######## mix_column_seq_flat ########
**src/rtl/aes_pkg.sv**
```systemverilog
// Shared AES definitions: FSM states, block/column widths, GF(2^8) helpers.
// Imported by mix_column_seq and gf_mix_col.
package aes_pkg;

    localparam int AES_BLK_W = 128;
    localparam int AES_COL_W = 32;

    localparam logic [7:0] GF_POLY = 8'h1B;

    typedef enum logic [1:0] {
        ST_IDLE = 2'd0,
        ST_BUSY = 2'd1,
        ST_DONE = 2'd2
    } state_t;

    function automatic logic [7:0] xtime(input logic [7:0] b);
        return {b[6:0], 1'b0} ^ (b[7] ? GF_POLY : 8'h00);
    endfunction

    // Multiply by a constant k < 16 as a sum of b, 2b, 4b, 8b.
    function automatic logic [7:0] gf_mul(input logic [7:0] b,
                                          input logic [3:0] k);
        logic [7:0] x1;
        logic [7:0] x2;
        logic [7:0] x3;
        x1 = xtime(b);
        x2 = xtime(x1);
        x3 = xtime(x2);
        return ({8{k[0]}} & b)  ^ ({8{k[1]}} & x1) ^
               ({8{k[2]}} & x2) ^ ({8{k[3]}} & x3);
    endfunction

endpackage

```
**src/rtl/mix_column_seq_if.sv**
```systemverilog
// Handshake bundle of mix_column_seq: input block channel and result channel.
// slave = the mixer, master = the producer/consumer driving it.
interface mix_column_seq_if;
    import aes_pkg::*;

    logic                 i_Valid;
    logic                 o_Ready;
    logic [AES_BLK_W-1:0] i_Data;
    logic                 i_fDec;
    logic                 o_Valid;
    logic                 i_Ready;
    logic [AES_BLK_W-1:0] o_Data;

    modport slave (
        input  i_Valid, i_Data, i_fDec, i_Ready,
        output o_Ready, o_Valid, o_Data
    );

    modport master (
        output i_Valid, i_Data, i_fDec, i_Ready,
        input  o_Ready, o_Valid, o_Data
    );

endinterface

```
**src/rtl/gf_mix_col.sv**
```systemverilog
// Combinational (Inv)MixColumns of one 32-bit column; row 0 byte in MSB.
// Ports: col_i, fdec_i (1 = inverse) -> col_o. fdec_i only used with MIX_COLUMN_DEC_EN.
module gf_mix_col
    import aes_pkg::*;
(
    input  logic [AES_COL_W-1:0] col_i,
    input  logic                 fdec_i,
    output logic [AES_COL_W-1:0] col_o
);

    logic [7:0] a0, a1, a2, a3;
    logic [3:0] k0, k1, k2, k3;

    assign {a0, a1, a2, a3} = col_i;

`ifdef MIX_COLUMN_DEC_EN
    assign {k0, k1, k2, k3} = fdec_i ? 16'hEBD9 : 16'h2311;
`else
    logic unused_fdec;
    assign unused_fdec = fdec_i;
    assign {k0, k1, k2, k3} = 16'h2311;
`endif

    // Circulant matrix: row i uses coefficient kn on byte a(i+n mod 4).
    assign col_o = {
        gf_mul(a0, k0) ^ gf_mul(a1, k1) ^ gf_mul(a2, k2) ^ gf_mul(a3, k3),
        gf_mul(a1, k0) ^ gf_mul(a2, k1) ^ gf_mul(a3, k2) ^ gf_mul(a0, k3),
        gf_mul(a2, k0) ^ gf_mul(a3, k1) ^ gf_mul(a0, k2) ^ gf_mul(a1, k3),
        gf_mul(a3, k0) ^ gf_mul(a0, k1) ^ gf_mul(a1, k2) ^ gf_mul(a2, k3)
    };

endmodule

```
**src/rtl/mix_column_seq.sv**
```systemverilog
// Sequential AES MixColumns: one column per clock through a shared gf_mix_col.
// Ports: i_Clk, i_Rst (sync, active high), bus (slave handshake bundle).
// Optional macro MIX_COLUMN_DEC_EN enables InvMixColumns via i_fDec.
module mix_column_seq
    import aes_pkg::*;
(
    input  logic              i_Clk,
    input  logic              i_Rst,
    mix_column_seq_if.slave   bus
);

    state_t               state_q;
    logic [1:0]           cnt_q;
    logic [AES_BLK_W-1:0] data_q;
    logic                 fdec_q;
    logic                 ovalid_q;
    logic                 ordy_q;
    logic [AES_BLK_W-1:0] odata_q;

    logic [1:0]           col_sel;
    logic [AES_COL_W-1:0] col_in;
    logic [AES_COL_W-1:0] col_d;

    // Column j lives at bits [(3-j)*32 +: 32], and 3-j == ~j for 2 bits.
    assign col_sel = ~cnt_q;
    assign col_in  = data_q[{col_sel, 5'd0} +: AES_COL_W];

    gf_mix_col u_col (
        .col_i  (col_in),
        .fdec_i (fdec_q),
        .col_o  (col_d)
    );

    always_ff @(posedge i_Clk) begin
        if (i_Rst) begin
            state_q  <= ST_IDLE;
            cnt_q    <= 2'd0;
            data_q   <= '0;
            fdec_q   <= 1'b0;
            ovalid_q <= 1'b0;
            ordy_q   <= 1'b1;
            odata_q  <= '0;
        end else begin
            unique case (state_q)
                ST_IDLE: begin
                    if (bus.i_Valid) begin
                        state_q <= ST_BUSY;
                        data_q  <= bus.i_Data;
                        fdec_q  <= bus.i_fDec;
                        cnt_q   <= 2'd0;
                        ordy_q  <= 1'b0;
                    end
                end
                ST_BUSY: begin
                    odata_q[{col_sel, 5'd0} +: AES_COL_W] <= col_d;
                    cnt_q <= cnt_q + 2'd1;
                    if (cnt_q == 2'd3) begin
                        state_q  <= ST_DONE;
                        ovalid_q <= 1'b1;
                    end
                end
                ST_DONE: begin
                    // Returning to IDLE first keeps a pending result from
                    // ever overlapping a new accept.
                    if (bus.i_Ready) begin
                        state_q  <= ST_IDLE;
                        ovalid_q <= 1'b0;
                        ordy_q   <= 1'b1;
                    end
                end
                default: begin
                    state_q  <= ST_IDLE;
                    ovalid_q <= 1'b0;
                    ordy_q   <= 1'b1;
                end
            endcase
        end
    end

    assign bus.o_Ready = ordy_q;
    assign bus.o_Valid = ovalid_q;
    assign bus.o_Data  = odata_q;

endmodule

```
**src/flat_wrapper.sv**
```systemverilog
// flat-port wrapper written by rule: the top's interface ports become plain ports
module mix_column_seq_flat import aes_pkg::*;
  (i_Clk, i_Rst, bus_i_Valid, bus_i_Data, bus_i_fDec, bus_i_Ready, bus_o_Ready, bus_o_Valid, bus_o_Data);
  mix_column_seq_if bus_i ();
  input  logic i_Clk;
  input  logic i_Rst;
  input wire logic [$bits(bus_i.i_Valid)-1:0] bus_i_Valid;
  input wire logic [$bits(bus_i.i_Data)-1:0] bus_i_Data;
  input wire logic [$bits(bus_i.i_fDec)-1:0] bus_i_fDec;
  input wire logic [$bits(bus_i.i_Ready)-1:0] bus_i_Ready;
  output wire logic [$bits(bus_i.o_Ready)-1:0] bus_o_Ready;
  output wire logic [$bits(bus_i.o_Valid)-1:0] bus_o_Valid;
  output wire logic [$bits(bus_i.o_Data)-1:0] bus_o_Data;
  assign bus_i.i_Valid = bus_i_Valid;
  assign bus_i.i_Data = bus_i_Data;
  assign bus_i.i_fDec = bus_i_fDec;
  assign bus_i.i_Ready = bus_i_Ready;
  assign bus_o_Ready = bus_i.o_Ready;
  assign bus_o_Valid = bus_i.o_Valid;
  assign bus_o_Data = bus_i.o_Data;
  mix_column_seq u_core (.i_Clk(i_Clk), .i_Rst(i_Rst), .bus(bus_i));
endmodule
```
**config.mk**
```make
export PLATFORM = sky130hd
export DESIGN_NAME = mix_column_seq_flat
export DESIGN_NICKNAME = d
export VERILOG_FILES = /design/src/rtl/aes_pkg.sv /design/src/rtl/mix_column_seq_if.sv /design/src/rtl/gf_mix_col.sv /design/src/rtl/mix_column_seq.sv /design/src/flat_wrapper.sv
export SDC_FILE = /design/constraint.sdc
export NUM_CORES = 1
export LEC_CHECK = 0
export CAP_MARGIN = 20
export CORE_AREA = 2 2 191 193
export CTS_CLUSTER_DIAMETER = 100
export DETAILED_ROUTE_END_ITERATION = 16
export DIE_AREA = 0 0 193 195
export SLEW_MARGIN = 10
export SYNTH_ARGS = -nofsm -noshare
export SYNTH_HDL_FRONTEND = slang
export SYNTH_HIERARCHICAL = 1
export SYNTH_SLANG_ARGS = --single-unit
```
**constraint.sdc**
```tcl
create_clock -name i_Clk -period 2.95 [get_ports i_Clk]
set_input_delay 0.4425 -clock i_Clk [delete_from_list [all_inputs] [get_ports i_Clk]]
set_output_delay 0.4425 -clock i_Clk [all_outputs]
set_load 0.01 [all_outputs]
```
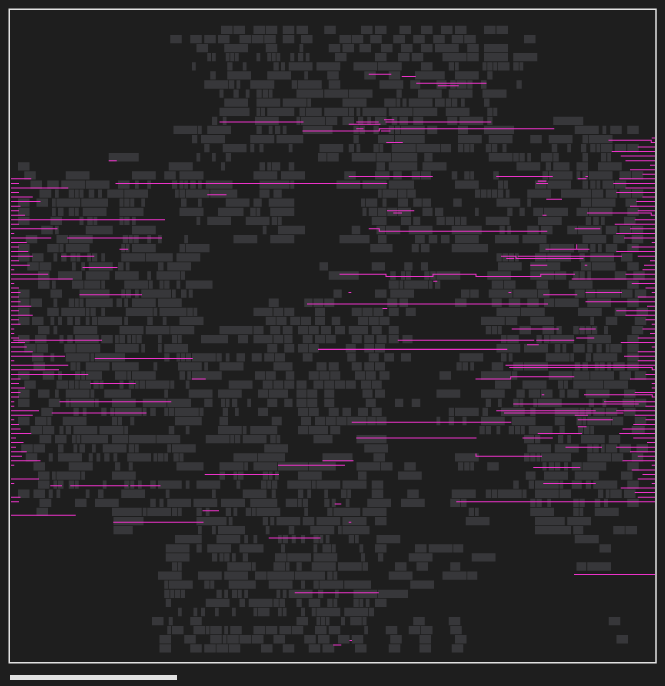
Figure 1: mix_column_seq_flat, the metal 3 layer.
Bar = 50 um. Cells faint in the background.
wire length on this layer = 2,550 um
nets with wire on the layer = 200
share of all routed wire = 7.3%
Routed WL: 34,900 um
total number of vias: 9,238

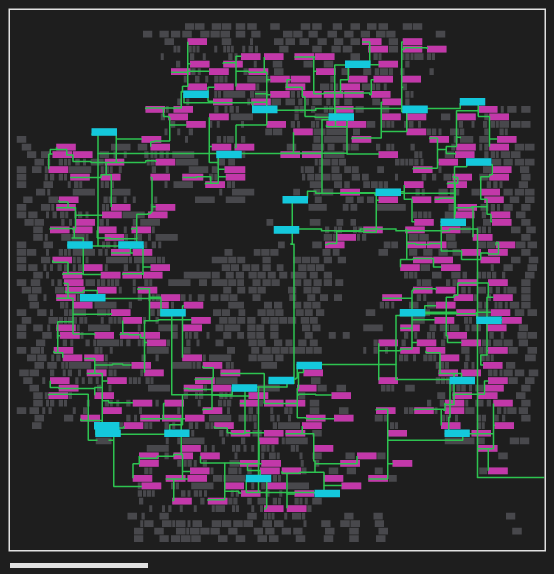
Figure 2: mix_column_seq_flat, routed clock nets over the placement.
Bar = 50 um.
magenta -> flip-flops  # count 262
cyan -> clock drivers  # count 29
green -> clock wires  # length 3,330 um
flops lie = spread over the die
Clk pwr share: 0.387
clk pwr: 3.63 mW
Layout Skew: 0.0104 ns
clk latency late pin: 0.54 ns

==> flow_metrics.env <==
# implementation run metrics
export IMPL_setup_slack_ns=0.274
export IMPL_sh_comb_area=0.344
export IMPL_path_buffers=1
export IMPL_cp_startpoint="u_core/cnt_q[1]"
export IMPL_clockRootBuffer="clkbuf_16"
export IMPL_ant_nets=0
export IMPL_outcome="completed"
export IMPL_min_from="i_Rst"
export IMPL_mostFrequentLayoutCells="321 x nand2_1, 260 x clkdlybuf4s50_1, 260 x dfxtp_1"
export IMPL_setup_viol=0
export IMPL_antenna_found_initial=1
export IMPL_vias_per_cell=4.84
export IMPL_log_warning_count=34
export IMPL_cts_tree="built"
export IMPL_tightest_slew_ns=0.744
export IMPL_peakVddDrop_v=0.000423
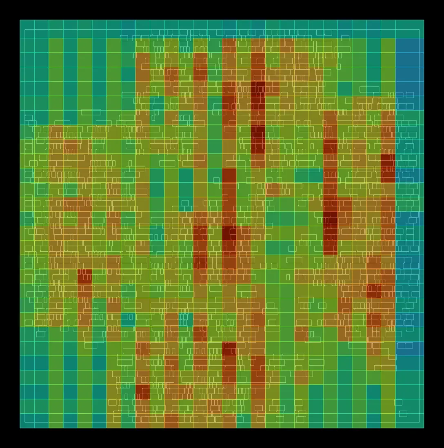
Figure 3: mix_column_seq_flat, routing congestion map.
GR Util met1: 0.251
global routing's busiest layer: met2
met3 usage: 0.0340
met2 Use GR: 0.299
routed len/inst: 18.3 um

## flip-flops by register name, indices dropped and copies added, names as in the netlist
name / cells
u_core/bus.o_Data: 128
u_core/bus.o_Valid: 1
u_core/state_q: 2
u_core/data_q: 128
u_core/cnt_q: 2
u_core/bus.o_Ready: 1
## report_power, final
part / total, mW / leakage (nW) / internal, mW / switching (mW)
registers: 3.79 / 2.13 / 3.70 / 0.0898
logic: 1.95 / 2.74 / 0.835 / 1.12
clock network: 3.63 / 0.481 / 2.19 / 1.43

######## ppg_window_sequencer ########
Figure 4. Routed clock nets over the placement (ppg_window_sequencer).
Bar = 50 um.
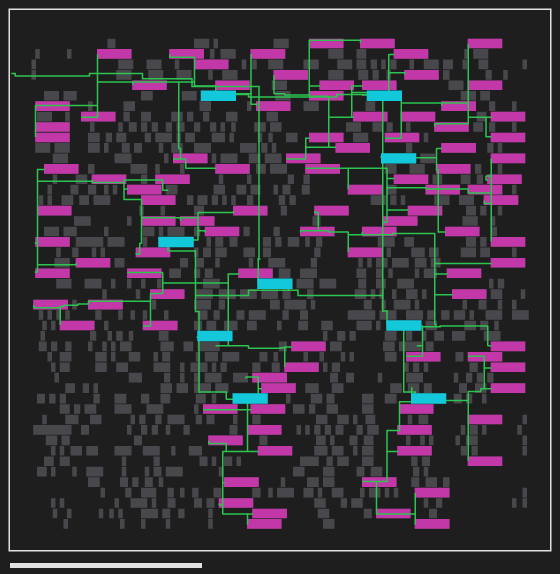
Figure 5. Routed metal, one color a layer (ppg_window_sequencer).
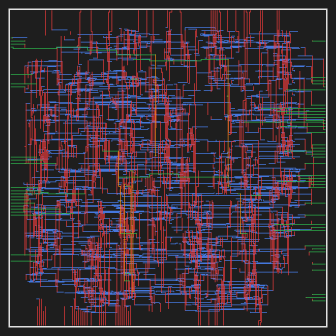
<file path="src/rtl/ppg_window_sequencer.sv">
// Windowed read sequencer for the PPG sample ROM: fetches a clipped address window and
// streams it over valid/ready through a 2-entry skid FIFO. Optional running sum: SEQ_SUM_EN.
module ppg_window_sequencer #(
  parameter int DATA_WIDTH   = 16,
  parameter int MEMORY_DEPTH = 5968,
  parameter int ADDR_WIDTH   = 13
) (
  input  logic                             clk,
  input  logic                             reset,
  input  logic                             start,
  input  logic                             abort,
  input  logic [ADDR_WIDTH-1:0]            win_start,
  input  logic [ADDR_WIDTH-1:0]            win_len,
  input  logic                             mem_loaded,
  output logic [ADDR_WIDTH-1:0]            mem_read_address,
  input  logic [DATA_WIDTH-1:0]            mem_data,
  output logic [DATA_WIDTH-1:0]            sample_out,
  output logic                             sample_valid,
  input  logic                             sample_ready,
  output logic                             sample_last,
  output logic [ADDR_WIDTH-1:0]            sample_index,
  output logic                             busy,
  output logic                             done,
  output logic [DATA_WIDTH+ADDR_WIDTH-1:0] sample_sum
);

  localparam logic [ADDR_WIDTH-1:0] LP_DEPTH = ADDR_WIDTH'(MEMORY_DEPTH);
  localparam logic [ADDR_WIDTH-1:0] LP_ONE   = ADDR_WIDTH'(1);
  localparam int                    SUM_W    = DATA_WIDTH + ADDR_WIDTH;

  typedef enum logic [1:0] {S_IDLE, S_WAIT_LOAD, S_RUN, S_DONE} state_t;

  state_t                 r_state;
  state_t                 w_state_next;
  logic [ADDR_WIDTH-1:0]  r_base;
  logic [ADDR_WIDTH-1:0]  r_eff_len;
  logic [ADDR_WIDTH-1:0]  r_issue_cnt;
  logic [ADDR_WIDTH-1:0]  r_xfer_cnt;
  logic [ADDR_WIDTH-1:0]  r_last_addr;
  logic [DATA_WIDTH-1:0]  r_buf0;
  logic [DATA_WIDTH-1:0]  r_buf1;
  logic [1:0]             r_occ;
  logic                   r_inflight;

  logic [ADDR_WIDTH-1:0]  w_remain;
  logic [ADDR_WIDTH-1:0]  w_clip_len;
  logic                   w_empty;
  logic                   w_start_ok;
  logic                   w_pop;
  logic                   w_head_last;
  logic [2:0]             w_level;
  logic                   w_issue;
  logic [ADDR_WIDTH-1:0]  w_issue_addr;

  // Window clipped to the end of the ROM; an out-of-range start yields an empty window
  assign w_remain   = LP_DEPTH - win_start;
  assign w_clip_len = (win_start >= LP_DEPTH) ? '0 :
                      ((win_len < w_remain) ? win_len : w_remain);
  assign w_empty    = (w_clip_len == '0);
  assign w_start_ok = start && !abort && ((r_state == S_IDLE) || (r_state == S_DONE));

  assign sample_valid = (r_occ != 2'd0);
  assign sample_out   = r_buf0;
  assign sample_index = r_xfer_cnt;
  assign w_head_last  = (r_xfer_cnt == (r_eff_len - LP_ONE));
  assign sample_last  = sample_valid && w_head_last;
  assign w_pop        = sample_valid && sample_ready && !abort;

  // Level counts the slot freed by this cycle's pop so a full-rate stream never stalls
  assign w_level      = {1'b0, r_occ} + {2'b00, r_inflight} - {2'b00, w_pop};
  assign w_issue      = (r_state == S_RUN) && !abort && (r_issue_cnt < r_eff_len) &&
                        (w_level < 3'd2);
  assign w_issue_addr = r_base + r_issue_cnt;
  assign mem_read_address = w_issue ? w_issue_addr : r_last_addr;

  always_ff @(posedge clk or posedge reset) begin
    if (reset) begin
      r_state <= S_IDLE;
    end else begin
      r_state <= w_state_next;
    end
  end

  always_comb begin
    w_state_next = r_state;
    if (abort) begin
      w_state_next = S_IDLE;
    end else begin
      case (r_state)
        S_IDLE, S_DONE: begin
          if (start) begin
            if (w_empty)         w_state_next = S_DONE;
            else if (mem_loaded) w_state_next = S_RUN;
            else                 w_state_next = S_WAIT_LOAD;
          end
        end
        S_WAIT_LOAD: if (mem_loaded) w_state_next = S_RUN;
        S_RUN:       if (w_pop && w_head_last) w_state_next = S_DONE;
        default:     w_state_next = S_IDLE;
      endcase
    end
  end

  always_comb begin
    busy = (r_state == S_WAIT_LOAD) || (r_state == S_RUN);
    done = (r_state == S_DONE);
  end

  always_ff @(posedge clk or posedge reset) begin
    if (reset) begin
      r_base      <= '0;
      r_eff_len   <= '0;
      r_issue_cnt <= '0;
      r_xfer_cnt  <= '0;
      r_last_addr <= '0;
    end else if (w_start_ok) begin
      r_base      <= win_start;
      r_eff_len   <= w_clip_len;
      r_issue_cnt <= '0;
      r_xfer_cnt  <= '0;
    end else begin
      if (w_issue) begin
        r_issue_cnt <= r_issue_cnt + LP_ONE;
        r_last_addr <= w_issue_addr;
      end
      if (w_pop) r_xfer_cnt <= r_xfer_cnt + LP_ONE;
    end
  end

  // Skid FIFO: head in r_buf0; ROM data lands one cycle after its read was issued
  always_ff @(posedge clk or posedge reset) begin
    if (reset) begin
      r_occ      <= 2'd0;
      r_inflight <= 1'b0;
      r_buf0     <= '0;
      r_buf1     <= '0;
    end else if (abort) begin
      r_occ      <= 2'd0;
      r_inflight <= 1'b0;
    end else begin
      r_inflight <= w_issue;
      case ({w_pop, r_inflight})
        2'b10: begin
          r_buf0 <= r_buf1;
          r_occ  <= r_occ - 2'd1;
        end
        2'b01: begin
          if (r_occ == 2'd0) r_buf0 <= mem_data;
          else               r_buf1 <= mem_data;
          r_occ <= r_occ + 2'd1;
        end
        2'b11: begin
          if (r_occ == 2'd1) begin
            r_buf0 <= mem_data;
          end else begin
            r_buf0 <= r_buf1;
            r_buf1 <= mem_data;
          end
        end
        default: ;
      endcase
    end
  end

`ifdef SEQ_SUM_EN
  logic [SUM_W-1:0] r_sum;

  always_ff @(posedge clk or posedge reset) begin
    if (reset) begin
      r_sum <= '0;
    end else if (abort || w_start_ok) begin
      r_sum <= '0;
    end else if (w_pop) begin
      r_sum <= r_sum + SUM_W'(sample_out);
    end
  end

  assign sample_sum = r_sum;
`else
  assign sample_sum = {SUM_W{1'b0}};
`endif

endmodule

</file>
<file path="config.mk">
export PLATFORM = sky130hd
export DESIGN_NAME = ppg_window_sequencer
export DESIGN_NICKNAME = d
export VERILOG_FILES = /design/src/rtl/ppg_window_sequencer.sv
export SDC_FILE = /design/constraint.sdc
export NUM_CORES = 1
export LEC_CHECK = 0
export CELL_PAD_IN_SITES_DETAIL_PLACEMENT = 1
export CELL_PAD_IN_SITES_GLOBAL_PLACEMENT = 2
export CORE_MARGIN = 5
export CORE_UTILIZATION = 40
export DETAILED_ROUTE_END_ITERATION = 16
export DONT_BUFFER_PORTS = 1
export PLACE_DENSITY_LB_ADDON = 0.1
export SLEW_MARGIN = 20
export SYNTH_ARGS = -nofsm -noshare
export SYNTH_HDL_FRONTEND = slang
export SYNTH_SLANG_ARGS = --single-unit
</file>
<file path="constraint.sdc">
create_clock -name clk -period 8.55 [get_ports clk]
set_clock_uncertainty 0.15 [all_clocks]
set_input_delay 2.565 -clock clk [delete_from_list [all_inputs] [get_ports clk]]
set_output_delay 2.565 -clock clk [all_outputs]
set_load 0.02 [all_outputs]
</file>
==> flow_metrics.env <==
# implementation run metrics
export IMPL_track_usage=0.187
export IMPL_topCellsByArea="dfrtp_1 37%, ha_1 9.0%, mux2_2 6.4%, nand2_1 4.6%, xor2_1 3.8%"
export IMPL_syn_area_mm2=0.00683
export IMPL_grt_overflow_total=0
export IMPL_synth_cells=738
export IMPL_rsz0062_at_grt="no"
export IMPL_worst_hold_path_type="flop to flop"
export IMPL_nNonClkInverters=42
export IMPL_drc=0
export IMPL_antenna_found_initial=0
export IMPL_comb_multi_input_count=565
export IMPL_min_from="r_base[0]"
export IMPL_gr_usage_met3=0.0440
export IMPL_outcome="completed"
export IMPL_ys_ff=102
export IMPL_synth_cell_types=65
export IMPL_fp_util=0.410
export IMPL_cp_common_cell="nand2_1"
export IMPL_hold_depth=2
export IMPL_finalCriticalPeriod_ns=8.01
export IMPL_layout_nets=825
export IMPL_reg2reg_depth=15
export IMPL_drt_iter0_drc=208
export IMPL_reg2reg_setup_slack_ns=4.32
export IMPL_fin_area_mm2=0.00723
export IMPL_numPortBuffers=0
export IMPL_yosysTopAreaCell="dfrtp_1"
export IMPL_dr_wl_met2_um=8740
export IMPL_ys_flop_type="dfrtp_1"
export IMPL_tightest_slew_ns=0.895
export IMPL_syn_avg_cell_area_um2=9.25
export IMPL_xor_share=0.0731
export IMPL_critical_path_endpoint="mem_read_address[4]"
export IMPL_ys_seq_frac=0.374
About Figure 4:
cyan -> clock drivers  # count 9
magenta -> flip-flops  # count 102
green -> clock wires  # length 1,460 um
flops lie = spread over the die
routed clock nets = 10
clk pwr: 0.420 mW
Clk pwr share: 0.191
clk latency late pin: 0.36 ns

About Figure 5:
blue -> metal 1  # wire length 8,210 um
orange -> metal 4  # wire length 292 um
green -> metal 3  # wire length 892 um
red -> metal 2  # wire length 8,740 um
Routed WL: 18,100 um
total number of vias: 5,201

[flip-flops by register name, summed over array words and instances (netlist names)]
signal        flops
r_buf1           16
r_state           2
r_eff_len        13
sample_index     13
r_last_addr      13
r_occ             2
r_base           13
sample_out       16
r_issue_cnt      13
r_inflight        1
[metrics by stage]
step,worst slack (ns),instances
after floorplan,0.259,766
after global placement,0.525,935
after detailed placement,0.487,935
after CTS,0.483,951
after global routing,0.280,951
final,0.536,951
[power by group]
part	internal, mW	total, mW	leakage, nW	switching [mW]
sequential	0.654	0.841	1.32	0.187
combinational	0.395	0.944	1.87	0.549
clock	0.208	0.420	0.148	0.212

######## cpu_debug_dump_flat ########
File: src/rtl/cpu_debug_dump_pkg.sv
// Shared constants and FSM encoding for the debug dump unit.
package cpu_debug_dump_pkg;

  localparam int unsigned NUM_REGS = 32;
  localparam int unsigned IDX_W    = 5;
  localparam int unsigned TAG_W    = 6;

  // Tags after the register words: cycle snapshot, then instruction snapshot.
  localparam logic [TAG_W-1:0] TAG_CYC   = TAG_W'(NUM_REGS);
  localparam logic [TAG_W-1:0] TAG_INSTR = TAG_W'(NUM_REGS + 1);

  typedef enum logic [2:0] {
    ST_IDLE,
    ST_FETCH,
    ST_SEND,
    ST_CYC,
    ST_INSTR
  } state_t;

  // Tag carried by a register word is simply its index.
  function automatic logic [TAG_W-1:0] reg_tag(input logic [IDX_W-1:0] idx);
    return TAG_W'(idx);
  endfunction

endpackage

File: src/rtl/cpu_debug_dump_if.sv
// Valid/ready word stream carrying dumped registers and counter snapshots.
interface cpu_debug_dump_if #(
  parameter int unsigned DATA_W = 32
) ();

  logic                                  out_valid;
  logic                                  out_ready;
  logic [DATA_W-1:0]                     out_data;
  logic [cpu_debug_dump_pkg::TAG_W-1:0]  out_tag;
  logic                                  out_last;

  modport master (
    output out_valid,
    output out_data,
    output out_tag,
    output out_last,
    input  out_ready
  );

  modport slave (
    input  out_valid,
    input  out_data,
    input  out_tag,
    input  out_last,
    output out_ready
  );

endinterface

File: src/rtl/cpu_debug_dump_sat_counter.sv
// Saturating up-counter; sticks at all-ones instead of wrapping.
module sat_counter #(
  parameter int unsigned CNT_W = 32
) (
  input  logic             clk,
  input  logic             rst,
  input  logic             inc,
  output logic [CNT_W-1:0] count
);

  // Count enabled increments, holding once all-ones is reached.
  always_ff @(posedge clk or negedge rst) begin
    if (!rst) begin
      count <= '0;
    end else if (inc && (count != '1)) begin
      count <= count + CNT_W'(1);
    end
  end

endmodule

File: src/rtl/cpu_debug_dump.sv
// Debug/performance unit: live cycle and retired-instruction counters, plus an
// on-demand dump of the register file and counter snapshots over a word stream.
module cpu_debug_dump
  import cpu_debug_dump_pkg::*;
#(
  parameter int unsigned DATA_W = 32,
  parameter int unsigned CNT_W  = 32
) (
  input  logic              clk,
  input  logic              rst,
  input  logic              instr_retire,
  input  logic              dump_req,
  output logic [IDX_W-1:0]  rf_raddr,
  input  logic [DATA_W-1:0] rf_rdata,
  cpu_debug_dump_if.master  dbg,
  output logic              busy,
  output logic [CNT_W-1:0]  cycle_cnt,
  output logic [CNT_W-1:0]  instr_cnt
);

  state_t           state, state_nxt;
  logic [IDX_W-1:0] idx;
  logic [CNT_W-1:0] cyc_snap, ins_snap;

  logic hs;
  logic snap, load_reg, next_reg, load_cyc, load_ins, finish;

  sat_counter #(.CNT_W(CNT_W)) u_cyc_cnt (
    .clk   (clk),
    .rst   (rst),
    .inc   (1'b1),
    .count (cycle_cnt)
  );

  sat_counter #(.CNT_W(CNT_W)) u_ins_cnt (
    .clk   (clk),
    .rst   (rst),
    .inc   (instr_retire),
    .count (instr_cnt)
  );

  assign hs       = dbg.out_valid && dbg.out_ready;
  assign busy     = (state != ST_IDLE);
  assign rf_raddr = idx;

  // State register.
  always_ff @(posedge clk or negedge rst) begin
    if (!rst) begin
      state <= ST_IDLE;
    end else begin
      state <= state_nxt;
    end
  end

  // Next-state decode; emits one-hot datapath strobes for the register block.
  always_comb begin
    state_nxt = state;
    snap      = 1'b0;
    load_reg  = 1'b0;
    next_reg  = 1'b0;
    load_cyc  = 1'b0;
    load_ins  = 1'b0;
    finish    = 1'b0;
    unique case (state)
      ST_IDLE: begin
        if (dump_req) begin
          snap      = 1'b1;
          state_nxt = ST_FETCH;
        end
      end
      ST_FETCH: begin
        load_reg  = 1'b1;
        state_nxt = ST_SEND;
      end
      ST_SEND: begin
        if (hs) begin
          if (idx == IDX_W'(NUM_REGS - 1)) begin
            load_cyc  = 1'b1;
            state_nxt = ST_CYC;
          end else begin
            next_reg  = 1'b1;
            state_nxt = ST_FETCH;
          end
        end
      end
      ST_CYC: begin
        if (hs) begin
          load_ins  = 1'b1;
          state_nxt = ST_INSTR;
        end
      end
      ST_INSTR: begin
        if (hs) begin
          finish    = 1'b1;
          state_nxt = ST_IDLE;
        end
      end
      default: state_nxt = ST_IDLE;
    endcase
  end

  // Snapshots, walk index and the registered output word.
  always_ff @(posedge clk or negedge rst) begin
    if (!rst) begin
      idx           <= '0;
      cyc_snap      <= '0;
      ins_snap      <= '0;
      dbg.out_valid <= 1'b0;
      dbg.out_data  <= '0;
      dbg.out_tag   <= '0;
      dbg.out_last  <= 1'b0;
    end else if (snap) begin
      // Counters still show the pre-increment value at this edge.
      idx      <= '0;
      cyc_snap <= cycle_cnt;
      ins_snap <= instr_cnt;
    end else if (load_reg) begin
      dbg.out_data  <= rf_rdata;
      dbg.out_tag   <= reg_tag(idx);
      dbg.out_valid <= 1'b1;
    end else if (next_reg) begin
      idx           <= idx + IDX_W'(1);
      dbg.out_valid <= 1'b0;
    end else if (load_cyc) begin
      dbg.out_data <= DATA_W'(cyc_snap);
      dbg.out_tag  <= TAG_CYC;
    end else if (load_ins) begin
      dbg.out_data <= DATA_W'(ins_snap);
      dbg.out_tag  <= TAG_INSTR;
      dbg.out_last <= 1'b1;
    end else if (finish) begin
      dbg.out_valid <= 1'b0;
      dbg.out_last  <= 1'b0;
    end
  end

endmodule

File: src/flat_wrapper.sv
// flat-port wrapper written by rule: the top's interface ports become plain ports
module cpu_debug_dump_flat import cpu_debug_dump_pkg::*;
#(
  parameter int unsigned DATA_W = 32,
  parameter int unsigned CNT_W  = 32
)
  (clk, rst, instr_retire, dump_req, rf_raddr, rf_rdata, busy, cycle_cnt, instr_cnt, dbg_out_valid, dbg_out_data, dbg_out_tag, dbg_out_last, dbg_out_ready);
  cpu_debug_dump_if #(.DATA_W(DATA_W)) dbg_i ();
  input  logic clk;
  input  logic rst;
  input  logic instr_retire;
  input  logic dump_req;
  output logic [IDX_W-1:0] rf_raddr;
  input  logic [DATA_W-1:0] rf_rdata;
  output logic busy;
  output logic [CNT_W-1:0] cycle_cnt;
  output logic [CNT_W-1:0] instr_cnt;
  output wire logic [$bits(dbg_i.out_valid)-1:0] dbg_out_valid;
  output wire logic [$bits(dbg_i.out_data)-1:0] dbg_out_data;
  output wire logic [$bits(dbg_i.out_tag)-1:0] dbg_out_tag;
  output wire logic [$bits(dbg_i.out_last)-1:0] dbg_out_last;
  input wire logic [$bits(dbg_i.out_ready)-1:0] dbg_out_ready;
  assign dbg_out_valid = dbg_i.out_valid;
  assign dbg_out_data = dbg_i.out_data;
  assign dbg_out_tag = dbg_i.out_tag;
  assign dbg_out_last = dbg_i.out_last;
  assign dbg_i.out_ready = dbg_out_ready;
  cpu_debug_dump #(.DATA_W(DATA_W), .CNT_W(CNT_W)) u_core (.clk(clk), .rst(rst), .instr_retire(instr_retire), .dump_req(dump_req), .rf_raddr(rf_raddr), .rf_rdata(rf_rdata), .dbg(dbg_i), .busy(busy), .cycle_cnt(cycle_cnt), .instr_cnt(instr_cnt));
endmodule
File: config.mk
export PLATFORM = sky130hd
export DESIGN_NAME = cpu_debug_dump_flat
export DESIGN_NICKNAME = d
export VERILOG_FILES = /design/src/rtl/cpu_debug_dump_pkg.sv /design/src/rtl/cpu_debug_dump_if.sv /design/src/rtl/cpu_debug_dump_sat_counter.sv /design/src/rtl/cpu_debug_dump.sv /design/src/flat_wrapper.sv
export SDC_FILE = /design/constraint.sdc
export NUM_CORES = 1
export LEC_CHECK = 0
export CAP_MARGIN = 10
export CORE_UTILIZATION = 57
export CTS_CLUSTER_SIZE = 10
export DETAILED_ROUTE_END_ITERATION = 6
export HOLD_SLACK_MARGIN = 0.06
export MAX_ROUTING_LAYER = met4
export PLACE_DENSITY_LB_ADDON = 0.1
export SLEW_MARGIN = 20
export SYNTH_ARGS = -nofsm -noshare
export SYNTH_HDL_FRONTEND = slang
export SYNTH_SLANG_ARGS = --single-unit
File: constraint.sdc
create_clock -name clk -period 4.9 [get_ports clk]
set_input_delay 0.735 -clock clk [delete_from_list [all_inputs] [get_ports clk]]
set_output_delay 0.735 -clock clk [all_outputs]
set_load 0.005 [all_outputs]
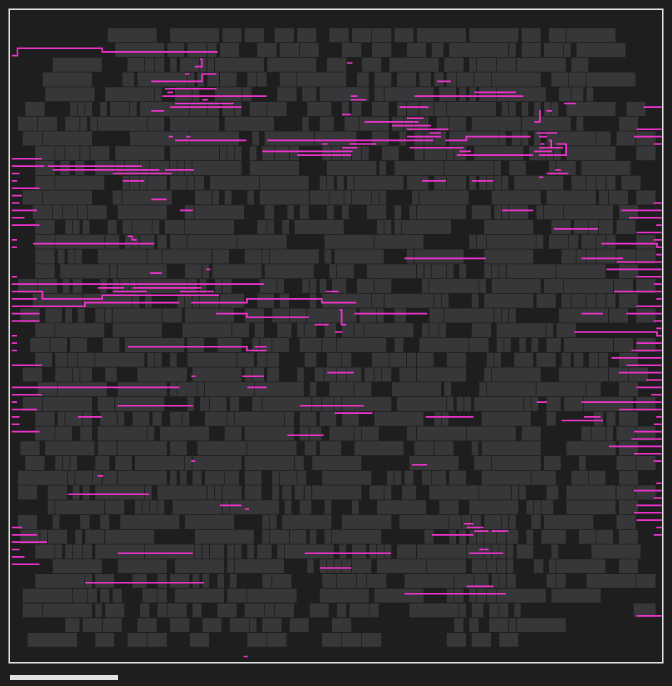
Figure 6: cpu_debug_dump_flat, the metal 3 layer.
Bar = 20 um. Cells faint in the background.
wire length on this layer = 1,260 um
nets with wire on the layer = 157
Routed WL: 20,900 um
total number of vias: 6,738
met3 usage: 0.0575

==> flow_metrics.env <==
# implementation run metrics
export IMPL_firstDrtPassIters=5
export IMPL_setup_viol=0
export IMPL_ys_flop_type="dfrtp_1"
export IMPL_synth_cells=813
export IMPL_critical_path_endpoint="u_core.dbg.out_data[8]"
export IMPL_aoi_share=0.105
export IMPL_synthTopLogicFamily="simple AND/OR/NAND/NOR gates"
export IMPL_grt_busiest_layer="met2"
export IMPL_common_cells="223 x nand2_1, 176 x dfrtp_1, 45 x a21oi_1"
export IMPL_synth_nets=854
export IMPL_clock_path_buffers=2
export IMPL_cp_end_kind="flop"
export IMPL_outcome="completed"
export IMPL_leakagePower_nw=4.70
export IMPL_crit_path_start_kind="flop"
export IMPL_crit_type="flop to flop"
export IMPL_die_y_um=120
export IMPL_cp_data_arrival_time_ns=3.30
export IMPL_path_max_fanout=16
export IMPL_dp_hpwl_um=14100
export IMPL_route_met3_wl_um=1260
export IMPL_clockRootBuffer="clkbuf_16"
export IMPL_tightest_slew_ns=0.977
export IMPL_reg2reg_setup_slack_ns=1.92
export IMPL_syn_area_mm2=0.00797
export IMPL_ant_nets=0
export IMPL_fin_area_mm2=0.0102
export IMPL_power_density_mw_per_mm2=322
export IMPL_power_mw=3.30
export IMPL_ys_sh_adder=0.00628
export IMPL_dieArea_mm2=0.0145
export IMPL_reg2reg_depth=9
export IMPL_track_usage=0.312
export IMPL_clk_transition_reported_paths_ns=0.06
export IMPL_xor_share=0.0615
==> where the power goes <==
group	switching (mW)	leakage (nW)	internal (mW)
clock	0.549	0.330	0.963
sequential	0.0681	2.33	1.50
combinational	0.0906	2.03	0.133
total	0.708	4.70	2.59
==> cell type report <==
cell class,count,area [um2],share of cell area
timing repair buffer,154,1520,0.149
clock inverter,13,215,0.0210
clock buffer,19,443,0.0432
tap,176,220,0.0215
multi-input combinational,591,3410,0.333
inverter,8,30.0,0.00293
sequential,176,4400,0.430

######## uart_tx ########
[config.mk]
export PLATFORM = sky130hd
export DESIGN_NAME = uart_tx
export DESIGN_NICKNAME = d
export VERILOG_FILES = /design/src/rtl/uart_pkg.sv /design/src/rtl/uart_tx.sv
export SDC_FILE = /design/constraint.sdc
export NUM_CORES = 1
export LEC_CHECK = 0
export CAP_MARGIN = 20
export CORE_MARGIN = 4
export CORE_UTILIZATION = 54
export CTS_BUF_LIST = sky130_fd_sc_hd__clkbuf_16
export DETAILED_ROUTE_END_ITERATION = 10
export PLACE_DENSITY = 0.82
export SLEW_MARGIN = 0
export SYNTH_ARGS = -nofsm -noshare
export SYNTH_HDL_FRONTEND = slang
export SYNTH_SLANG_ARGS = --single-unit
export TNS_END_PERCENT = 100
[constraint.sdc]
create_clock -name i_clk -period 3.1 [get_ports i_clk]
set_input_delay 0.62 -clock i_clk [delete_from_list [all_inputs] [get_ports i_clk]]
set_output_delay 0.62 -clock i_clk [all_outputs]
set_load 0.01 [all_outputs]
[src/rtl/uart_pkg.sv]
// Shared UART definitions for the tx and rx paths: state encoding, frame levels
// and the parity helper.
package uart_pkg;

  localparam int MAX_DATA_BITS = 9;
  localparam int MIN_DATA_BITS = 5;

  localparam logic START_BIT = 1'b0;
  localparam logic STOP_BIT  = 1'b1;

  typedef enum logic [2:0] {
    IDLE,
    START,
    DATA,
    PARITY,
    STOP
  } tx_state_t;

  // Even parity is the XOR of the data bits; odd parity is its inverse.
  function automatic logic parity(input logic [MAX_DATA_BITS-1:0] data, input logic odd);
    return (^data) ^ odd;
  endfunction

endpackage

[src/rtl/uart_tx.sv]
// UART serializer: one word per valid/ready handshake, shifted out LSB first as
// start, data, optional parity and stop bits, paced by an external 1x baud tick.
module uart_tx
  import uart_pkg::*;
#(
  parameter int DATA_BITS  = 8,
  parameter int PARITY_EN  = 0,
  parameter int PARITY_ODD = 0,
  parameter int STOP_BITS  = 1
) (
  input  logic                 i_clk,
  input  logic                 reset_n,
  input  logic [DATA_BITS-1:0] i_data,
  input  logic                 i_valid,
  output logic                 o_ready,
  input  logic                 i_b_tick,
  output logic                 o_tx_br_rst,
  output logic                 o_tx,
  output logic                 o_busy,
  output logic                 o_done
);

  localparam int                CNT_W     = $clog2(DATA_BITS);
  localparam logic [CNT_W-1:0]  LAST_BIT  = CNT_W'(DATA_BITS - 1);
  localparam logic              LAST_STOP = (STOP_BITS == 2);
  localparam logic              ODD       = (PARITY_ODD != 0);

  tx_state_t            state_q, state_d;
  logic [DATA_BITS-1:0] shift_q, shift_d;
  logic                 par_q, par_d;
  logic [CNT_W-1:0]     bit_cnt_q, bit_cnt_d;
  logic                 stop_cnt_q, stop_cnt_d;
  logic                 tx_q, tx_d;
  logic                 done;

  always_comb begin
    state_d    = state_q;
    shift_d    = shift_q;
    par_d      = par_q;
    bit_cnt_d  = bit_cnt_q;
    stop_cnt_d = stop_cnt_q;
    tx_d       = tx_q;
    done       = 1'b0;
    unique case (state_q)
      // Ticks are ignored here, so a tick coinciding with the handshake never shortens the start bit.
      IDLE: begin
        if (i_valid) begin
          state_d = START;
          shift_d = i_data;
          par_d   = parity(MAX_DATA_BITS'(i_data), ODD);
          tx_d    = START_BIT;
        end
      end
      START: begin
        if (i_b_tick) begin
          state_d   = DATA;
          bit_cnt_d = '0;
          tx_d      = shift_q[0];
        end
      end
      DATA: begin
        if (i_b_tick) begin
          if (bit_cnt_q == LAST_BIT) begin
            if (PARITY_EN != 0) begin
              state_d = PARITY;
              tx_d    = par_q;
            end else begin
              state_d    = STOP;
              stop_cnt_d = 1'b0;
              tx_d       = STOP_BIT;
            end
          end else begin
            shift_d   = {1'b0, shift_q[DATA_BITS-1:1]};
            bit_cnt_d = bit_cnt_q + CNT_W'(1);
            tx_d      = shift_q[1];
          end
        end
      end
      PARITY: begin
        if (i_b_tick) begin
          state_d    = STOP;
          stop_cnt_d = 1'b0;
          tx_d       = STOP_BIT;
        end
      end
      STOP: begin
        if (i_b_tick) begin
          if (stop_cnt_q == LAST_STOP) begin
            state_d = IDLE;
            done    = 1'b1;
          end else begin
            stop_cnt_d = 1'b1;
          end
          tx_d = STOP_BIT;
        end
      end
      default: begin
        state_d = IDLE;
        tx_d    = STOP_BIT;
      end
    endcase
  end

  always_ff @(posedge i_clk or negedge reset_n) begin
    if (!reset_n) begin
      state_q    <= IDLE;
      shift_q    <= '0;
      par_q      <= 1'b0;
      bit_cnt_q  <= '0;
      stop_cnt_q <= 1'b0;
      tx_q       <= STOP_BIT;
    end else begin
      state_q    <= state_d;
      shift_q    <= shift_d;
      par_q      <= par_d;
      bit_cnt_q  <= bit_cnt_d;
      stop_cnt_q <= stop_cnt_d;
      tx_q       <= tx_d;
    end
  end

  // Holding the baud counter in reset while idle makes every frame start bit-aligned.
  assign o_ready     = (state_q == IDLE);
  assign o_tx_br_rst = (state_q == IDLE);
  assign o_busy      = (state_q != IDLE);
  assign o_tx        = tx_q;
  assign o_done      = done;

endmodule
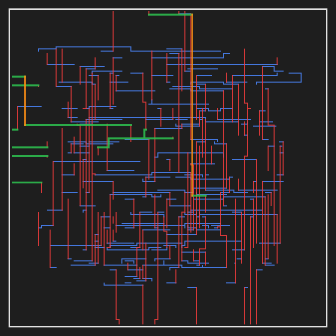
Figure 7: uart_tx, routed metal, one color a layer.
red -> metal 2  # wire length 842 um
blue -> metal 1  # wire length 676 um
green -> metal 3  # wire length 60.9 um
orange -> metal 4  # wire length 35.4 um
total number of vias: 599
Routed WL: 1610 um
routed len/inst: 14.9 um

==> flow_metrics.env <==
# implementation run metrics
export IMPL_outcome="completed"
export IMPL_mostFrequentLayoutCell="mux2_2"
export IMPL_cts_hold_buffers=0
export IMPL_p_int_mw=0.775
export IMPL_grt_first_pass_wirelength_um=2820
export IMPL_stdcell_count=108
export IMPL_final_util=0.732
export IMPL_nWellTaps=16
export IMPL_use_met1=0.167
export IMPL_yosysTopAreaCell="dfrtp_1"
export IMPL_comb_multi_input_count=52
export IMPL_synthTopLogicFamily="multiplexers"
export IMPL_dr_wl_met2_um=842
export IMPL_firstDrtPassIters=2
export IMPL_wl_met1_um=675
export IMPL_grt_max_degree=16
export IMPL_syn_area_um2=893
export IMPL_gr_usage_met3=0.0399
export IMPL_nNonClkInverters=3
export IMPL_path_max_fanout=11
export IMPL_cp_startpoint="state_q[1]"
export IMPL_cts_htree_levels=1
export IMPL_track_usage=0.148
export IMPL_clock_path_buffers=2
export IMPL_clockRootBuffer="clkbuf_16"
export IMPL_syn_avg_cell_area_um2=11.8
export IMPL_synth_cell_types=27
export IMPL_netSwitchingFraction=0.315
## kinds of logic (layout without fill, tap and decap cells)
| family | Yosys count | after routing |
|---|---|---|
| AND/OR/NAND/NOR | 20 | 20 |
| AND-OR/OR-AND | 8 | 8 |
| flip-flops | 15 | 15 |
| buffers and inverters | 9 | 25 |
| multiplexers | 22 | 22 |
| adder cells (fa/ha/maj) | 2 | 2 |
## registers in the layout (all words and copies together), names as in the netlist
signal,count
shift_q,8
bit_cnt_q,3
state_q,3
o_tx,1

######## tick_gen_multi ########
Figure 8. Met2 routing (tick_gen_multi).
Cells faint in the background.
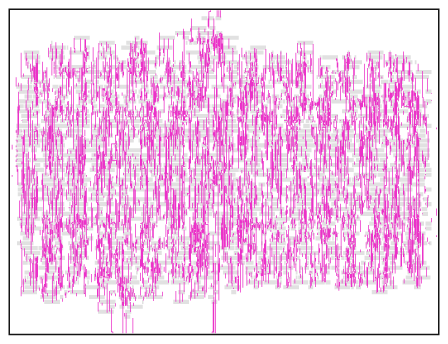
Figure 9. The metal 3 layer (tick_gen_multi).
Bar = 50 um. Cells faint in the background.
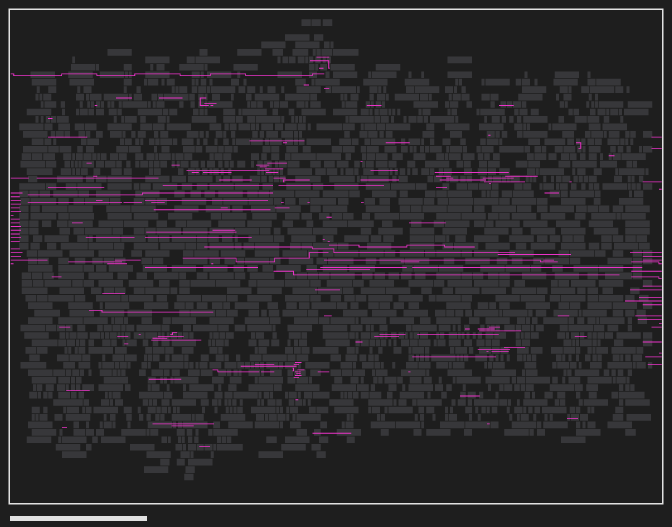
==> config.mk <==
export PLATFORM = sky130hd
export DESIGN_NAME = tick_gen_multi
export DESIGN_NICKNAME = d
export VERILOG_FILES = /design/src/rtl/tick_gen_pkg.sv /design/src/rtl/tick_channel.sv /design/src/rtl/tick_gen_multi.sv
export SDC_FILE = /design/constraint.sdc
export NUM_CORES = 1
export LEC_CHECK = 0
export CAP_MARGIN = 10
export CORE_ASPECT_RATIO = 0.75
export CORE_MARGIN = 3
export CORE_UTILIZATION = 54
export CTS_CLUSTER_DIAMETER = 150
export CTS_CLUSTER_SIZE = 40
export DETAILED_ROUTE_END_ITERATION = 6
export GPL_TIMING_DRIVEN = 0
export PLACE_DENSITY = 0.77
export REMOVE_ABC_BUFFERS = 1
export SLEW_MARGIN = 40
export SYNTH_ARGS = -nofsm -noshare
export SYNTH_HDL_FRONTEND = slang
export SYNTH_SLANG_ARGS = --single-unit
==> constraint.sdc <==
create_clock -name clk -period 21.2 [get_ports clk]
set_input_delay 5.3 -clock clk [delete_from_list [all_inputs] [get_ports clk]]
set_output_delay 5.3 -clock clk [all_outputs]
set_load 0.01 [all_outputs]
==> src/rtl/tick_gen_pkg.sv <==
// Shared types and constants for the multi-channel tick generator.
package tick_gen_pkg;

    // Per-channel control state
    typedef enum logic [1:0] {
        IDLE = 2'd0,
        RUN  = 2'd1,
        HOLD = 2'd2
    } ch_state_t;

    localparam logic MODE_PERIODIC = 1'b0;
    localparam logic MODE_ONESHOT  = 1'b1;

endpackage

==> src/rtl/tick_channel.sv <==
// One tick channel: counter, active/shadow divisor+mode and the IDLE/RUN/HOLD FSM.
// New settings are written to the shadow and only become active at a period
// boundary, while idle, on re-arm from HOLD, or on sync_clr, so a period is
// never cut short.
module tick_channel
    import tick_gen_pkg::*;
#(
    parameter int CNT_W   = 32,
    parameter int DEF_DIV = 100
) (
    input  logic             clk,
    input  logic             rst,
    input  logic             i_ch_en,
    input  logic             i_sync_clr,
    input  logic             i_wr,
    input  logic [CNT_W-1:0] i_wr_div,
    input  logic             i_wr_mode,
    output logic             o_tick,
    output logic             o_wave,
    output logic             o_pending
);

    localparam logic [CNT_W-1:0] C_ZERO = {CNT_W{1'b0}};
    localparam logic [CNT_W-1:0] C_ONE  = CNT_W'(1);
    localparam logic [CNT_W-1:0] C_DEF  = CNT_W'(DEF_DIV);

    // A divisor of zero behaves like one (tick every cycle)
    function automatic logic [CNT_W-1:0] f_div_eff(input logic [CNT_W-1:0] div);
        if (div == C_ZERO) begin
            f_div_eff = C_ONE;
        end else begin
            f_div_eff = div;
        end
    endfunction

    ch_state_t        r_state, w_state_nx;
    logic [CNT_W-1:0] r_cnt, w_cnt_nx;
    logic [CNT_W-1:0] r_div, w_div_nx;
    logic             r_mode, w_mode_nx;
    logic [CNT_W-1:0] r_sdiv, w_sdiv_nx;
    logic             r_smode, w_smode_nx;
    logic             r_pending, w_pending_nx;
    logic             r_tick, w_tick_nx;
    logic             r_wave, w_wave_nx;
    logic             w_xfer;
    logic             w_tc;

    assign w_tc = (r_cnt >= (f_div_eff(r_div) - C_ONE));

    // Next-state, counter and shadow-transfer decisions
    always_comb begin
        w_state_nx   = r_state;
        w_cnt_nx     = r_cnt;
        w_div_nx     = r_div;
        w_mode_nx    = r_mode;
        w_sdiv_nx    = r_sdiv;
        w_smode_nx   = r_smode;
        w_pending_nx = r_pending;
        w_tick_nx    = 1'b0;
        w_wave_nx    = r_wave;
        w_xfer       = 1'b0;

        if (i_sync_clr) begin
            w_xfer     = 1'b1;
            w_cnt_nx   = C_ZERO;
            w_wave_nx  = 1'b0;
            w_state_nx = i_ch_en ? RUN : IDLE;
        end else if (!i_ch_en) begin
            w_state_nx = IDLE;
            w_cnt_nx   = C_ZERO;
            if (r_state == IDLE) begin
                w_xfer = 1'b1;
            end else begin
                w_xfer = 1'b0;
            end
        end else begin
            case (r_state)
                IDLE: begin
                    w_xfer     = 1'b1;
                    w_state_nx = RUN;
                    w_cnt_nx   = C_ZERO;
                end
                RUN: begin
                    if (w_tc) begin
                        w_xfer     = 1'b1;
                        w_cnt_nx   = C_ZERO;
                        w_tick_nx  = 1'b1;
                        w_wave_nx  = ~r_wave;
                        w_state_nx = (r_mode == MODE_ONESHOT) ? HOLD : RUN;
                    end else begin
                        w_cnt_nx   = r_cnt + C_ONE;
                    end
                end
                HOLD: begin
                    w_cnt_nx = C_ZERO;
                    if (r_pending) begin
                        w_xfer     = 1'b1;
                        w_state_nx = RUN;
                    end else begin
                        w_state_nx = HOLD;
                    end
                end
                default: begin
                    w_state_nx = IDLE;
                    w_cnt_nx   = C_ZERO;
                end
            endcase
        end

        // Transfer takes the shadow as it was before this edge's write
        if (w_xfer) begin
            w_div_nx     = r_sdiv;
            w_mode_nx    = r_smode;
            w_pending_nx = 1'b0;
        end else begin
            w_pending_nx = r_pending;
        end

        // A write on the same edge stays in shadow and keeps pending set
        if (i_wr) begin
            w_sdiv_nx    = i_wr_div;
            w_smode_nx   = i_wr_mode;
            w_pending_nx = 1'b1;
        end else begin
            w_sdiv_nx    = r_sdiv;
        end
    end

    // State and output registers
    always_ff @(posedge clk or posedge rst) begin
        if (rst) begin
            r_state   <= RUN;
            r_cnt     <= C_ZERO;
            r_div     <= C_DEF;
            r_mode    <= MODE_PERIODIC;
            r_sdiv    <= C_DEF;
            r_smode   <= MODE_PERIODIC;
            r_pending <= 1'b0;
            r_tick    <= 1'b0;
            r_wave    <= 1'b0;
        end else begin
            r_state   <= w_state_nx;
            r_cnt     <= w_cnt_nx;
            r_div     <= w_div_nx;
            r_mode    <= w_mode_nx;
            r_sdiv    <= w_sdiv_nx;
            r_smode   <= w_smode_nx;
            r_pending <= w_pending_nx;
            r_tick    <= w_tick_nx;
            r_wave    <= w_wave_nx;
        end
    end

    assign o_tick    = r_tick;
    assign o_wave    = r_wave;
    assign o_pending = r_pending;

endmodule

==> src/rtl/tick_gen_multi.sv <==
// Multi-channel programmable clock-enable generator: decodes writes to
// per-channel strobes and replicates tick_channel NUM_CH times.
module tick_gen_multi
    import tick_gen_pkg::*;
#(
    parameter  int NUM_CH  = 4,
    parameter  int CNT_W   = 32,
    parameter  int DEF_DIV = 100,
    localparam int CH_W    = (NUM_CH > 1) ? $clog2(NUM_CH) : 1
) (
    input  logic              clk,
    input  logic              rst,
    input  logic [NUM_CH-1:0] ch_en,
    input  logic              sync_clr,
    input  logic              wr_en,
    input  logic [CH_W-1:0]   wr_ch,
    input  logic [CNT_W-1:0]  wr_div,
    input  logic              wr_mode,
    output logic [NUM_CH-1:0] tick,
    output logic [NUM_CH-1:0] wave,
    output logic [NUM_CH-1:0] pending
);

    logic [NUM_CH-1:0] w_wr;

    // Write strobe decode; an index with no channel selects nothing
    always_comb begin
        w_wr = {NUM_CH{1'b0}};
        for (int i = 0; i < NUM_CH; i++) begin
            if (wr_en && (int'(wr_ch) == i)) begin
                w_wr[i] = 1'b1;
            end else begin
                w_wr[i] = 1'b0;
            end
        end
    end

    for (genvar g = 0; g < NUM_CH; g++) begin : g_ch
        tick_channel #(
            .CNT_W   (CNT_W),
            .DEF_DIV (DEF_DIV)
        ) u_ch (
            .clk        (clk),
            .rst        (rst),
            .i_ch_en    (ch_en[g]),
            .i_sync_clr (sync_clr),
            .i_wr       (w_wr[g]),
            .i_wr_div   (wr_div),
            .i_wr_mode  (wr_mode),
            .o_tick     (tick[g]),
            .o_wave     (wave[g]),
            .o_pending  (pending[g])
        );
    end

endmodule
==> flow_metrics.env <==
# implementation run metrics
export IMPL_outcome="completed"
export IMPL_nWellTaps=520
export IMPL_slowest_stage="clkdlybuf4s50_1"
export IMPL_clk_transition_reported_paths_ns=0.14
export IMPL_clock_skew_final_ns=0.0413
export IMPL_syn_avg_cell_area_um2=11.1
export IMPL_grt_overflow_total=0
export IMPL_dr_wl_met2_um=21600
export IMPL_ant_nets=0
export IMPL_yosysChipArea_mm2=0.0218
export IMPL_reg2reg_setup_slack_ns=15.11
export IMPL_slew_headroom=0.492
export IMPL_common_cells="384 x dfrtp_1, 260 x mux2_2, 231 x nor2_1"
export IMPL_nClkBuffers=23
export IMPL_clock_path_buffers=3
export IMPL_ys_seq_frac=0.474
export IMPL_clockNetworkAreaShare=0.0185
export IMPL_route_met3_wl_um=2260
export IMPL_mostFrequentLayoutCell="dfrtp_1"
export IMPL_synth_area_mux_share=0.137
export IMPL_cts_sinks=412
export IMPL_hold_depth=1
export IMPL_ff_count=412
export IMPL_layout_nonclk_buf_frac=0.0373
export IMPL_hold_viol_final=0
export IMPL_cts_htree_levels=1
export IMPL_firstDrtPassIters=5
export IMPL_ys_cells=1961
export IMPL_seqCellArea_mm2=0.0103
export IMPL_synth_cells=1961
Notes on Figure 8 above:
nets with wire on the layer = 1,933
share of all routed wire = 46%
total number of vias: 14,900
Routed WL: 46,500 um
met2 Use GR: 0.356

Notes on Figure 9 above:
longest straight run = 119 um
main direction = horizontal
wire length on this layer = 2,260 um
met3 usage: 0.0248

-- state kept, by name, summed over array words and instances, names as in the netlist --
name / flops
g_ch.u_ch.r_mode: 4
g_ch.u_ch.o_wave: 4
g_ch.u_ch.o_pending: 4
g_ch.u_ch.r_div: 128
g_ch.u_ch.r_state: 8
g_ch.u_ch.r_cnt: 128
g_ch.u_ch.r_smode: 4
g_ch.u_ch.o_tick: 4
g_ch.u_ch.r_sdiv: 128
-- power breakdown --
part,internal [mW],switching (mW)
Sequential,0.903,0.108
Combinational,0.187,0.165
Clock,0.138,0.238

######## seg7_scan_display ########
Figure 10. Met2 routing (seg7_scan_display).
Cells faint in the background.
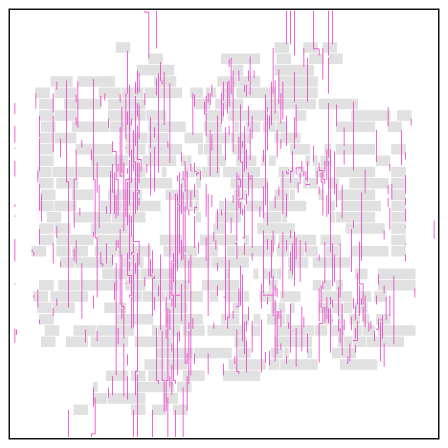
Figure 11. Routing congestion map (seg7_scan_display).
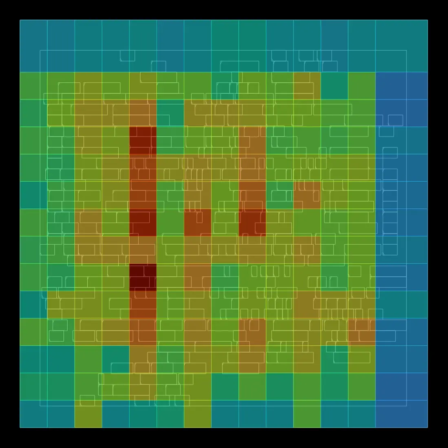
[src/rtl/display_pkg.sv]
// Shared constants for the seven-segment scan display: digit count, blank code,
// decimal-point mask and the active-low hex-to-segment table.
package display_pkg;

  localparam int         NUM_DIGITS = 8;
  localparam logic [7:0] SEG_BLANK  = 8'hFF;
  localparam logic [7:0] DP_MASK    = 8'b0101_0000;

  // Active-low {g,f,e,d,c,b,a}, entry n at index n (F listed first).
  localparam logic [15:0][6:0] HEX_SEG = {
    7'b0001110, 7'b0000110, 7'b0100001, 7'b1000110,
    7'b0000011, 7'b0001000, 7'b0010000, 7'b0000000,
    7'b1111000, 7'b0000010, 7'b0010010, 7'b0011001,
    7'b0110000, 7'b0100100, 7'b1111001, 7'b1000000
  };

endpackage

[src/rtl/hex7seg.sv]
// Combinational 4-bit to active-low 7-segment decoder, output {g,f,e,d,c,b,a}.
module hex7seg
  import display_pkg::*;
(
  input  logic [3:0] nib_i,
  output logic [6:0] seg_o
);

  assign seg_o = HEX_SEG[nib_i];

endmodule

[src/rtl/seg7_scan_display.sv]
// 8-digit multiplexed active-low display of {opr1, opr2, result}, with a per-frame
// snapshot so a frame never mixes old and new values. an/seg lag idx by one cycle.
module seg7_scan_display
  import display_pkg::*;
#(
  parameter int DIGIT_TICKS = 100000,
  parameter int CNT_W       = 17
) (
  input  logic                  clk,
  input  logic                  rst,
  input  logic [7:0]            opr1,
  input  logic [7:0]            opr2,
  input  logic [15:0]           result,
  input  logic                  blank_en,
  output logic [NUM_DIGITS-1:0] an,
  output logic [7:0]            seg,
  output logic                  frame_done
);

  logic [CNT_W-1:0]        cnt_q;
  logic [2:0]              idx_q;
  logic [4*NUM_DIGITS-1:0] snap_q;
  logic [NUM_DIGITS-1:0]   an_q, an_d;
  logic [7:0]              seg_q, seg_d;
  logic                    frame_done_q;

  logic       slot_end;
  logic [3:0] nib;
  logic [6:0] hex_seg;
  logic [3:1] rz;
  logic       blank;

  assign slot_end = (cnt_q == CNT_W'(DIGIT_TICKS - 1));
  assign nib      = snap_q[{idx_q, 2'b00} +: 4];

  hex7seg u_hex7seg (
    .nib_i (nib),
    .seg_o (hex_seg)
  );

  // A result digit is blanked only when it and every more significant result digit are zero.
  always_comb begin
    rz[1] = (snap_q[7:4]   == 4'h0);
    rz[2] = (snap_q[11:8]  == 4'h0);
    rz[3] = (snap_q[15:12] == 4'h0);
    blank = 1'b0;
    if (blank_en) begin
      case (idx_q)
        3'd1:    blank = &rz[3:1];
        3'd2:    blank = &rz[3:2];
        3'd3:    blank = rz[3];
        default: blank = 1'b0;
      endcase
    end
    an_d  = ~(NUM_DIGITS'(1) << idx_q);
    seg_d = {~DP_MASK[idx_q], hex_seg};
    if (blank) begin
      an_d  = '1;
      seg_d = SEG_BLANK;
    end
  end

  always_ff @(posedge clk or posedge rst) begin
    if (rst) begin
      cnt_q        <= '0;
      idx_q        <= '0;
      snap_q       <= '0;
      an_q         <= '1;
      seg_q        <= SEG_BLANK;
      frame_done_q <= 1'b0;
    end else begin
      an_q         <= an_d;
      seg_q        <= seg_d;
      frame_done_q <= 1'b0;
      if (slot_end) begin
        cnt_q <= '0;
        idx_q <= idx_q + 3'd1;
        if (idx_q == 3'd7) begin
          snap_q       <= {opr1, opr2, result};
          frame_done_q <= 1'b1;
        end
      end else begin
        cnt_q <= cnt_q + CNT_W'(1);
      end
    end
  end

  assign an         = an_q;
  assign seg        = seg_q;
  assign frame_done = frame_done_q;

endmodule

[config.mk]
export PLATFORM = sky130hd
export DESIGN_NAME = seg7_scan_display
export DESIGN_NICKNAME = d
export VERILOG_FILES = /design/src/rtl/display_pkg.sv /design/src/rtl/hex7seg.sv /design/src/rtl/seg7_scan_display.sv
export SDC_FILE = /design/constraint.sdc
export NUM_CORES = 1
export LEC_CHECK = 0
export CAP_MARGIN = 20
export CORE_MARGIN = 5
export CORE_UTILIZATION = 40
export CTS_BUF_LIST = sky130_fd_sc_hd__clkbuf_8
export DETAILED_ROUTE_END_ITERATION = 8
export SYNTH_ARGS = -nofsm -noshare
export SYNTH_HDL_FRONTEND = slang
export SYNTH_HIERARCHICAL = 1
export SYNTH_SLANG_ARGS = --single-unit
[constraint.sdc]
create_clock -name clk -period 3.9 [get_ports clk]
set_input_delay 0.78 -clock clk [delete_from_list [all_inputs] [get_ports clk]]
set_output_delay 0.78 -clock clk [all_outputs]
set_load 0.02 [all_outputs]
==> flow_metrics.env <==
# implementation run metrics
export IMPL_outcome="completed"
export IMPL_gp_congestion=0.774
export IMPL_synth_area_mux_share=0.218
export IMPL_p_int_mw=1.13
export IMPL_mostFrequentLayoutCells="53 x dfrtp_1, 51 x clkdlybuf4s50_1, 30 x mux2_4"
export IMPL_path_buffers=1
export IMPL_synth_edff_count=0
export IMPL_pg_seq_mw=0.759
export IMPL_vias_per_cell=4.91
export IMPL_hold_viol_final=0
export IMPL_fmax_mhz=372
export IMPL_netSwitchingFraction=0.214
export IMPL_peakVddDrop_v=0.000183
export IMPL_clockRootBuffer="clkbuf_8"
export IMPL_cts_tree="built"
export IMPL_p_comb_mw=0.136
export IMPL_crit_path_start_kind="flop"
export IMPL_p_clk_frac=0.377
export IMPL_common_cells="53 x dfrtp_1, 30 x mux2_4, 24 x nand2_1"
export IMPL_cp_common_cell="nand2_1"
export IMPL_fp_util=0.415
export IMPL_tightest_slew_ns=0.697
export IMPL_placement_cell_area_mm2=0.00405
export IMPL_pin_count=52
export IMPL_combinationalPowerShare=0.094
export IMPL_synthToLayoutAreaGrowth_pct=23.0
export IMPL_dp_cells=410
export IMPL_mostFrequentLayoutCell="dfrtp_1"
export IMPL_synth_cell_types=43
export IMPL_grt_overflow_total=0
export IMPL_post_cts_buffers=0
export IMPL_nFillCells=748
export IMPL_grt_first_pass_wirelength_um=11000
export IMPL_pg_clk_mw=0.543
export IMPL_reg2reg_depth=9
export IMPL_dp_hpwl_um=4910
export IMPL_aoi_share=0.0454
export IMPL_xor_share=0.0356
About Figure 10:
share of all routed wire = 45%
wire length on this layer = 2,930 um
nets with wire on the layer = 282
met2 Use GR: 0.199
Routed WL: 6450 um
total number of vias: 2,091

About Figure 11:
Global Route Usage Sum: 0.137
GR Util met1: 0.199
routed len/inst: 15.1 um
global routing's busiest layer: met1

## final cells by class
| cell class | count | area share |
|---|---|---|
| clock inverters | 6 | 0.0115 |
| flip-flops and latches | 69 | 0.412 |
| inverters | 9 | 0.00797 |
| clock buffers | 10 | 0.0325 |
| well taps | 105 | 0.0310 |
| multi-input cells | 172 | 0.378 |
| repair buffers | 55 | 0.127 |
## flip-flops by register name, summed over array words and instances (netlist names)
register,count
an,8
seg,8
cnt_q,17
frame_done,1
snap_q,32
idx_q,3
## metal layers
layer	vias to the layer above	GRT usage
li1	1034	-
met1	999	0.199
met2	50	0.199
met3	8	0.0291
met4	0	0.0598
met5	-	0

######## fetch_prefetch_unit ########
Figure 12. Routing congestion map (fetch_prefetch_unit).
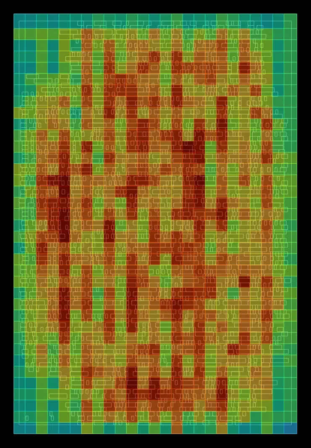
### src/rtl/fetch_pkg.sv
// Shared types and constants for the instruction-fetch / prefetch stage.
package fetch_pkg;

    localparam logic [31:0] RESET_PC_DEFAULT = 32'h0040_0000;

    typedef enum logic [1:0] {
        S_BOOT  = 2'd0,
        S_RUN   = 2'd1,
        S_FLUSH = 2'd2
    } fetch_state_t;

    typedef struct packed {
        logic [31:0] pc4;
        logic [31:0] instr;
    } fetch_entry_t;

    function automatic logic [31:0] word_align(input logic [31:0] addr);
        return addr & 32'hFFFF_FFFC;
    endfunction

endpackage

### src/rtl/fetch_fifo.sv
// Prefetch FIFO of {pc4, instr} entries with a registered head; flush beats push and pop.
module fetch_fifo
    import fetch_pkg::*;
#(
    parameter int  DEPTH = 4,
    localparam int PTR_W = $clog2(DEPTH),
    localparam int CNT_W = PTR_W + 1
) (
    input  logic             clk,
    input  logic             reset,
    input  logic             push,
    input  fetch_entry_t     push_data,
    input  logic             pop,
    input  logic             flush,
    output fetch_entry_t     head,
    output logic [CNT_W-1:0] count
);

    fetch_entry_t     mem_q [DEPTH];
    fetch_entry_t     head_q, head_d;
    logic [PTR_W-1:0] rd_ptr_q, rd_ptr_d;
    logic [PTR_W-1:0] wr_ptr_q, wr_ptr_d;
    logic [CNT_W-1:0] count_q, count_d;
    logic             do_push, do_pop;

    always_comb begin
        do_pop   = pop && (count_q != '0) && !flush;
        do_push  = push && !flush && ((count_q != CNT_W'(DEPTH)) || do_pop);
        rd_ptr_d = rd_ptr_q;
        wr_ptr_d = wr_ptr_q;
        count_d  = count_q;
        head_d   = head_q;
        if (flush) begin
            rd_ptr_d = '0;
            wr_ptr_d = '0;
            count_d  = '0;
            head_d   = '0;
        end else begin
            if (do_pop)  rd_ptr_d = rd_ptr_q + 1'b1;
            if (do_push) wr_ptr_d = wr_ptr_q + 1'b1;
            count_d = count_q + CNT_W'(do_push) - CNT_W'(do_pop);
            // The new head can be the entry being written this very cycle.
            if (count_d != '0) begin
                head_d = (do_push && (wr_ptr_q == rd_ptr_d)) ? push_data : mem_q[rd_ptr_d];
            end
        end
    end

    always_ff @(posedge clk) begin
        if (!reset) begin
            rd_ptr_q <= '0;
            wr_ptr_q <= '0;
            count_q  <= '0;
            head_q   <= '0;
        end else begin
            rd_ptr_q <= rd_ptr_d;
            wr_ptr_q <= wr_ptr_d;
            count_q  <= count_d;
            head_q   <= head_d;
        end
    end

    always_ff @(posedge clk) begin
        if (do_push) mem_q[wr_ptr_q] <= push_data;
    end

    assign head  = head_q;
    assign count = count_q;

endmodule

### src/rtl/fetch_prefetch_unit.sv
// Fetch stage: PC generation, 1-cycle ROM reads, credit-limited prefetch FIFO, redirect squash.
// Optional FETCH_PERF_CNT_EN adds saturating pop/redirect counters.
//
// state   | meaning
// S_BOOT  | first cycle after reset, no request
// S_RUN   | normal fetch, request whenever FIFO credit allows
// S_FLUSH | bubble after a redirect, no request
module fetch_prefetch_unit
    import fetch_pkg::*;
#(
    parameter int          FIFO_DEPTH = 4,
    parameter logic [31:0] RESET_PC   = RESET_PC_DEFAULT
) (
    input  logic        clk,
    input  logic        reset,
    output logic        imem_req,
    output logic [31:0] imem_addr,
    input  logic [31:0] imem_rdata,
    input  logic        redirect_valid,
    input  logic [31:0] redirect_pc,
    output logic        if_valid,
    input  logic        if_ready,
    output logic [31:0] if_instr,
    output logic [31:0] if_pc4
`ifdef FETCH_PERF_CNT_EN
    ,
    output logic [31:0] perf_fetched,
    output logic [31:0] perf_redirects
`endif
);

    localparam int CNT_W = $clog2(FIFO_DEPTH) + 1;

    fetch_state_t     state_q, state_d;
    logic [31:0]      fetch_pc_q, fetch_pc_d;
    logic [31:0]      pc4_cap_q, pc4_cap_d;
    logic             outstanding_q, outstanding_d;
    logic [CNT_W-1:0] fifo_count;
    fetch_entry_t     fifo_head, push_entry;
    logic             credit_ok, push, pop;

    always_comb begin
        state_d    = state_q;
        fetch_pc_d = fetch_pc_q;
        pc4_cap_d  = pc4_cap_q;
        imem_req   = 1'b0;
        // An in-flight read already owns one FIFO slot.
        credit_ok  = ((CNT_W+1)'(fifo_count) + (CNT_W+1)'(outstanding_q)) < (CNT_W+1)'(FIFO_DEPTH);
        unique case (state_q)
            S_BOOT:  state_d = S_RUN;
            S_RUN:   imem_req = credit_ok && !redirect_valid;
            S_FLUSH: state_d = S_RUN;
            default: state_d = S_BOOT;
        endcase
        if (imem_req) begin
            fetch_pc_d = fetch_pc_q + 32'd4;
            pc4_cap_d  = fetch_pc_q + 32'd4;
        end
        if (redirect_valid) begin
            state_d    = S_FLUSH;
            fetch_pc_d = word_align(redirect_pc);
        end
        outstanding_d = imem_req;
    end

    always_ff @(posedge clk) begin
        if (!reset) begin
            state_q       <= S_BOOT;
            fetch_pc_q    <= RESET_PC;
            pc4_cap_q     <= '0;
            outstanding_q <= 1'b0;
        end else begin
            state_q       <= state_d;
            fetch_pc_q    <= fetch_pc_d;
            pc4_cap_q     <= pc4_cap_d;
            outstanding_q <= outstanding_d;
        end
    end

    assign imem_addr  = fetch_pc_q;
    assign push       = outstanding_q && !redirect_valid;
    assign push_entry = '{pc4: pc4_cap_q, instr: imem_rdata};
    assign if_valid   = (fifo_count != '0);
    assign pop        = if_valid && if_ready;
    assign if_instr   = fifo_head.instr;
    assign if_pc4     = fifo_head.pc4;

    fetch_fifo #(
        .DEPTH (FIFO_DEPTH)
    ) u_fifo (
        .clk       (clk),
        .reset     (reset),
        .push      (push),
        .push_data (push_entry),
        .pop       (pop),
        .flush     (redirect_valid),
        .head      (fifo_head),
        .count     (fifo_count)
    );

`ifdef FETCH_PERF_CNT_EN
    logic [31:0] perf_fetched_q, perf_fetched_d;
    logic [31:0] perf_redirects_q, perf_redirects_d;

    always_comb begin
        perf_fetched_d   = perf_fetched_q;
        perf_redirects_d = perf_redirects_q;
        if (pop && (perf_fetched_q != '1))              perf_fetched_d   = perf_fetched_q + 32'd1;
        if (redirect_valid && (perf_redirects_q != '1)) perf_redirects_d = perf_redirects_q + 32'd1;
    end

    always_ff @(posedge clk) begin
        if (!reset) begin
            perf_fetched_q   <= '0;
            perf_redirects_q <= '0;
        end else begin
            perf_fetched_q   <= perf_fetched_d;
            perf_redirects_q <= perf_redirects_d;
        end
    end

    assign perf_fetched   = perf_fetched_q;
    assign perf_redirects = perf_redirects_q;
`endif

endmodule
### config.mk
export PLATFORM = sky130hd
export DESIGN_NAME = fetch_prefetch_unit
export DESIGN_NICKNAME = d
export VERILOG_FILES = /design/src/rtl/fetch_pkg.sv /design/src/rtl/fetch_fifo.sv /design/src/rtl/fetch_prefetch_unit.sv
export SDC_FILE = /design/constraint.sdc
export NUM_CORES = 1
export LEC_CHECK = 0
export ABC_AREA = 1
export CAP_MARGIN = 15
export CELL_PAD_IN_SITES_DETAIL_PLACEMENT = 2
export CELL_PAD_IN_SITES_GLOBAL_PLACEMENT = 2
export CORE_ASPECT_RATIO = 1.5
export CORE_MARGIN = 3
export CORE_UTILIZATION = 40
export CTS_BUF_LIST = sky130_fd_sc_hd__clkbuf_8
export CTS_CLUSTER_DIAMETER = 200
export DETAILED_ROUTE_END_ITERATION = 12
export PLACE_DENSITY = 0.88
export SYNTH_ARGS = -nofsm -noshare
export SYNTH_HDL_FRONTEND = slang
export SYNTH_SLANG_ARGS = --single-unit
### constraint.sdc
create_clock -name clk -period 7.35 [get_ports clk]
set_input_delay 1.1025 -clock clk [delete_from_list [all_inputs] [get_ports clk]]
set_output_delay 1.1025 -clock clk [all_outputs]
set_load 0.01 [all_outputs]
==> flow_metrics.env <==
# implementation run metrics
export IMPL_cts_hold_buffers=0
export IMPL_r2r_end="u_fifo.head[20]"
export IMPL_tightest_slew_ns=1.18
export IMPL_syn_avg_cell_area_um2=9.01
export IMPL_drv_cap=0
export IMPL_netSwitchingFraction=0.246
export IMPL_slowest_stage="clkdlybuf4s50_1"
export IMPL_worst_hold_path_type="flop to flop"
export IMPL_reg2reg_depth=13
export IMPL_path_buffers=3
export IMPL_dieArea_mm2=0.0447
export IMPL_wl_per_cell_um=25.1
export IMPL_hold_depth=1
export IMPL_power_mw=4.41
export IMPL_mostFrequentLayoutCell="nand2_1"
export IMPL_comb_area_mm2=0.00555
export IMPL_p_seq_frac=0.525
export IMPL_ff_count=380
export IMPL_nWellTaps=558
export IMPL_drt_iter0_drc=1063
export IMPL_syn_area_mm2=0.0168
export IMPL_synth_most_common_cell="nand2_1"
export IMPL_drc=0
export IMPL_yosysChipArea_mm2=0.0168
export IMPL_placement_cell_area_mm2=0.0187
export IMPL_pg_seq_mw=2.32
export IMPL_cp_startpoint="redirect_valid"
export IMPL_core_area_mm2=0.0413
export IMPL_pin_count=166
export IMPL_row_count=91
export IMPL_holdWs_ns=0.442
export IMPL_outcome="completed"
export IMPL_comb_multi_input_count=1212
export IMPL_synth_cell_types=36
export IMPL_layout_drive_gt1_share=0.0686
export IMPL_peakVddDrop_v=0.000109
export IMPL_topCellsByArea="edfxtp_1 44%, dfxtp_1 16%, nand2_1 11%, nand3_1 9.9%, nor2_1 4.5%"
export IMPL_cpPeakStageDelay_ns=0.91
export IMPL_power_switching_mw=1.08
export IMPL_die_y_um=257
export IMPL_wirelength_um=65700
About Figure 12:
Finished Core Util: 0.483
Global Route Usage Sum: 0.290
met3 usage: 0.0413
GR Util met1: 0.323
met2 Use GR: 0.538

-- sequential cells by signal, indices dropped and copies added (netlist names) --
signal           flops
u_fifo.mem_q       248
u_fifo.head         62
imem_addr           30
pc4_cap_q           30
u_fifo.count         3
state_q              2
u_fifo.rd_ptr_q      2
u_fifo.wr_ptr_q      2
outstanding_q        1
-- logic make-up after synthesis --
| logic type | share of synthesized area |
|---|---|
| simple gates | 0.275 |
| flops | 0.599 |
| buf+inv | 0.0752 |
| compound gates | 0.0311 |
| xor+xnor | 0.0120 |
| fa+ha+maj | 0.00713 |
| other cells | 0.000223 |

######## traffic_light_cmd_parser ########
Figure 13. Met2 routing (traffic_light_cmd_parser).
Cells faint in the background.
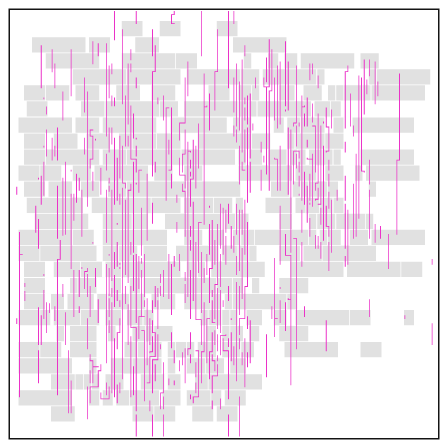
Figure 14. Routed metal, one color a layer (traffic_light_cmd_parser).
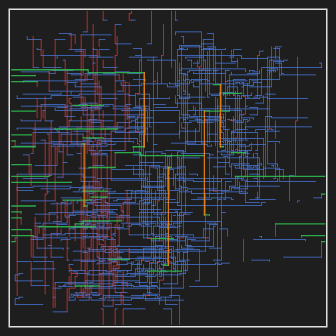
Figure 15. Routed clock nets over the placement (traffic_light_cmd_parser).
Bar = 20 um.
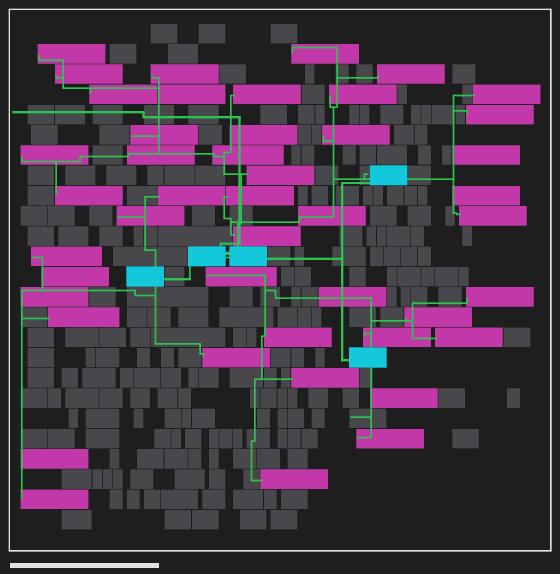
==> src/rtl/traffic_light_pkg.sv <==
// Shared definitions for the traffic light command parser: mode encodings,
// ASCII opcodes and the parser FSM state type.
package traffic_light_pkg;

   localparam logic [1:0] MODE_AUTO   = 2'd0;
   localparam logic [1:0] MODE_FLASH  = 2'd1;
   localparam logic [1:0] MODE_ALLRED = 2'd2;
   localparam logic [1:0] MODE_HOLD   = 2'd3;

   localparam logic [7:0] CH_A  = 8'h41;
   localparam logic [7:0] CH_M  = 8'h4D;
   localparam logic [7:0] CH_G  = 8'h47;
   localparam logic [7:0] CH_Y  = 8'h59;
   localparam logic [7:0] CH_P  = 8'h50;
   localparam logic [7:0] CH_CR = 8'h0D;
   localparam logic [7:0] CH_LF = 8'h0A;
   localparam logic [7:0] CH_SP = 8'h20;
   localparam logic [7:0] CH_0  = 8'h30;
   localparam logic [7:0] CH_1  = 8'h31;
   localparam logic [7:0] CH_2  = 8'h32;
   localparam logic [7:0] CH_3  = 8'h33;

   typedef enum logic [1:0] {IDLE, ARG_MODE, ARG_HI, ARG_LO} state_t;

   // Map a mode digit character to {valid, mode}.
   function automatic logic [2:0] digit_to_mode(input logic [7:0] c);
      case (c)
         CH_0:    return {1'b1, MODE_AUTO};
         CH_1:    return {1'b1, MODE_FLASH};
         CH_2:    return {1'b1, MODE_ALLRED};
         CH_3:    return {1'b1, MODE_HOLD};
         default: return 3'b000;
      endcase
   endfunction

endpackage

==> src/rtl/traffic_light_hex_decode.sv <==
// ASCII hex digit decoder: '0'-'9', 'A'-'F', 'a'-'f' to a 4-bit nibble.
module traffic_light_hex_decode (
   input  logic [7:0] ascii,
   output logic [3:0] nibble,
   output logic       is_hex
);

   // Letters share low-nibble 1..6 in both cases, so add 9 to get 10..15.
   always_comb begin
      nibble = 4'd0;
      is_hex = 1'b0;
      if (ascii >= 8'h30 && ascii <= 8'h39) begin
         is_hex = 1'b1;
         nibble = ascii[3:0];
      end else if ((ascii >= 8'h41 && ascii <= 8'h46) ||
                   (ascii >= 8'h61 && ascii <= 8'h66)) begin
         is_hex = 1'b1;
         nibble = ascii[3:0] + 4'd9;
      end
   end

endmodule

==> src/rtl/traffic_light_cmd_parser.sv <==
// ASCII command parser between the UART RX stage and the light sequencer.
// Holds mode and phase duration registers; pulses ok/err per command.
module traffic_light_cmd_parser
   import traffic_light_pkg::*;
#(
   parameter int TIME_W         = 8,
   parameter int GREEN_DEFAULT  = 10,
   parameter int YELLOW_DEFAULT = 3,
   parameter int TIMEOUT_CYCLES = 100000
) (
   input  logic              clk,
   input  logic              rst_n,
   input  logic [7:0]        rx_data,
   input  logic              rx_valid,
   output logic [1:0]        mode,
   output logic [TIME_W-1:0] green_time,
   output logic [TIME_W-1:0] yellow_time,
   output logic              ped_req,
   output logic              cmd_ok,
   output logic              cmd_err
);

   localparam int CNT_W = (TIMEOUT_CYCLES > 1) ? $clog2(TIMEOUT_CYCLES) : 1;
   localparam logic [CNT_W-1:0] CNT_MAX = CNT_W'(TIMEOUT_CYCLES - 1);

   state_t            state, nxt_state;
   logic [CNT_W-1:0]  cnt, nxt_cnt;
   logic [3:0]        hi, nxt_hi;
   logic              tgt_yel, nxt_tgt_yel;   // 0: green_time, 1: yellow_time
   logic [1:0]        nxt_mode;
   logic [TIME_W-1:0] nxt_green, nxt_yellow, arg_val;
   logic              nxt_ped, nxt_ok, nxt_err;
   logic [3:0]        nib;
   logic              is_hex;
   logic [2:0]        mdec;

   traffic_light_hex_decode u_hex (
      .ascii  (rx_data),
      .nibble (nib),
      .is_hex (is_hex)
   );

   assign mdec    = digit_to_mode(rx_data);
   assign arg_val = TIME_W'({hi, nib});

   // State and configuration registers.
   always_ff @(posedge clk or negedge rst_n) begin
      if (!rst_n) begin
         state       <= IDLE;
         cnt         <= '0;
         hi          <= 4'd0;
         tgt_yel     <= 1'b0;
         mode        <= MODE_AUTO;
         green_time  <= TIME_W'(GREEN_DEFAULT);
         yellow_time <= TIME_W'(YELLOW_DEFAULT);
         ped_req     <= 1'b0;
         cmd_ok      <= 1'b0;
         cmd_err     <= 1'b0;
      end else begin
         state       <= nxt_state;
         cnt         <= nxt_cnt;
         hi          <= nxt_hi;
         tgt_yel     <= nxt_tgt_yel;
         mode        <= nxt_mode;
         green_time  <= nxt_green;
         yellow_time <= nxt_yellow;
         ped_req     <= nxt_ped;
         cmd_ok      <= nxt_ok;
         cmd_err     <= nxt_err;
      end
   end

   // Parser: byte dispatch per state, inter-byte timeout in argument states.
   always_comb begin
      nxt_state   = state;
      nxt_cnt     = '0;
      nxt_hi      = hi;
      nxt_tgt_yel = tgt_yel;
      nxt_mode    = mode;
      nxt_green   = green_time;
      nxt_yellow  = yellow_time;
      nxt_ped     = 1'b0;
      nxt_ok      = 1'b0;
      nxt_err     = 1'b0;
      if (state == IDLE) begin
         if (rx_valid) begin
            case (rx_data)
               CH_A: begin
                  nxt_mode = MODE_AUTO;
                  nxt_ok   = 1'b1;
               end
               CH_P: begin
                  nxt_ped = 1'b1;
                  nxt_ok  = 1'b1;
               end
               CH_M: nxt_state = ARG_MODE;
               CH_G: begin
                  nxt_state   = ARG_HI;
                  nxt_tgt_yel = 1'b0;
               end
               CH_Y: begin
                  nxt_state   = ARG_HI;
                  nxt_tgt_yel = 1'b1;
               end
               CH_CR, CH_LF, CH_SP: ;
               default: nxt_err = 1'b1;
            endcase
         end
      end else if (rx_valid) begin
         // A byte in the expiry cycle still wins over the timeout.
         nxt_state = IDLE;
         case (state)
            ARG_MODE: begin
               if (mdec[2]) begin
                  nxt_mode = mdec[1:0];
                  nxt_ok   = 1'b1;
               end else begin
                  nxt_err = 1'b1;
               end
            end
            ARG_HI: begin
               if (is_hex) begin
                  nxt_hi    = nib;
                  nxt_state = ARG_LO;
               end else begin
                  nxt_err = 1'b1;
               end
            end
            ARG_LO: begin
               if (is_hex && arg_val != '0) begin
                  if (tgt_yel) nxt_yellow = arg_val;
                  else         nxt_green  = arg_val;
                  nxt_ok = 1'b1;
               end else begin
                  nxt_err = 1'b1;
               end
            end
            default: ;
         endcase
      end else if (cnt == CNT_MAX) begin
         nxt_state = IDLE;
         nxt_err   = 1'b1;
      end else begin
         nxt_cnt = cnt + 1'b1;
      end
   end

endmodule

==> config.mk <==
export PLATFORM = sky130hd
export DESIGN_NAME = traffic_light_cmd_parser
export DESIGN_NICKNAME = d
export VERILOG_FILES = /design/src/rtl/traffic_light_pkg.sv /design/src/rtl/traffic_light_hex_decode.sv /design/src/rtl/traffic_light_cmd_parser.sv
export SDC_FILE = /design/constraint.sdc
export NUM_CORES = 1
export LEC_CHECK = 0
export CORE_UTILIZATION = 50
export CTS_CLUSTER_DIAMETER = 40
export DETAILED_ROUTE_END_ITERATION = 8
export GPL_TIMING_DRIVEN = 1
export PLACE_DENSITY = 0.83
export SYNTH_ARGS = -nofsm -noshare
export SYNTH_HDL_FRONTEND = slang
export SYNTH_SLANG_ARGS = --single-unit
==> constraint.sdc <==
create_clock -name clk -period 6.6 [get_ports clk]
set_clock_uncertainty 0.2 [all_clocks]
set_input_delay 1.65 -clock clk [delete_from_list [all_inputs] [get_ports clk]]
set_output_delay 1.65 -clock clk [all_outputs]
set_load 0.05 [all_outputs]
==> flow_metrics.env <==
# implementation run metrics
export IMPL_p_int_mw=0.425
export IMPL_ctsResizeCount=0
export IMPL_layout_nonclk_buf_frac=0.103
export IMPL_ant_nets=0
export IMPL_cp_depth=8
export IMPL_cts_made_buffers=5
export IMPL_firstDrtPassIters=4
export IMPL_setup_viol=0
export IMPL_dp_hpwl_um=3640
export IMPL_r2r_start="cnt[5]"
export IMPL_ys_ff=45
export IMPL_synthTopLogicFamily="simple AND/OR/NAND/NOR gates"
export IMPL_netSwitchingFraction=0.247
export IMPL_crit_type="input pin to flop"
export IMPL_place_ws_ns=1.82
export IMPL_final_util=0.622
export IMPL_power_density_mw_per_mm2=191
export IMPL_leakagePower_nw=1.18
export IMPL_final_period_utilization=0.681
export IMPL_outcome="completed"
export IMPL_synth_most_common_cell="dfrtp_1"
export IMPL_vias_per_cell=5.72
export IMPL_syn_avg_cell_area_um2=10.5
export IMPL_row_count=25
export IMPL_cp_required_ns=6.58
export IMPL_mostFrequentLayoutCells="41 x dfrtp_1, 30 x clkdlybuf4s50_1, 27 x nor2_1"
export IMPL_core_area_mm2=0.00475
Notes on Figure 13 above:
share of all routed wire = 44%
main direction = vertical
longest straight run = 32.3 um
nets with wire on the layer = 238
wire length on this layer = 2,290 um
Routed WL: 5150 um
total number of vias: 1,912
met2 Use GR: 0.330

Notes on Figure 14 above:
blue -> metal 1  # wire length 2,490 um
green -> metal 3  # wire length 279 um
red -> metal 2  # wire length 2,290 um
orange -> metal 4  # wire length 91.8 um
routed len/inst: 15.4 um
Global Route Usage Sum: 0.218

Notes on Figure 15 above:
cyan -> clock drivers  # count 5
green -> clock wires  # length 517 um
magenta -> flip-flops  # count 45
routed clock nets = 6
Clk pwr share: 0.381
clk latency late pin: 0.29 ns
clk pwr: 0.215 mW

routing by layer:
metal / vias to the layer above / part of all wire / track usage / routed length (um)
met4: 0 / 0.018 / 0.0675 / 91
met5: - / 0 / 0 / 0
met3: 11 / 0.054 / 0.0458 / 279
met2: 63 / 0.44 / 0.330 / 2290
met1: 910 / 0.48 / 0.315 / 2490
li1: 928 / - / - / -
state kept, by name (all words and copies together), names as in the netlist:
register     cells
cnt             17
green_time       8
yellow_time      8
hi               4
mode             2
state            2
cmd_err          1
cmd_ok           1
ped_req          1
tgt_yel          1

######## mold_tx_pack ########
**src/rtl/mold_tx_pack.sv**
```systemverilog
// MoldUDP64 transmit packetizer: wraps one AXI-stream message into a single-message
// MoldUDP64 payload (session, sequence, count=1, length, message bytes).
module mold_tx_pack #(
  parameter int unsigned AXI_DATA_W = 64,
  parameter int unsigned AXI_KEEP_W = AXI_DATA_W/8,
  parameter int unsigned LEN_W      = 16,
  parameter int unsigned SID_W      = 80,
  parameter int unsigned SEQ_W      = 64
) (
  input  logic                  clk,
  input  logic                  nreset,
  input  logic [SID_W-1:0]      sid_i,
  input  logic                  seq_load_v_i,
  input  logic [SEQ_W-1:0]      seq_i,
  input  logic                  msg_valid_i,
  output logic                  msg_ready_o,
  input  logic [AXI_DATA_W-1:0] msg_data_i,
  input  logic [AXI_KEEP_W-1:0] msg_keep_i,
  input  logic                  msg_last_i,
  input  logic [LEN_W-1:0]      msg_len_i,
  output logic                  m_valid_o,
  input  logic                  m_ready_i,
  output logic [AXI_DATA_W-1:0] m_data_o,
  output logic [AXI_KEEP_W-1:0] m_keep_o,
  output logic                  m_last_o,
  output logic                  len_err_o
);

  typedef enum logic [2:0] {IDLE, HDR0, HDR1, HDR2, BODY, TAIL} state_t;

  function automatic logic [63:0] bswap(input logic [63:0] v);
    logic [63:0] r;
    for (int unsigned i = 0; i < 8; i++) r[8*i +: 8] = v[63-8*i -: 8];
    return r;
  endfunction

  function automatic logic [3:0] pop8(input logic [7:0] k);
    logic [3:0] c;
    c = '0;
    for (int unsigned i = 0; i < 8; i++) c = c + {3'b000, k[i]};
    return c;
  endfunction

  function automatic logic [7:0] therm(input logic [3:0] n);
    logic [7:0] r;
    for (int unsigned i = 0; i < 8; i++) r[i] = (i < 32'(n));
    return r;
  endfunction

  state_t                  state_q, state_d;
  logic [LEN_W-1:0]        len_q, byte_cnt, cnt_sum;
  logic [SEQ_W-1:0]        seq_q, seq_snap, seq_nxt;
  logic [47:0]             prev_q;
  logic [3:0]              tail_n, n_in;
  logic                    len_err_q;
  logic                    m_valid_q, m_last_q;
  logic [AXI_DATA_W-1:0]   m_data_q, d_data;
  logic [AXI_KEEP_W-1:0]   m_keep_q, d_keep;
  logic                    d_last, ld, adv, acc, start, last_fire;

  assign adv         = ~m_valid_q | m_ready_i;
  assign msg_ready_o = ((state_q == HDR2) || (state_q == BODY)) && adv;
  assign acc         = msg_valid_i & msg_ready_o;
  assign n_in        = pop8(msg_keep_i);
  assign cnt_sum     = byte_cnt + LEN_W'(n_in);
  assign last_fire   = m_valid_q & m_last_q & m_ready_i;
  assign seq_nxt     = seq_load_v_i ? seq_i : (last_fire ? seq_q + SEQ_W'(1) : seq_q);
  // Hold off a new packet while the previous last beat is still stalled, so the
  // snapshot below always sees the sequence number after that beat's increment.
  assign start       = msg_valid_i & ~(m_valid_q & m_last_q & ~m_ready_i);

  assign m_valid_o = m_valid_q;
  assign m_data_o  = m_data_q;
  assign m_keep_o  = m_keep_q;
  assign m_last_o  = m_last_q;
  assign len_err_o = len_err_q;

  always_comb begin
    state_d = state_q;
    ld      = 1'b0;
    d_data  = '0;
    d_keep  = '0;
    d_last  = 1'b0;
    case (state_q)
      IDLE: if (start) state_d = HDR0;
      HDR0: if (adv) begin
        ld      = 1'b1;
        d_data  = bswap(sid_i[79:16]);
        d_keep  = '1;
        state_d = HDR1;
      end
      HDR1: if (adv) begin
        ld      = 1'b1;
        d_data  = bswap({sid_i[15:0], seq_snap[63:16]});
        d_keep  = '1;
        state_d = HDR2;
      end
      HDR2, BODY: if (acc) begin
        ld = 1'b1;
        if (state_q == HDR2)
          d_data = bswap({seq_snap[15:0], 16'h0001, len_q, msg_data_i[7:0], msg_data_i[15:8]});
        else
          d_data = {msg_data_i[15:0], prev_q};
        if (!msg_last_i) begin
          d_keep  = '1;
          state_d = BODY;
        end else if (n_in <= 4'd2) begin
          d_keep  = therm(n_in + 4'd6);
          d_last  = 1'b1;
          state_d = IDLE;
        end else begin
          d_keep  = '1;
          state_d = TAIL;
        end
      end
      TAIL: if (adv) begin
        ld      = 1'b1;
        d_data  = {16'h0000, prev_q};
        d_keep  = therm(tail_n - 4'd2);
        d_last  = 1'b1;
        state_d = IDLE;
      end
      default: state_d = IDLE;
    endcase
  end

  always_ff @(posedge clk or negedge nreset) begin
    if (!nreset) begin
      state_q   <= IDLE;
      len_q     <= '0;
      seq_q     <= SEQ_W'(1);
      seq_snap  <= '0;
      prev_q    <= '0;
      tail_n    <= '0;
      byte_cnt  <= '0;
      len_err_q <= 1'b0;
    end else begin
      state_q   <= state_d;
      seq_q     <= seq_nxt;
      len_err_q <= acc & msg_last_i & (cnt_sum != len_q);
      if (state_q == IDLE && start) begin
        len_q    <= msg_len_i;
        seq_snap <= seq_nxt;
      end
      if (state_q == IDLE) byte_cnt <= '0;
      else if (acc)        byte_cnt <= cnt_sum;
      if (acc) begin
        prev_q <= msg_data_i[63:16];
        if (msg_last_i) tail_n <= n_in;
      end
    end
  end

  always_ff @(posedge clk or negedge nreset) begin
    if (!nreset) begin
      m_valid_q <= 1'b0;
      m_data_q  <= '0;
      m_keep_q  <= '0;
      m_last_q  <= 1'b0;
    end else if (ld) begin
      m_valid_q <= 1'b1;
      m_data_q  <= d_data;
      m_keep_q  <= d_keep;
      m_last_q  <= d_last;
    end else if (m_ready_i) begin
      m_valid_q <= 1'b0;
    end
  end

endmodule

```
**config.mk**
```make
export PLATFORM = sky130hd
export DESIGN_NAME = mold_tx_pack
export DESIGN_NICKNAME = d
export VERILOG_FILES = /design/src/rtl/mold_tx_pack.sv
export SDC_FILE = /design/constraint.sdc
export NUM_CORES = 1
export LEC_CHECK = 0
export CORE_ASPECT_RATIO = 0.7
export CORE_MARGIN = 5
export CORE_UTILIZATION = 30
export DETAILED_ROUTE_END_ITERATION = 10
export HOLD_SLACK_MARGIN = 0.15
export PLACE_DENSITY = 0.63
export REMOVE_ABC_BUFFERS = 1
export SETUP_SLACK_MARGIN = 0.3
export SYNTH_ARGS = -nofsm -noshare
export SYNTH_HDL_FRONTEND = slang
export SYNTH_SLANG_ARGS = --single-unit
```
**constraint.sdc**
```tcl
create_clock -name clk -period 5.4 [get_ports clk]
set_input_delay 1.62 -clock clk [delete_from_list [all_inputs] [get_ports clk]]
set_output_delay 1.62 -clock clk [all_outputs]
set_load 0.02 [all_outputs]
```
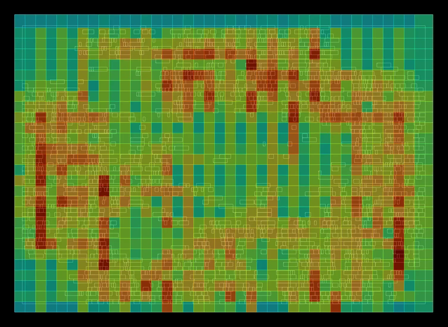
Figure 16: mold_tx_pack, routing congestion map.
met3 usage: 0.0560
routed len/inst: 20.5 um

==> flow_metrics.env <==
# implementation run metrics
export IMPL_ys_flop_type="dfrtp_1"
export IMPL_final_util=0.415
export IMPL_wirelength_um=51200
export IMPL_syn_avg_cell_area_um2=9.63
export IMPL_synthToLayoutAreaGrowth_pct=36.3
export IMPL_numPortBuffers=313
export IMPL_seqCellArea_mm2=0.00726
export IMPL_power_group_top="combinational logic"
export IMPL_holdPathEnd="m_data_o[4]"
export IMPL_dominant_cells="registers"
export IMPL_row_count=67
export IMPL_num_nonclk_buffers=367
export IMPL_vias=13000
export IMPL_place_ws_ns=-1.11
export IMPL_setup_viol=0
export IMPL_yosysChipArea_mm2=0.0147
export IMPL_simple_gate_area_frac=0.209
export IMPL_holdWs_ns=0.475
export IMPL_outcome="completed"
export IMPL_setup_tns_ns=0
export IMPL_ys_seq_frac=0.495
export IMPL_power_switching_mw=3.77
export IMPL_cts_hold_buffers=0
critical path, stage by stage:
cell       delay [ns]
buf_6            0.09
fa_1             0.52
inv_1            0.05
fa_1             0.47
fa_1             0.51
inv_2            0.05
ha_4             0.15
fa_2             0.46
fa_2             0.37
a211o_1          0.35
and2_4           0.19
xnor2_2          0.13
a2111oi_2        0.32
and3_1           0.21
a31oi_1          0.08
per-layer routing:
metal  up-vias  global-route usage  share of wire  wire length, um
met4        22              0.0450          0.023             1160
met3        86              0.0560          0.091             4670
met5         -                   0         0.0026              131
met2       461               0.274           0.42            21600
li1       6030                   -              -                -
met1      6427               0.268           0.46            23600

######## switch_conditioner ########
### config.mk
export PLATFORM = sky130hd
export DESIGN_NAME = switch_conditioner
export DESIGN_NICKNAME = d
export VERILOG_FILES = /design/src/rtl/switch_conditioner.sv
export SDC_FILE = /design/constraint.sdc
export NUM_CORES = 1
export LEC_CHECK = 0
export CAP_MARGIN = 20
export CORE_MARGIN = 2
export CORE_UTILIZATION = 45
export DETAILED_ROUTE_END_ITERATION = 16
export PLACE_DENSITY = 0.67
export SLEW_MARGIN = 30
export SYNTH_ARGS = -nofsm -noshare
export SYNTH_HDL_FRONTEND = slang
export SYNTH_SLANG_ARGS = --single-unit
### constraint.sdc
create_clock -name clock -period 1.38 [get_ports clock]
set_input_delay 0.138 -clock clock [delete_from_list [all_inputs] [get_ports clock]]
set_output_delay 0.138 -clock clock [all_outputs]
set_load 0.01 [all_outputs]
### src/rtl/switch_conditioner.sv
`default_nettype none
// ============================================================================
// Module      : switch_conditioner
// Description : Two-flop synchronisation and counter debounce for the brake,
//               ignition and hidden-switch contacts, plus ignition edge pulses,
//               an any-change pulse and a post-reset ready flag.
// Revision    : 1.0 - initial release
// ============================================================================
module switch_conditioner #(
    parameter int DEBOUNCE_CYCLES = 16,
    parameter int CNT_W           = 5
) (
    input  logic clock,
    input  logic reset,
    input  logic brk_raw,
    input  logic ignition_raw,
    input  logic hidden_sw_raw,
    output logic brk,
    output logic ignition,
    output logic hidden_sw,
    output logic ignition_rise,
    output logic ignition_fall,
    output logic any_change,
    output logic ready
);

    localparam int               c_NUM_CH   = 3;
    localparam int               c_IGN_CH   = 1;
    localparam logic [CNT_W-1:0] c_CNT_LAST = CNT_W'(DEBOUNCE_CYCLES - 1);

    // Channel order: [2] brake, [1] ignition, [0] hidden switch
    logic [c_NUM_CH-1:0] w_raw;
    logic [c_NUM_CH-1:0] w_sync;
    logic [c_NUM_CH-1:0] w_stable;
    logic [c_NUM_CH-1:0] w_update;

    assign w_raw = {brk_raw, ignition_raw, hidden_sw_raw};

    generate
        for (genvar i = 0; i < c_NUM_CH; i++) begin : g_chan
            logic             r_s1;
            logic             r_s2;
            logic             r_stable;
            logic [CNT_W-1:0] r_cnt;

            always_ff @(posedge clock or posedge reset) begin
                if (reset) begin
                    r_s1     <= 1'b0;
                    r_s2     <= 1'b0;
                    r_stable <= 1'b0;
                    r_cnt    <= '0;
                end else begin
                    r_s1 <= w_raw[i];
                    r_s2 <= r_s1;
                    // Any sample back at the stable level restarts the run
                    if (r_s2 == r_stable) begin
                        r_cnt <= '0;
                    end else if (r_cnt == c_CNT_LAST) begin
                        r_stable <= r_s2;
                        r_cnt    <= '0;
                    end else begin
                        r_cnt <= r_cnt + 1'b1;
                    end
                end
            end

            assign w_sync[i]   = r_s2;
            assign w_stable[i] = r_stable;
            assign w_update[i] = (r_s2 != r_stable) && (r_cnt == c_CNT_LAST);
        end
    endgenerate

    // Startup: counter reaches DEBOUNCE_CYCLES-1, then three more stages so that
    // ready rises on edge DEBOUNCE_CYCLES+3 without the counter needing extra width.
    logic [CNT_W-1:0] r_start_cnt;
    logic [2:0]       r_settle_sr;
    logic             r_ready;
    logic             w_start_done;

    assign w_start_done = (r_start_cnt == c_CNT_LAST);

    always_ff @(posedge clock or posedge reset) begin
        if (reset) begin
            r_start_cnt <= '0;
            r_settle_sr <= '0;
            r_ready     <= 1'b0;
        end else begin
            if (!w_start_done) begin
                r_start_cnt <= r_start_cnt + 1'b1;
            end
            r_settle_sr <= {r_settle_sr[1:0], w_start_done};
            r_ready     <= r_ready | r_settle_sr[2];
        end
    end

    logic r_ign_rise;
    logic r_ign_fall;
    logic r_any_change;

    always_ff @(posedge clock or posedge reset) begin
        if (reset) begin
            r_ign_rise   <= 1'b0;
            r_ign_fall   <= 1'b0;
            r_any_change <= 1'b0;
        end else begin
            r_ign_rise   <= r_ready & w_update[c_IGN_CH] &  w_sync[c_IGN_CH];
            r_ign_fall   <= r_ready & w_update[c_IGN_CH] & ~w_sync[c_IGN_CH];
            r_any_change <= r_ready & (|w_update);
        end
    end

    assign brk           = w_stable[2];
    assign ignition      = w_stable[1];
    assign hidden_sw     = w_stable[0];
    assign ignition_rise = r_ign_rise;
    assign ignition_fall = r_ign_fall;
    assign any_change    = r_any_change;
    assign ready         = r_ready;

endmodule
`default_nettype wire

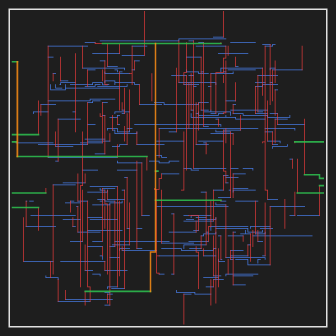
Figure 17: switch_conditioner, routed metal, one color a layer.
orange -> metal 4  # wire length 64.8 um
blue -> metal 1  # wire length 861 um
green -> metal 3  # wire length 103 um
red -> metal 2  # wire length 1,010 um
routed len/inst: 12.6 um
Global Route Usage Sum: 0.148
total number of vias: 790
Routed WL: 2040 um

[layer usage]
layer,routed length [um],part of all wire,up-vias,global-route usage
li1,-,-,395,-
met1,860,0.42,375,0.155
met2,1010,0.49,14,0.244
met3,103,0.051,6,0.0593
met4,64,0.031,0,0.0974
met5,0,0,-,0
[repair_timing]
item,in CTS,in global routing
resized,5,4
setup buffers,5,3
gates cloned,0,0
endpoints found under the setup margin,7,8
[logic make-up after synthesis]
kind of cell	count (synthesis)
adders and majority gates	5
xor gates and xnor gates	15
and+or+nand+nor	33
AOI/OAI and AO/OA	4
buffers and inverters	4
DFF	36
muxes	5
==> flow_metrics.env <==
# implementation run metrics
export IMPL_numPortBuffers=11
export IMPL_seqCellArea_um2=901
export IMPL_dieArea_mm2=0.00348
export IMPL_cp_data_arrival_time_ns=1.60
export IMPL_tightest_slew_ns=0.355
export IMPL_cts_made_buffers=5
export IMPL_nWellTaps=31
export IMPL_slew_headroom=0.761
export IMPL_p_seq_frac=0.648
export IMPL_pin_count=12
export IMPL_yosysChipArea_mm2=0.00136
export IMPL_cts_sinks=36
export IMPL_finalCriticalPeriod_ns=1.36
export IMPL_place_ws_ns=-0.0467
export IMPL_drc=1
export IMPL_violations="design-rule violations"
export IMPL_dp_hpwl_um=1400
export IMPL_reg_top3="g_chan.r_cnt x15, r_start_cnt x5"
export IMPL_p_int_mw=1.32
export IMPL_regMostFlops="g_chan.r_cnt"
export IMPL_synth_cell_types=19
export IMPL_comb_area_um2=465
export IMPL_xor_share=0.0967
export IMPL_synth_edff_count=0
export IMPL_outcome="complete, but fails checks"
export IMPL_sh_comb_area=0.279
export IMPL_ff_count=36
export IMPL_comb_multi_input_count=62

######## agc_dual_rate ########
Figure 18. Routed metal, one color a layer (agc_dual_rate).
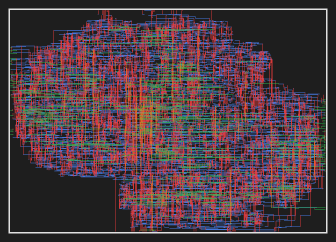
Figure 19. Met2 routing (agc_dual_rate).
Cells faint in the background.
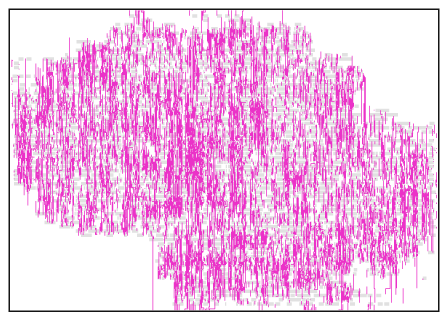
## src/rtl/agc_dual_rate.sv

```systemverilog
// agc_dual_rate: closed-loop I/Q automatic gain control, fast attack (gain down) / slow release (gain up).
// Latency: 2 cycles from in_valid to out_valid, one sample per cycle sustained.
// Backpressure: none; always ready, out_valid is in_valid delayed by two cycles.
// Ports: clk, nrst; in_valid/in_real/in_imag sample in; target, hold, gain_load/gain_load_val loop control;
//        out_valid/out_real/out_imag/sat scaled sample out; gain, locked loop status.
module agc_dual_rate #(
  parameter int SAMPLE_W      = 16,
  parameter int SAMPLE_FR     = 15,
  parameter int GAIN_W        = 16,
  parameter int GAIN_FR       = 8,
  parameter int ATTACK_SHIFT  = 3,
  parameter int RELEASE_SHIFT = 8,
  parameter int GAIN_INIT     = 256,
  parameter int GAIN_MIN      = 16,
  parameter int GAIN_MAX      = 16384,
  parameter int LOCK_TOL      = 256,
  parameter int LOCK_CNT      = 16
) (
  input  logic                clk,
  input  logic                nrst,
  input  logic                in_valid,
  input  logic [SAMPLE_W-1:0] in_real,
  input  logic [SAMPLE_W-1:0] in_imag,
  input  logic [SAMPLE_W-1:0] target,
  input  logic                hold,
  input  logic                gain_load,
  input  logic [GAIN_W-1:0]   gain_load_val,
  output logic                out_valid,
  output logic [SAMPLE_W-1:0] out_real,
  output logic [SAMPLE_W-1:0] out_imag,
  output logic [GAIN_W-1:0]   gain,
  output logic                sat,
  output logic                locked
);

  localparam int ACC_FR  = SAMPLE_FR + RELEASE_SHIFT;
  localparam int K       = ACC_FR - GAIN_FR;
  localparam int ACC_W   = GAIN_W + K + 2;
  localparam int PROD_W  = SAMPLE_W + GAIN_W;
  localparam int RW      = PROD_W + 1;
  localparam int ERR_W   = SAMPLE_W + 1;
  localparam int CNT_W   = $clog2(LOCK_CNT + 1);
  localparam int STEP_SH = RELEASE_SHIFT - ATTACK_SHIFT;

  localparam logic signed [ACC_W-1:0] ACC_MIN  = ACC_W'(longint'(GAIN_MIN) <<< K);
  localparam logic signed [ACC_W-1:0] ACC_MAX  = ACC_W'(longint'(GAIN_MAX) <<< K);
  localparam logic signed [ACC_W-1:0] ACC_INIT = ACC_W'(longint'(GAIN_INIT) <<< K);
  localparam logic signed [ACC_W-1:0] ACC_HALF = ACC_W'(longint'(1) <<< (K - 1));
  localparam logic signed [RW-1:0]    RND      = RW'(longint'(1) <<< (GAIN_FR - 1));
  localparam logic signed [RW-1:0]    SMAX     = RW'((longint'(1) <<< (SAMPLE_W - 1)) - 1);
  localparam logic signed [RW-1:0]    SMIN     = RW'(-(longint'(1) <<< (SAMPLE_W - 1)));
  localparam logic [CNT_W-1:0]        CNT_MAX  = CNT_W'(LOCK_CNT);

  function automatic logic [SAMPLE_W-1:0] clip(input logic signed [RW-1:0] v);
    if (v > SMAX)      return SMAX[SAMPLE_W-1:0];
    else if (v < SMIN) return SMIN[SAMPLE_W-1:0];
    else               return v[SAMPLE_W-1:0];
  endfunction

  function automatic logic clipped(input logic signed [RW-1:0] v);
    return (v > SMAX) || (v < SMIN);
  endfunction

  // |x| with the most negative code folded onto the most positive one
  function automatic logic [SAMPLE_W-1:0] abs_sat(input logic [SAMPLE_W-1:0] x);
    if (!x[SAMPLE_W-1])                             return x;
    else if (x == {1'b1, {(SAMPLE_W-1){1'b0}}})     return {1'b0, {(SAMPLE_W-1){1'b1}}};
    else                                            return -x;
  endfunction

  // Loop state
  logic signed [ACC_W-1:0] acc, acc_rnd, acc_sum, acc_upd;
  logic signed [ACC_W-1:0] err_x, delta, ld_x, ld_sh, ld_acc;
  logic [CNT_W-1:0]        cnt, cnt_nxt;

  // Datapath
  logic signed [PROD_W-1:0] in_r_x, in_i_x, gain_x, mul_r, mul_i, p_r, p_i;
  logic signed [RW-1:0]     r_r, r_i;
  logic                     vld_d;

  // Error path
  logic [SAMPLE_W-1:0]     mag_r, mag_i, mag;
  logic signed [ERR_W-1:0] err;
  logic [ERR_W-1:0]        err_abs;
  logic                    in_tol;
  logic                    unused_ok;

  // Rounded gain is the accumulator's integer view at gain resolution
  assign acc_rnd   = acc + ACC_HALF;
  assign gain      = acc_rnd[K +: GAIN_W];
  assign unused_ok = ^{acc_rnd[K-1:0], acc_rnd[ACC_W-1:K+GAIN_W]};

  assign in_r_x = {{GAIN_W{in_real[SAMPLE_W-1]}}, in_real};
  assign in_i_x = {{GAIN_W{in_imag[SAMPLE_W-1]}}, in_imag};
  assign gain_x = {{SAMPLE_W{1'b0}}, gain};
  assign mul_r  = in_r_x * gain_x;
  assign mul_i  = in_i_x * gain_x;

  // Round half up, then drop gain fraction bits
  assign r_r = ($signed({p_r[PROD_W-1], p_r}) + RND) >>> GAIN_FR;
  assign r_i = ($signed({p_i[PROD_W-1], p_i}) + RND) >>> GAIN_FR;

  assign mag_r   = abs_sat(out_real);
  assign mag_i   = abs_sat(out_imag);
  assign mag     = (mag_r >= mag_i) ? mag_r : mag_i;
  assign err     = $signed({1'b0, target}) - $signed({1'b0, mag});
  assign err_abs = err[ERR_W-1] ? -err : err;
  assign in_tol  = (err_abs <= ERR_W'(LOCK_TOL));

  // Accumulator carries RELEASE_SHIFT extra fraction bits, so the release step adds err
  // directly and the attack step is err pre-scaled by the shift difference.
  assign err_x   = {{(ACC_W-ERR_W){err[ERR_W-1]}}, err};
  assign delta   = err[ERR_W-1] ? (err_x <<< STEP_SH) : err_x;
  assign acc_sum = acc + delta;

  assign ld_x  = {{(ACC_W-GAIN_W){gain_load_val[GAIN_W-1]}}, gain_load_val};
  assign ld_sh = ld_x <<< K;

  always_comb begin
    acc_upd = acc_sum;
    if (acc_sum < ACC_MIN)      acc_upd = ACC_MIN;
    else if (acc_sum > ACC_MAX) acc_upd = ACC_MAX;
    ld_acc = ld_sh;
    if (ld_sh < ACC_MIN)        ld_acc = ACC_MIN;
    else if (ld_sh > ACC_MAX)   ld_acc = ACC_MAX;
    cnt_nxt = '0;
    if (in_tol) cnt_nxt = (cnt == CNT_MAX) ? cnt : cnt + CNT_W'(1);
  end

  always_ff @(posedge clk or negedge nrst) begin
    if (!nrst) begin
      vld_d     <= 1'b0;
      p_r       <= '0;
      p_i       <= '0;
      out_valid <= 1'b0;
      out_real  <= '0;
      out_imag  <= '0;
      sat       <= 1'b0;
      acc       <= ACC_INIT;
      cnt       <= '0;
      locked    <= 1'b0;
    end else begin
      vld_d <= in_valid;
      if (in_valid) begin
        p_r <= mul_r;
        p_i <= mul_i;
      end

      out_valid <= vld_d;
      if (vld_d) begin
        out_real <= clip(r_r);
        out_imag <= clip(r_i);
        sat      <= clipped(r_r) || clipped(r_i);
      end else begin
        sat <= 1'b0;
      end

      // Preload beats hold, hold beats the loop update
      if (gain_load) begin
        acc    <= ld_acc;
        cnt    <= '0;
        locked <= 1'b0;
      end else if (!hold) begin
        locked <= (cnt == CNT_MAX);
        if (out_valid) begin
          acc <= acc_upd;
          cnt <= cnt_nxt;
        end
      end
    end
  end

endmodule

```

## config.mk

```make
export PLATFORM = sky130hd
export DESIGN_NAME = agc_dual_rate
export DESIGN_NICKNAME = d
export VERILOG_FILES = /design/src/rtl/agc_dual_rate.sv
export SDC_FILE = /design/constraint.sdc
export NUM_CORES = 2
export LEC_CHECK = 0
export CAP_MARGIN = 0
export CORE_ASPECT_RATIO = 0.7
export CORE_UTILIZATION = 54
export CTS_CLUSTER_SIZE = 40
export DETAILED_ROUTE_END_ITERATION = 8
export GPL_ROUTABILITY_DRIVEN = 0
export MAX_ROUTING_LAYER = met4
export PLACE_DENSITY = 0.84
export SYNTH_ARGS = -nofsm -noshare
export SYNTH_HDL_FRONTEND = slang
export SYNTH_SLANG_ARGS = --single-unit
```

## constraint.sdc

```tcl
create_clock -name clk -period 11.25 [get_ports clk]
set_input_delay 2.25 -clock clk [delete_from_list [all_inputs] [get_ports clk]]
set_output_delay 2.25 -clock clk [all_outputs]
set_load 0.02 [all_outputs]
```

==> flow_metrics.env <==
# implementation run metrics
export IMPL_outcome="completed"
export IMPL_tightest_slew_ns=1.33
export IMPL_pg_seq_mw=0.785
export IMPL_layout_drive_gt1_share=0.0492
export IMPL_dp_hpwl_um=56900
export IMPL_cpLargestDelayFamily="simple AND/OR/NAND/NOR gates"
export IMPL_nClkBuffers=19
export IMPL_yosysTopAreaCell="fa_1"
export IMPL_netSwitchingFraction=0.526
export IMPL_syn_avg_cell_area_um2=8.62
export IMPL_synth_area_mux_share=0.0266
export IMPL_clockRootBuffer="clkbuf_16"
export IMPL_power_mw=6.72
export IMPL_ys_flop_type="dfrtp_1"
export IMPL_r2r_start="out_imag[7]"
export IMPL_fp_util=0.550
export IMPL_dominant_cells="combinational gates"
export IMPL_clk_transition_reported_paths_ns=0.06
export IMPL_yosysChipArea_mm2=0.0273
export IMPL_seqCellArea_mm2=0.00311
export IMPL_layout_nets=3960
export IMPL_firstDrtPassIters=6
export IMPL_synth_async_reset_ratio=1.00
export IMPL_p_clk_frac=0.079
export IMPL_grt_busiest_layer="met2"
export IMPL_rsz0062_at_grt="no"
export IMPL_synth_most_common_cell="inv_1"
export IMPL_worst_hold_path_type="flop to flop"
export IMPL_route_met3_wl_um=7870
export IMPL_aoi_share=0.117
export IMPL_power_switching_mw=3.53
export IMPL_drv_cap=0
export IMPL_hold_depth=1
export IMPL_syn_area_mm2=0.0273
export IMPL_ys_sh_adder=0.422
export IMPL_cp_required_ns=11.57
export IMPL_ys_ff=124
export IMPL_holdWs_ns=0.496
export IMPL_numPortBuffers=119
export IMPL_grt_first_pass_wirelength_um=119000
export IMPL_hold_viol_final=0
## Picture notes: Figure 18
green -> metal 3  # wire length 7,870 um
red -> metal 2  # wire length 30.5 mm
orange -> metal 4  # wire length 1,560 um
blue -> metal 1  # wire length 32.4 mm
Global Route Usage Sum: 0.299
routed len/inst: 18.6 um
Routed WL: 72,400 um
total number of vias: 22,500

## Picture notes: Figure 19
share of all routed wire = 42%
wire length on this layer = 30.5 mm
longest straight run = 60.2 um
met2 Use GR: 0.430

==> cells in the final DEF (no fill, tap or decap), types with 17 or more instances in the layout <==
master           count
buf_4               33
clkbuf_16           17
o211ai_1            37
dfrtp_1            122
nor3_1              32
inv_1              546
mux2_2              43
nand3_1             58
a22o_1              21
nor2_1             109
and3_1              24
a31oi_1             21
nand4_1             26
o21a_1              43
o31ai_1             24
ha_1               300
xnor2_1             68
fa_1               388
nand2_1            430
a21o_1              64
a21oi_1             87
and2_1             197
mux2i_1             24
xor2_1              63
clkdlybuf4s50_1    117
nand2b_1            24
o21ai_0             71

######## reorder_buffer ########
## src/rtl/reorder_buffer.sv

```systemverilog
`default_nettype none
// ============================================================================
//  Module   : reorder_buffer
//  Purpose  : Circular reorder buffer that retires results strictly in
//             allocation order. Dispatch allocates at the tail, execution
//             units complete entries by tag, and the head entry commits
//             once it is done and the register file accepts it.
//  Ports    : clk, rst_n            - clock, async active-low reset
//             flush                 - discard every entry
//             alloc_*               - allocation request / tag handshake
//             wb_*                  - writeback of a result by tag
//             commit_*              - head entry retirement handshake
//             count, empty, full    - occupancy status
//  Revision : 1.0  initial release
// ============================================================================
module reorder_buffer #(
   parameter int DEPTH  = 8,
   parameter int TAG_W  = 3,
   parameter int DATA_W = 32
) (
   input  logic              clk,
   input  logic              rst_n,
   input  logic              flush,
   input  logic              alloc_valid,
   input  logic              alloc_uses_rw,
   input  logic [4:0]        alloc_rw_addr,
   output logic              alloc_ready,
   output logic [TAG_W-1:0]  alloc_tag,
   input  logic              wb_valid,
   input  logic [TAG_W-1:0]  wb_tag,
   input  logic [DATA_W-1:0] wb_data,
   output logic              commit_valid,
   input  logic              commit_ready,
   output logic [TAG_W-1:0]  commit_tag,
   output logic              commit_uses_rw,
   output logic [4:0]        commit_rw_addr,
   output logic [DATA_W-1:0] commit_data,
   output logic [TAG_W:0]    count,
   output logic              empty,
   output logic              full
);

   localparam logic [TAG_W:0] c_full_count = (TAG_W+1)'(DEPTH);

   // Control state (reset) and payload state (no reset needed: payload is
   // only ever observed through a valid entry).
   logic [DEPTH-1:0]  valid_q, valid_d;
   logic [DEPTH-1:0]  done_q, done_d;
   logic [DEPTH-1:0]  uses_rw_q, uses_rw_d;
   logic [4:0]        rw_addr_q [DEPTH];
   logic [4:0]        rw_addr_d [DEPTH];
   logic [DATA_W-1:0] data_q [DEPTH];
   logic [DATA_W-1:0] data_d [DEPTH];
   logic [TAG_W-1:0]  head_q, head_d;
   logic [TAG_W-1:0]  tail_q, tail_d;
   logic [TAG_W:0]    count_q, count_d;

   logic w_alloc_fire;
   logic w_commit_fire;

   assign empty = (count_q == '0);
   assign full  = (count_q == c_full_count);
   assign count = count_q;

   // Ready is a function of registered occupancy only; a commit in the same
   // cycle never frees a slot early. rst_n gating keeps it low while the
   // reset is held.
   assign alloc_ready = rst_n && !full && !flush;
   assign alloc_tag   = tail_q;

   assign commit_valid   = valid_q[head_q] && done_q[head_q] && !flush;
   assign commit_tag     = head_q;
   assign commit_uses_rw = uses_rw_q[head_q];
   assign commit_rw_addr = rw_addr_q[head_q];
   assign commit_data    = data_q[head_q];

   assign w_alloc_fire  = alloc_valid && alloc_ready;
   assign w_commit_fire = commit_valid && commit_ready;

   always_comb begin
      valid_d   = valid_q;
      done_d    = done_q;
      uses_rw_d = uses_rw_q;
      rw_addr_d = rw_addr_q;
      data_d    = data_q;
      head_d    = head_q;
      tail_d    = tail_q;
      count_d   = count_q;

      if (flush) begin
         valid_d = '0;
         done_d  = '0;
         head_d  = '0;
         tail_d  = '0;
         count_d = '0;
      end else begin
         // A writeback aimed at the slot being allocated this cycle sees the
         // old (invalid) entry and is dropped; a repeated writeback simply
         // overwrites the result.
         if (wb_valid && valid_q[wb_tag]) begin
            done_d[wb_tag] = 1'b1;
            data_d[wb_tag] = wb_data;
         end
         if (w_commit_fire) begin
            valid_d[head_q] = 1'b0;
            done_d[head_q]  = 1'b0;
            head_d          = head_q + TAG_W'(1);
         end
         // Alloc can only target the head slot when the buffer is empty,
         // so it never collides with the commit above.
         if (w_alloc_fire) begin
            valid_d[tail_q]   = 1'b1;
            done_d[tail_q]    = 1'b0;
            uses_rw_d[tail_q] = alloc_uses_rw;
            rw_addr_d[tail_q] = alloc_rw_addr;
            tail_d            = tail_q + TAG_W'(1);
         end
         count_d = count_q + {{TAG_W{1'b0}}, w_alloc_fire}
                           - {{TAG_W{1'b0}}, w_commit_fire};
      end
   end

   always_ff @(posedge clk or negedge rst_n) begin
      if (!rst_n) begin
         valid_q <= '0;
         done_q  <= '0;
         head_q  <= '0;
         tail_q  <= '0;
         count_q <= '0;
      end else begin
         valid_q <= valid_d;
         done_q  <= done_d;
         head_q  <= head_d;
         tail_q  <= tail_d;
         count_q <= count_d;
      end
   end

   always_ff @(posedge clk) begin
      uses_rw_q <= uses_rw_d;
      rw_addr_q <= rw_addr_d;
      data_q    <= data_d;
   end

endmodule
`default_nettype wire
```

## config.mk

```make
export PLATFORM = sky130hd
export DESIGN_NAME = reorder_buffer
export DESIGN_NICKNAME = d
export VERILOG_FILES = /design/src/rtl/reorder_buffer.sv
export SDC_FILE = /design/constraint.sdc
export NUM_CORES = 1
export LEC_CHECK = 0
export CAP_MARGIN = 0
export CORE_MARGIN = 4
export CORE_UTILIZATION = 55
export DETAILED_ROUTE_END_ITERATION = 10
export PLACE_DENSITY = 0.83
export SETUP_SLACK_MARGIN = 0.02
export SYNTH_ARGS = -nofsm -noshare
export SYNTH_HDL_FRONTEND = slang
export SYNTH_SLANG_ARGS = --single-unit
```

## constraint.sdc

```tcl
create_clock -name clk -period 4.8 [get_ports clk]
set_clock_uncertainty 0.1 [all_clocks]
set_input_delay 0.96 -clock clk [delete_from_list [all_inputs] [get_ports clk]]
set_output_delay 0.96 -clock clk [all_outputs]
set_load 0.02 [all_outputs]
```

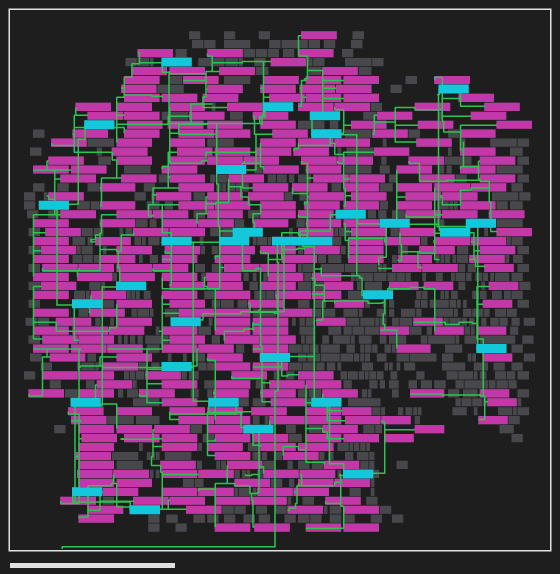
Figure 20: reorder_buffer, routed clock nets over the placement.
Bar = 50 um.
cyan -> clock drivers  # count 31
magenta -> flip-flops  # count 330
green -> clock wires  # length 3,420 um
flops lie = spread over the die
routed clock nets = 32
Clk pwr share: 0.400
clk latency late pin: 0.56 ns
clk pwr: 2.22 mW

-- flip-flops by register name, indices dropped and copies added, names as in the netlist --
register / count
count: 4
rw_addr_q: 40
alloc_tag: 3
valid_q: 8
commit_tag: 3
uses_rw_q: 8
done_q: 8
data_q: 256
-- per-layer routing --
| layer | vias up | part of all wire | global-route usage |
|---|---|---|---|
| li1 | 3345 | - | - |
| met1 | 3896 | 0.39 | 0.308 |
| met2 | 374 | 0.51 | 0.383 |
| met3 | 64 | 0.074 | 0.0346 |
| met4 | 0 | 0.028 | 0.0701 |
| met5 | - | 0 | 0 |
==> flow_metrics.env <==
# implementation run metrics
export IMPL_outcome="completed"
export IMPL_syn_area_mm2=0.0134
export IMPL_gp_congestion=0.843
export IMPL_track_usage=0.227
export IMPL_cpPeakStageDelay_ns=0.74
export IMPL_seq_share=0.621
export IMPL_min_from="valid_q[2]"
export IMPL_cts_made_buffers=31
export IMPL_power_group_top="registers"
export IMPL_common_cells="304 x edfxtp_1, 56 x nor2_1, 37 x mux2i_1"
export IMPL_num_nonclk_buffers=125
export IMPL_cts_htree_levels=1
export IMPL_cp_required_ns=3.74
export IMPL_simple_gate_area_frac=0.0583
export IMPL_cts_sinks=330
export IMPL_clk_transition_reported_paths_ns=0.06
export IMPL_drv_cap=0
export IMPL_p_seq_frac=0.569
export IMPL_r2r_end="count[2]"
export IMPL_slew_headroom=0.394


## Gallery

Routed clock nets over the placement.
panel A
Bar = 100 um.
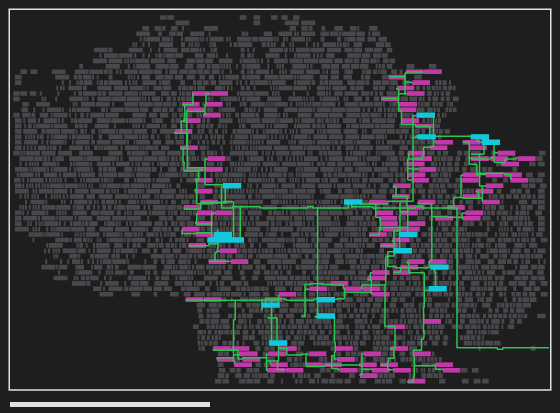
panel B
Bar = 20 um.
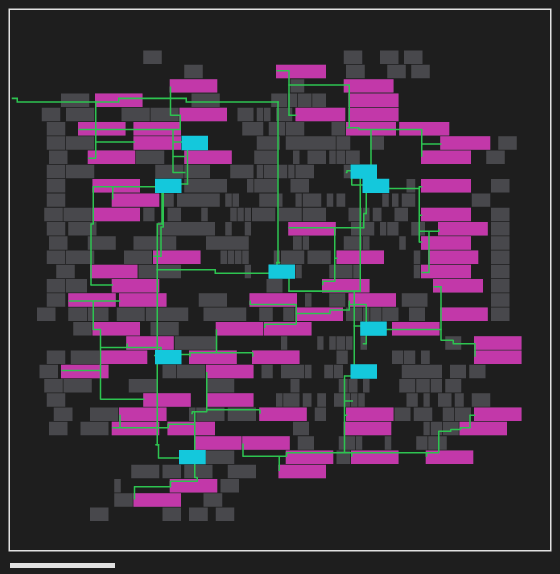
panel C
Bar = 20 um.
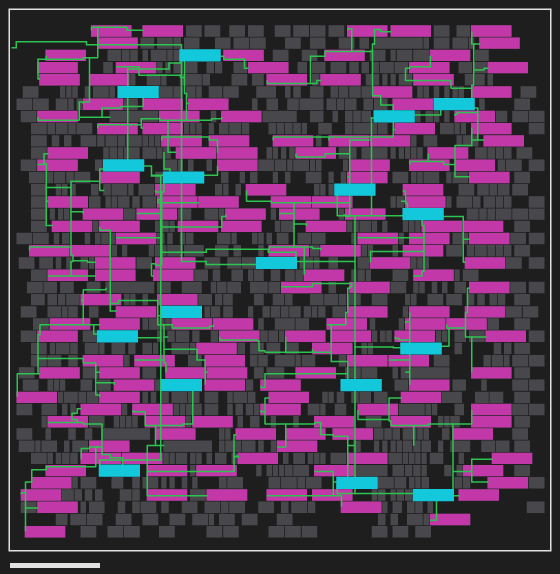
panel D
Bar = 50 um.
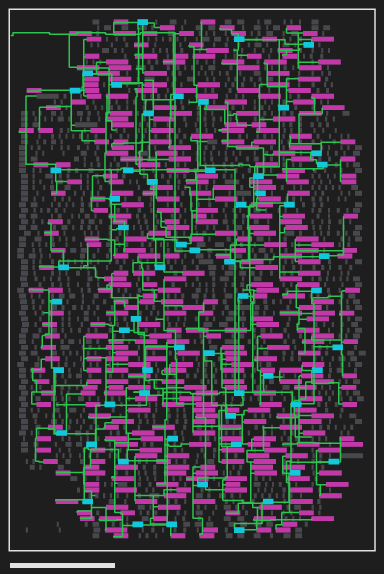
panel E
Bar = 50 um.
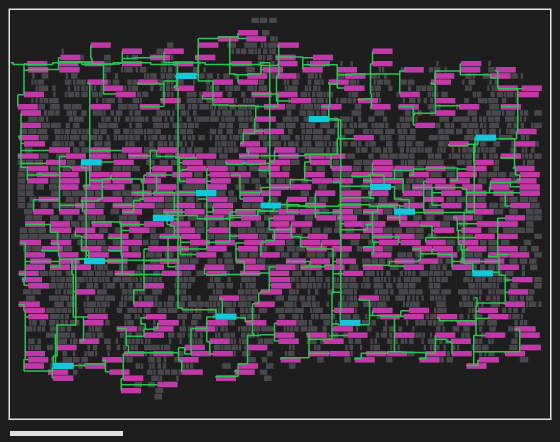
panel F
Bar = 20 um.
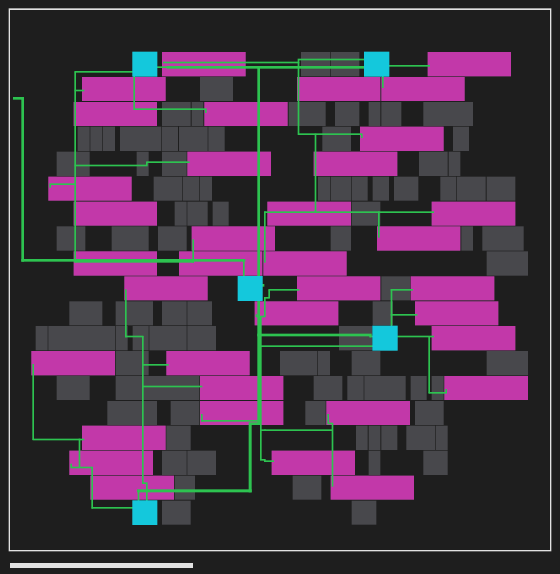
Panel C is cpu_debug_dump_flat.
Panel A is agc_dual_rate.
Panel B is seg7_scan_display.
Panel E is tick_gen_multi.
Panel D is fetch_prefetch_unit.
Panel F is switch_conditioner.
- smallest die: panel F
- fewest sequential cells: panel F


==> layout pictures side by side <==
Routed metal, one color a layer.
Plate I
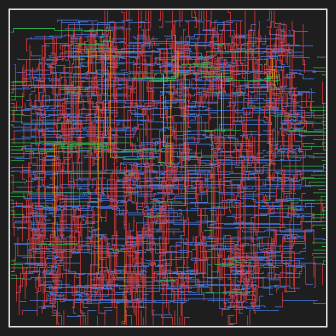
Plate II
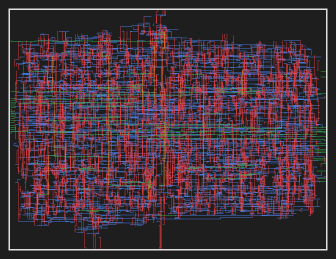
Plate III
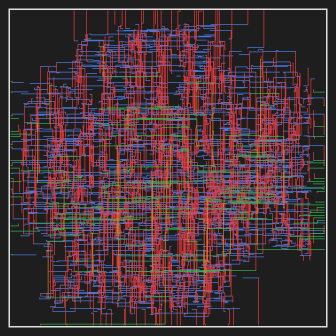
Plate IV
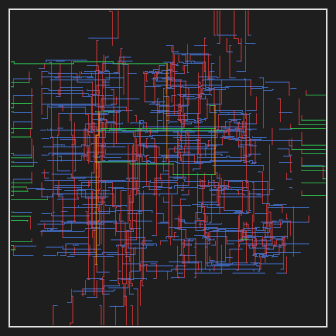
Plate V
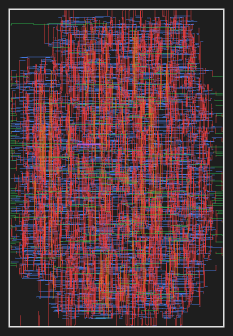
Plate VI
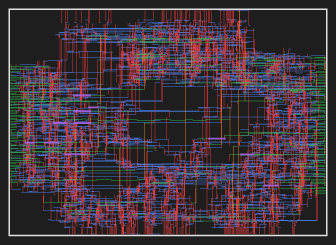
Plate II comes from tick_gen_multi.
Plate VI comes from mold_tx_pack.
Plate IV comes from seg7_scan_display.
Plate III comes from reorder_buffer.
Plate I comes from cpu_debug_dump_flat.
Plate V comes from fetch_prefetch_unit.
The one with the most wire is Plate V.
The one with the least wire is Plate IV.

Key to Plate I:
green -> metal 3  # wire length 1,260 um
orange -> metal 4  # wire length 534 um
red -> metal 2  # wire length 10,200 um
blue -> metal 1  # wire length 8,920 um

Power is estimated from default activity; no workload was simulated.
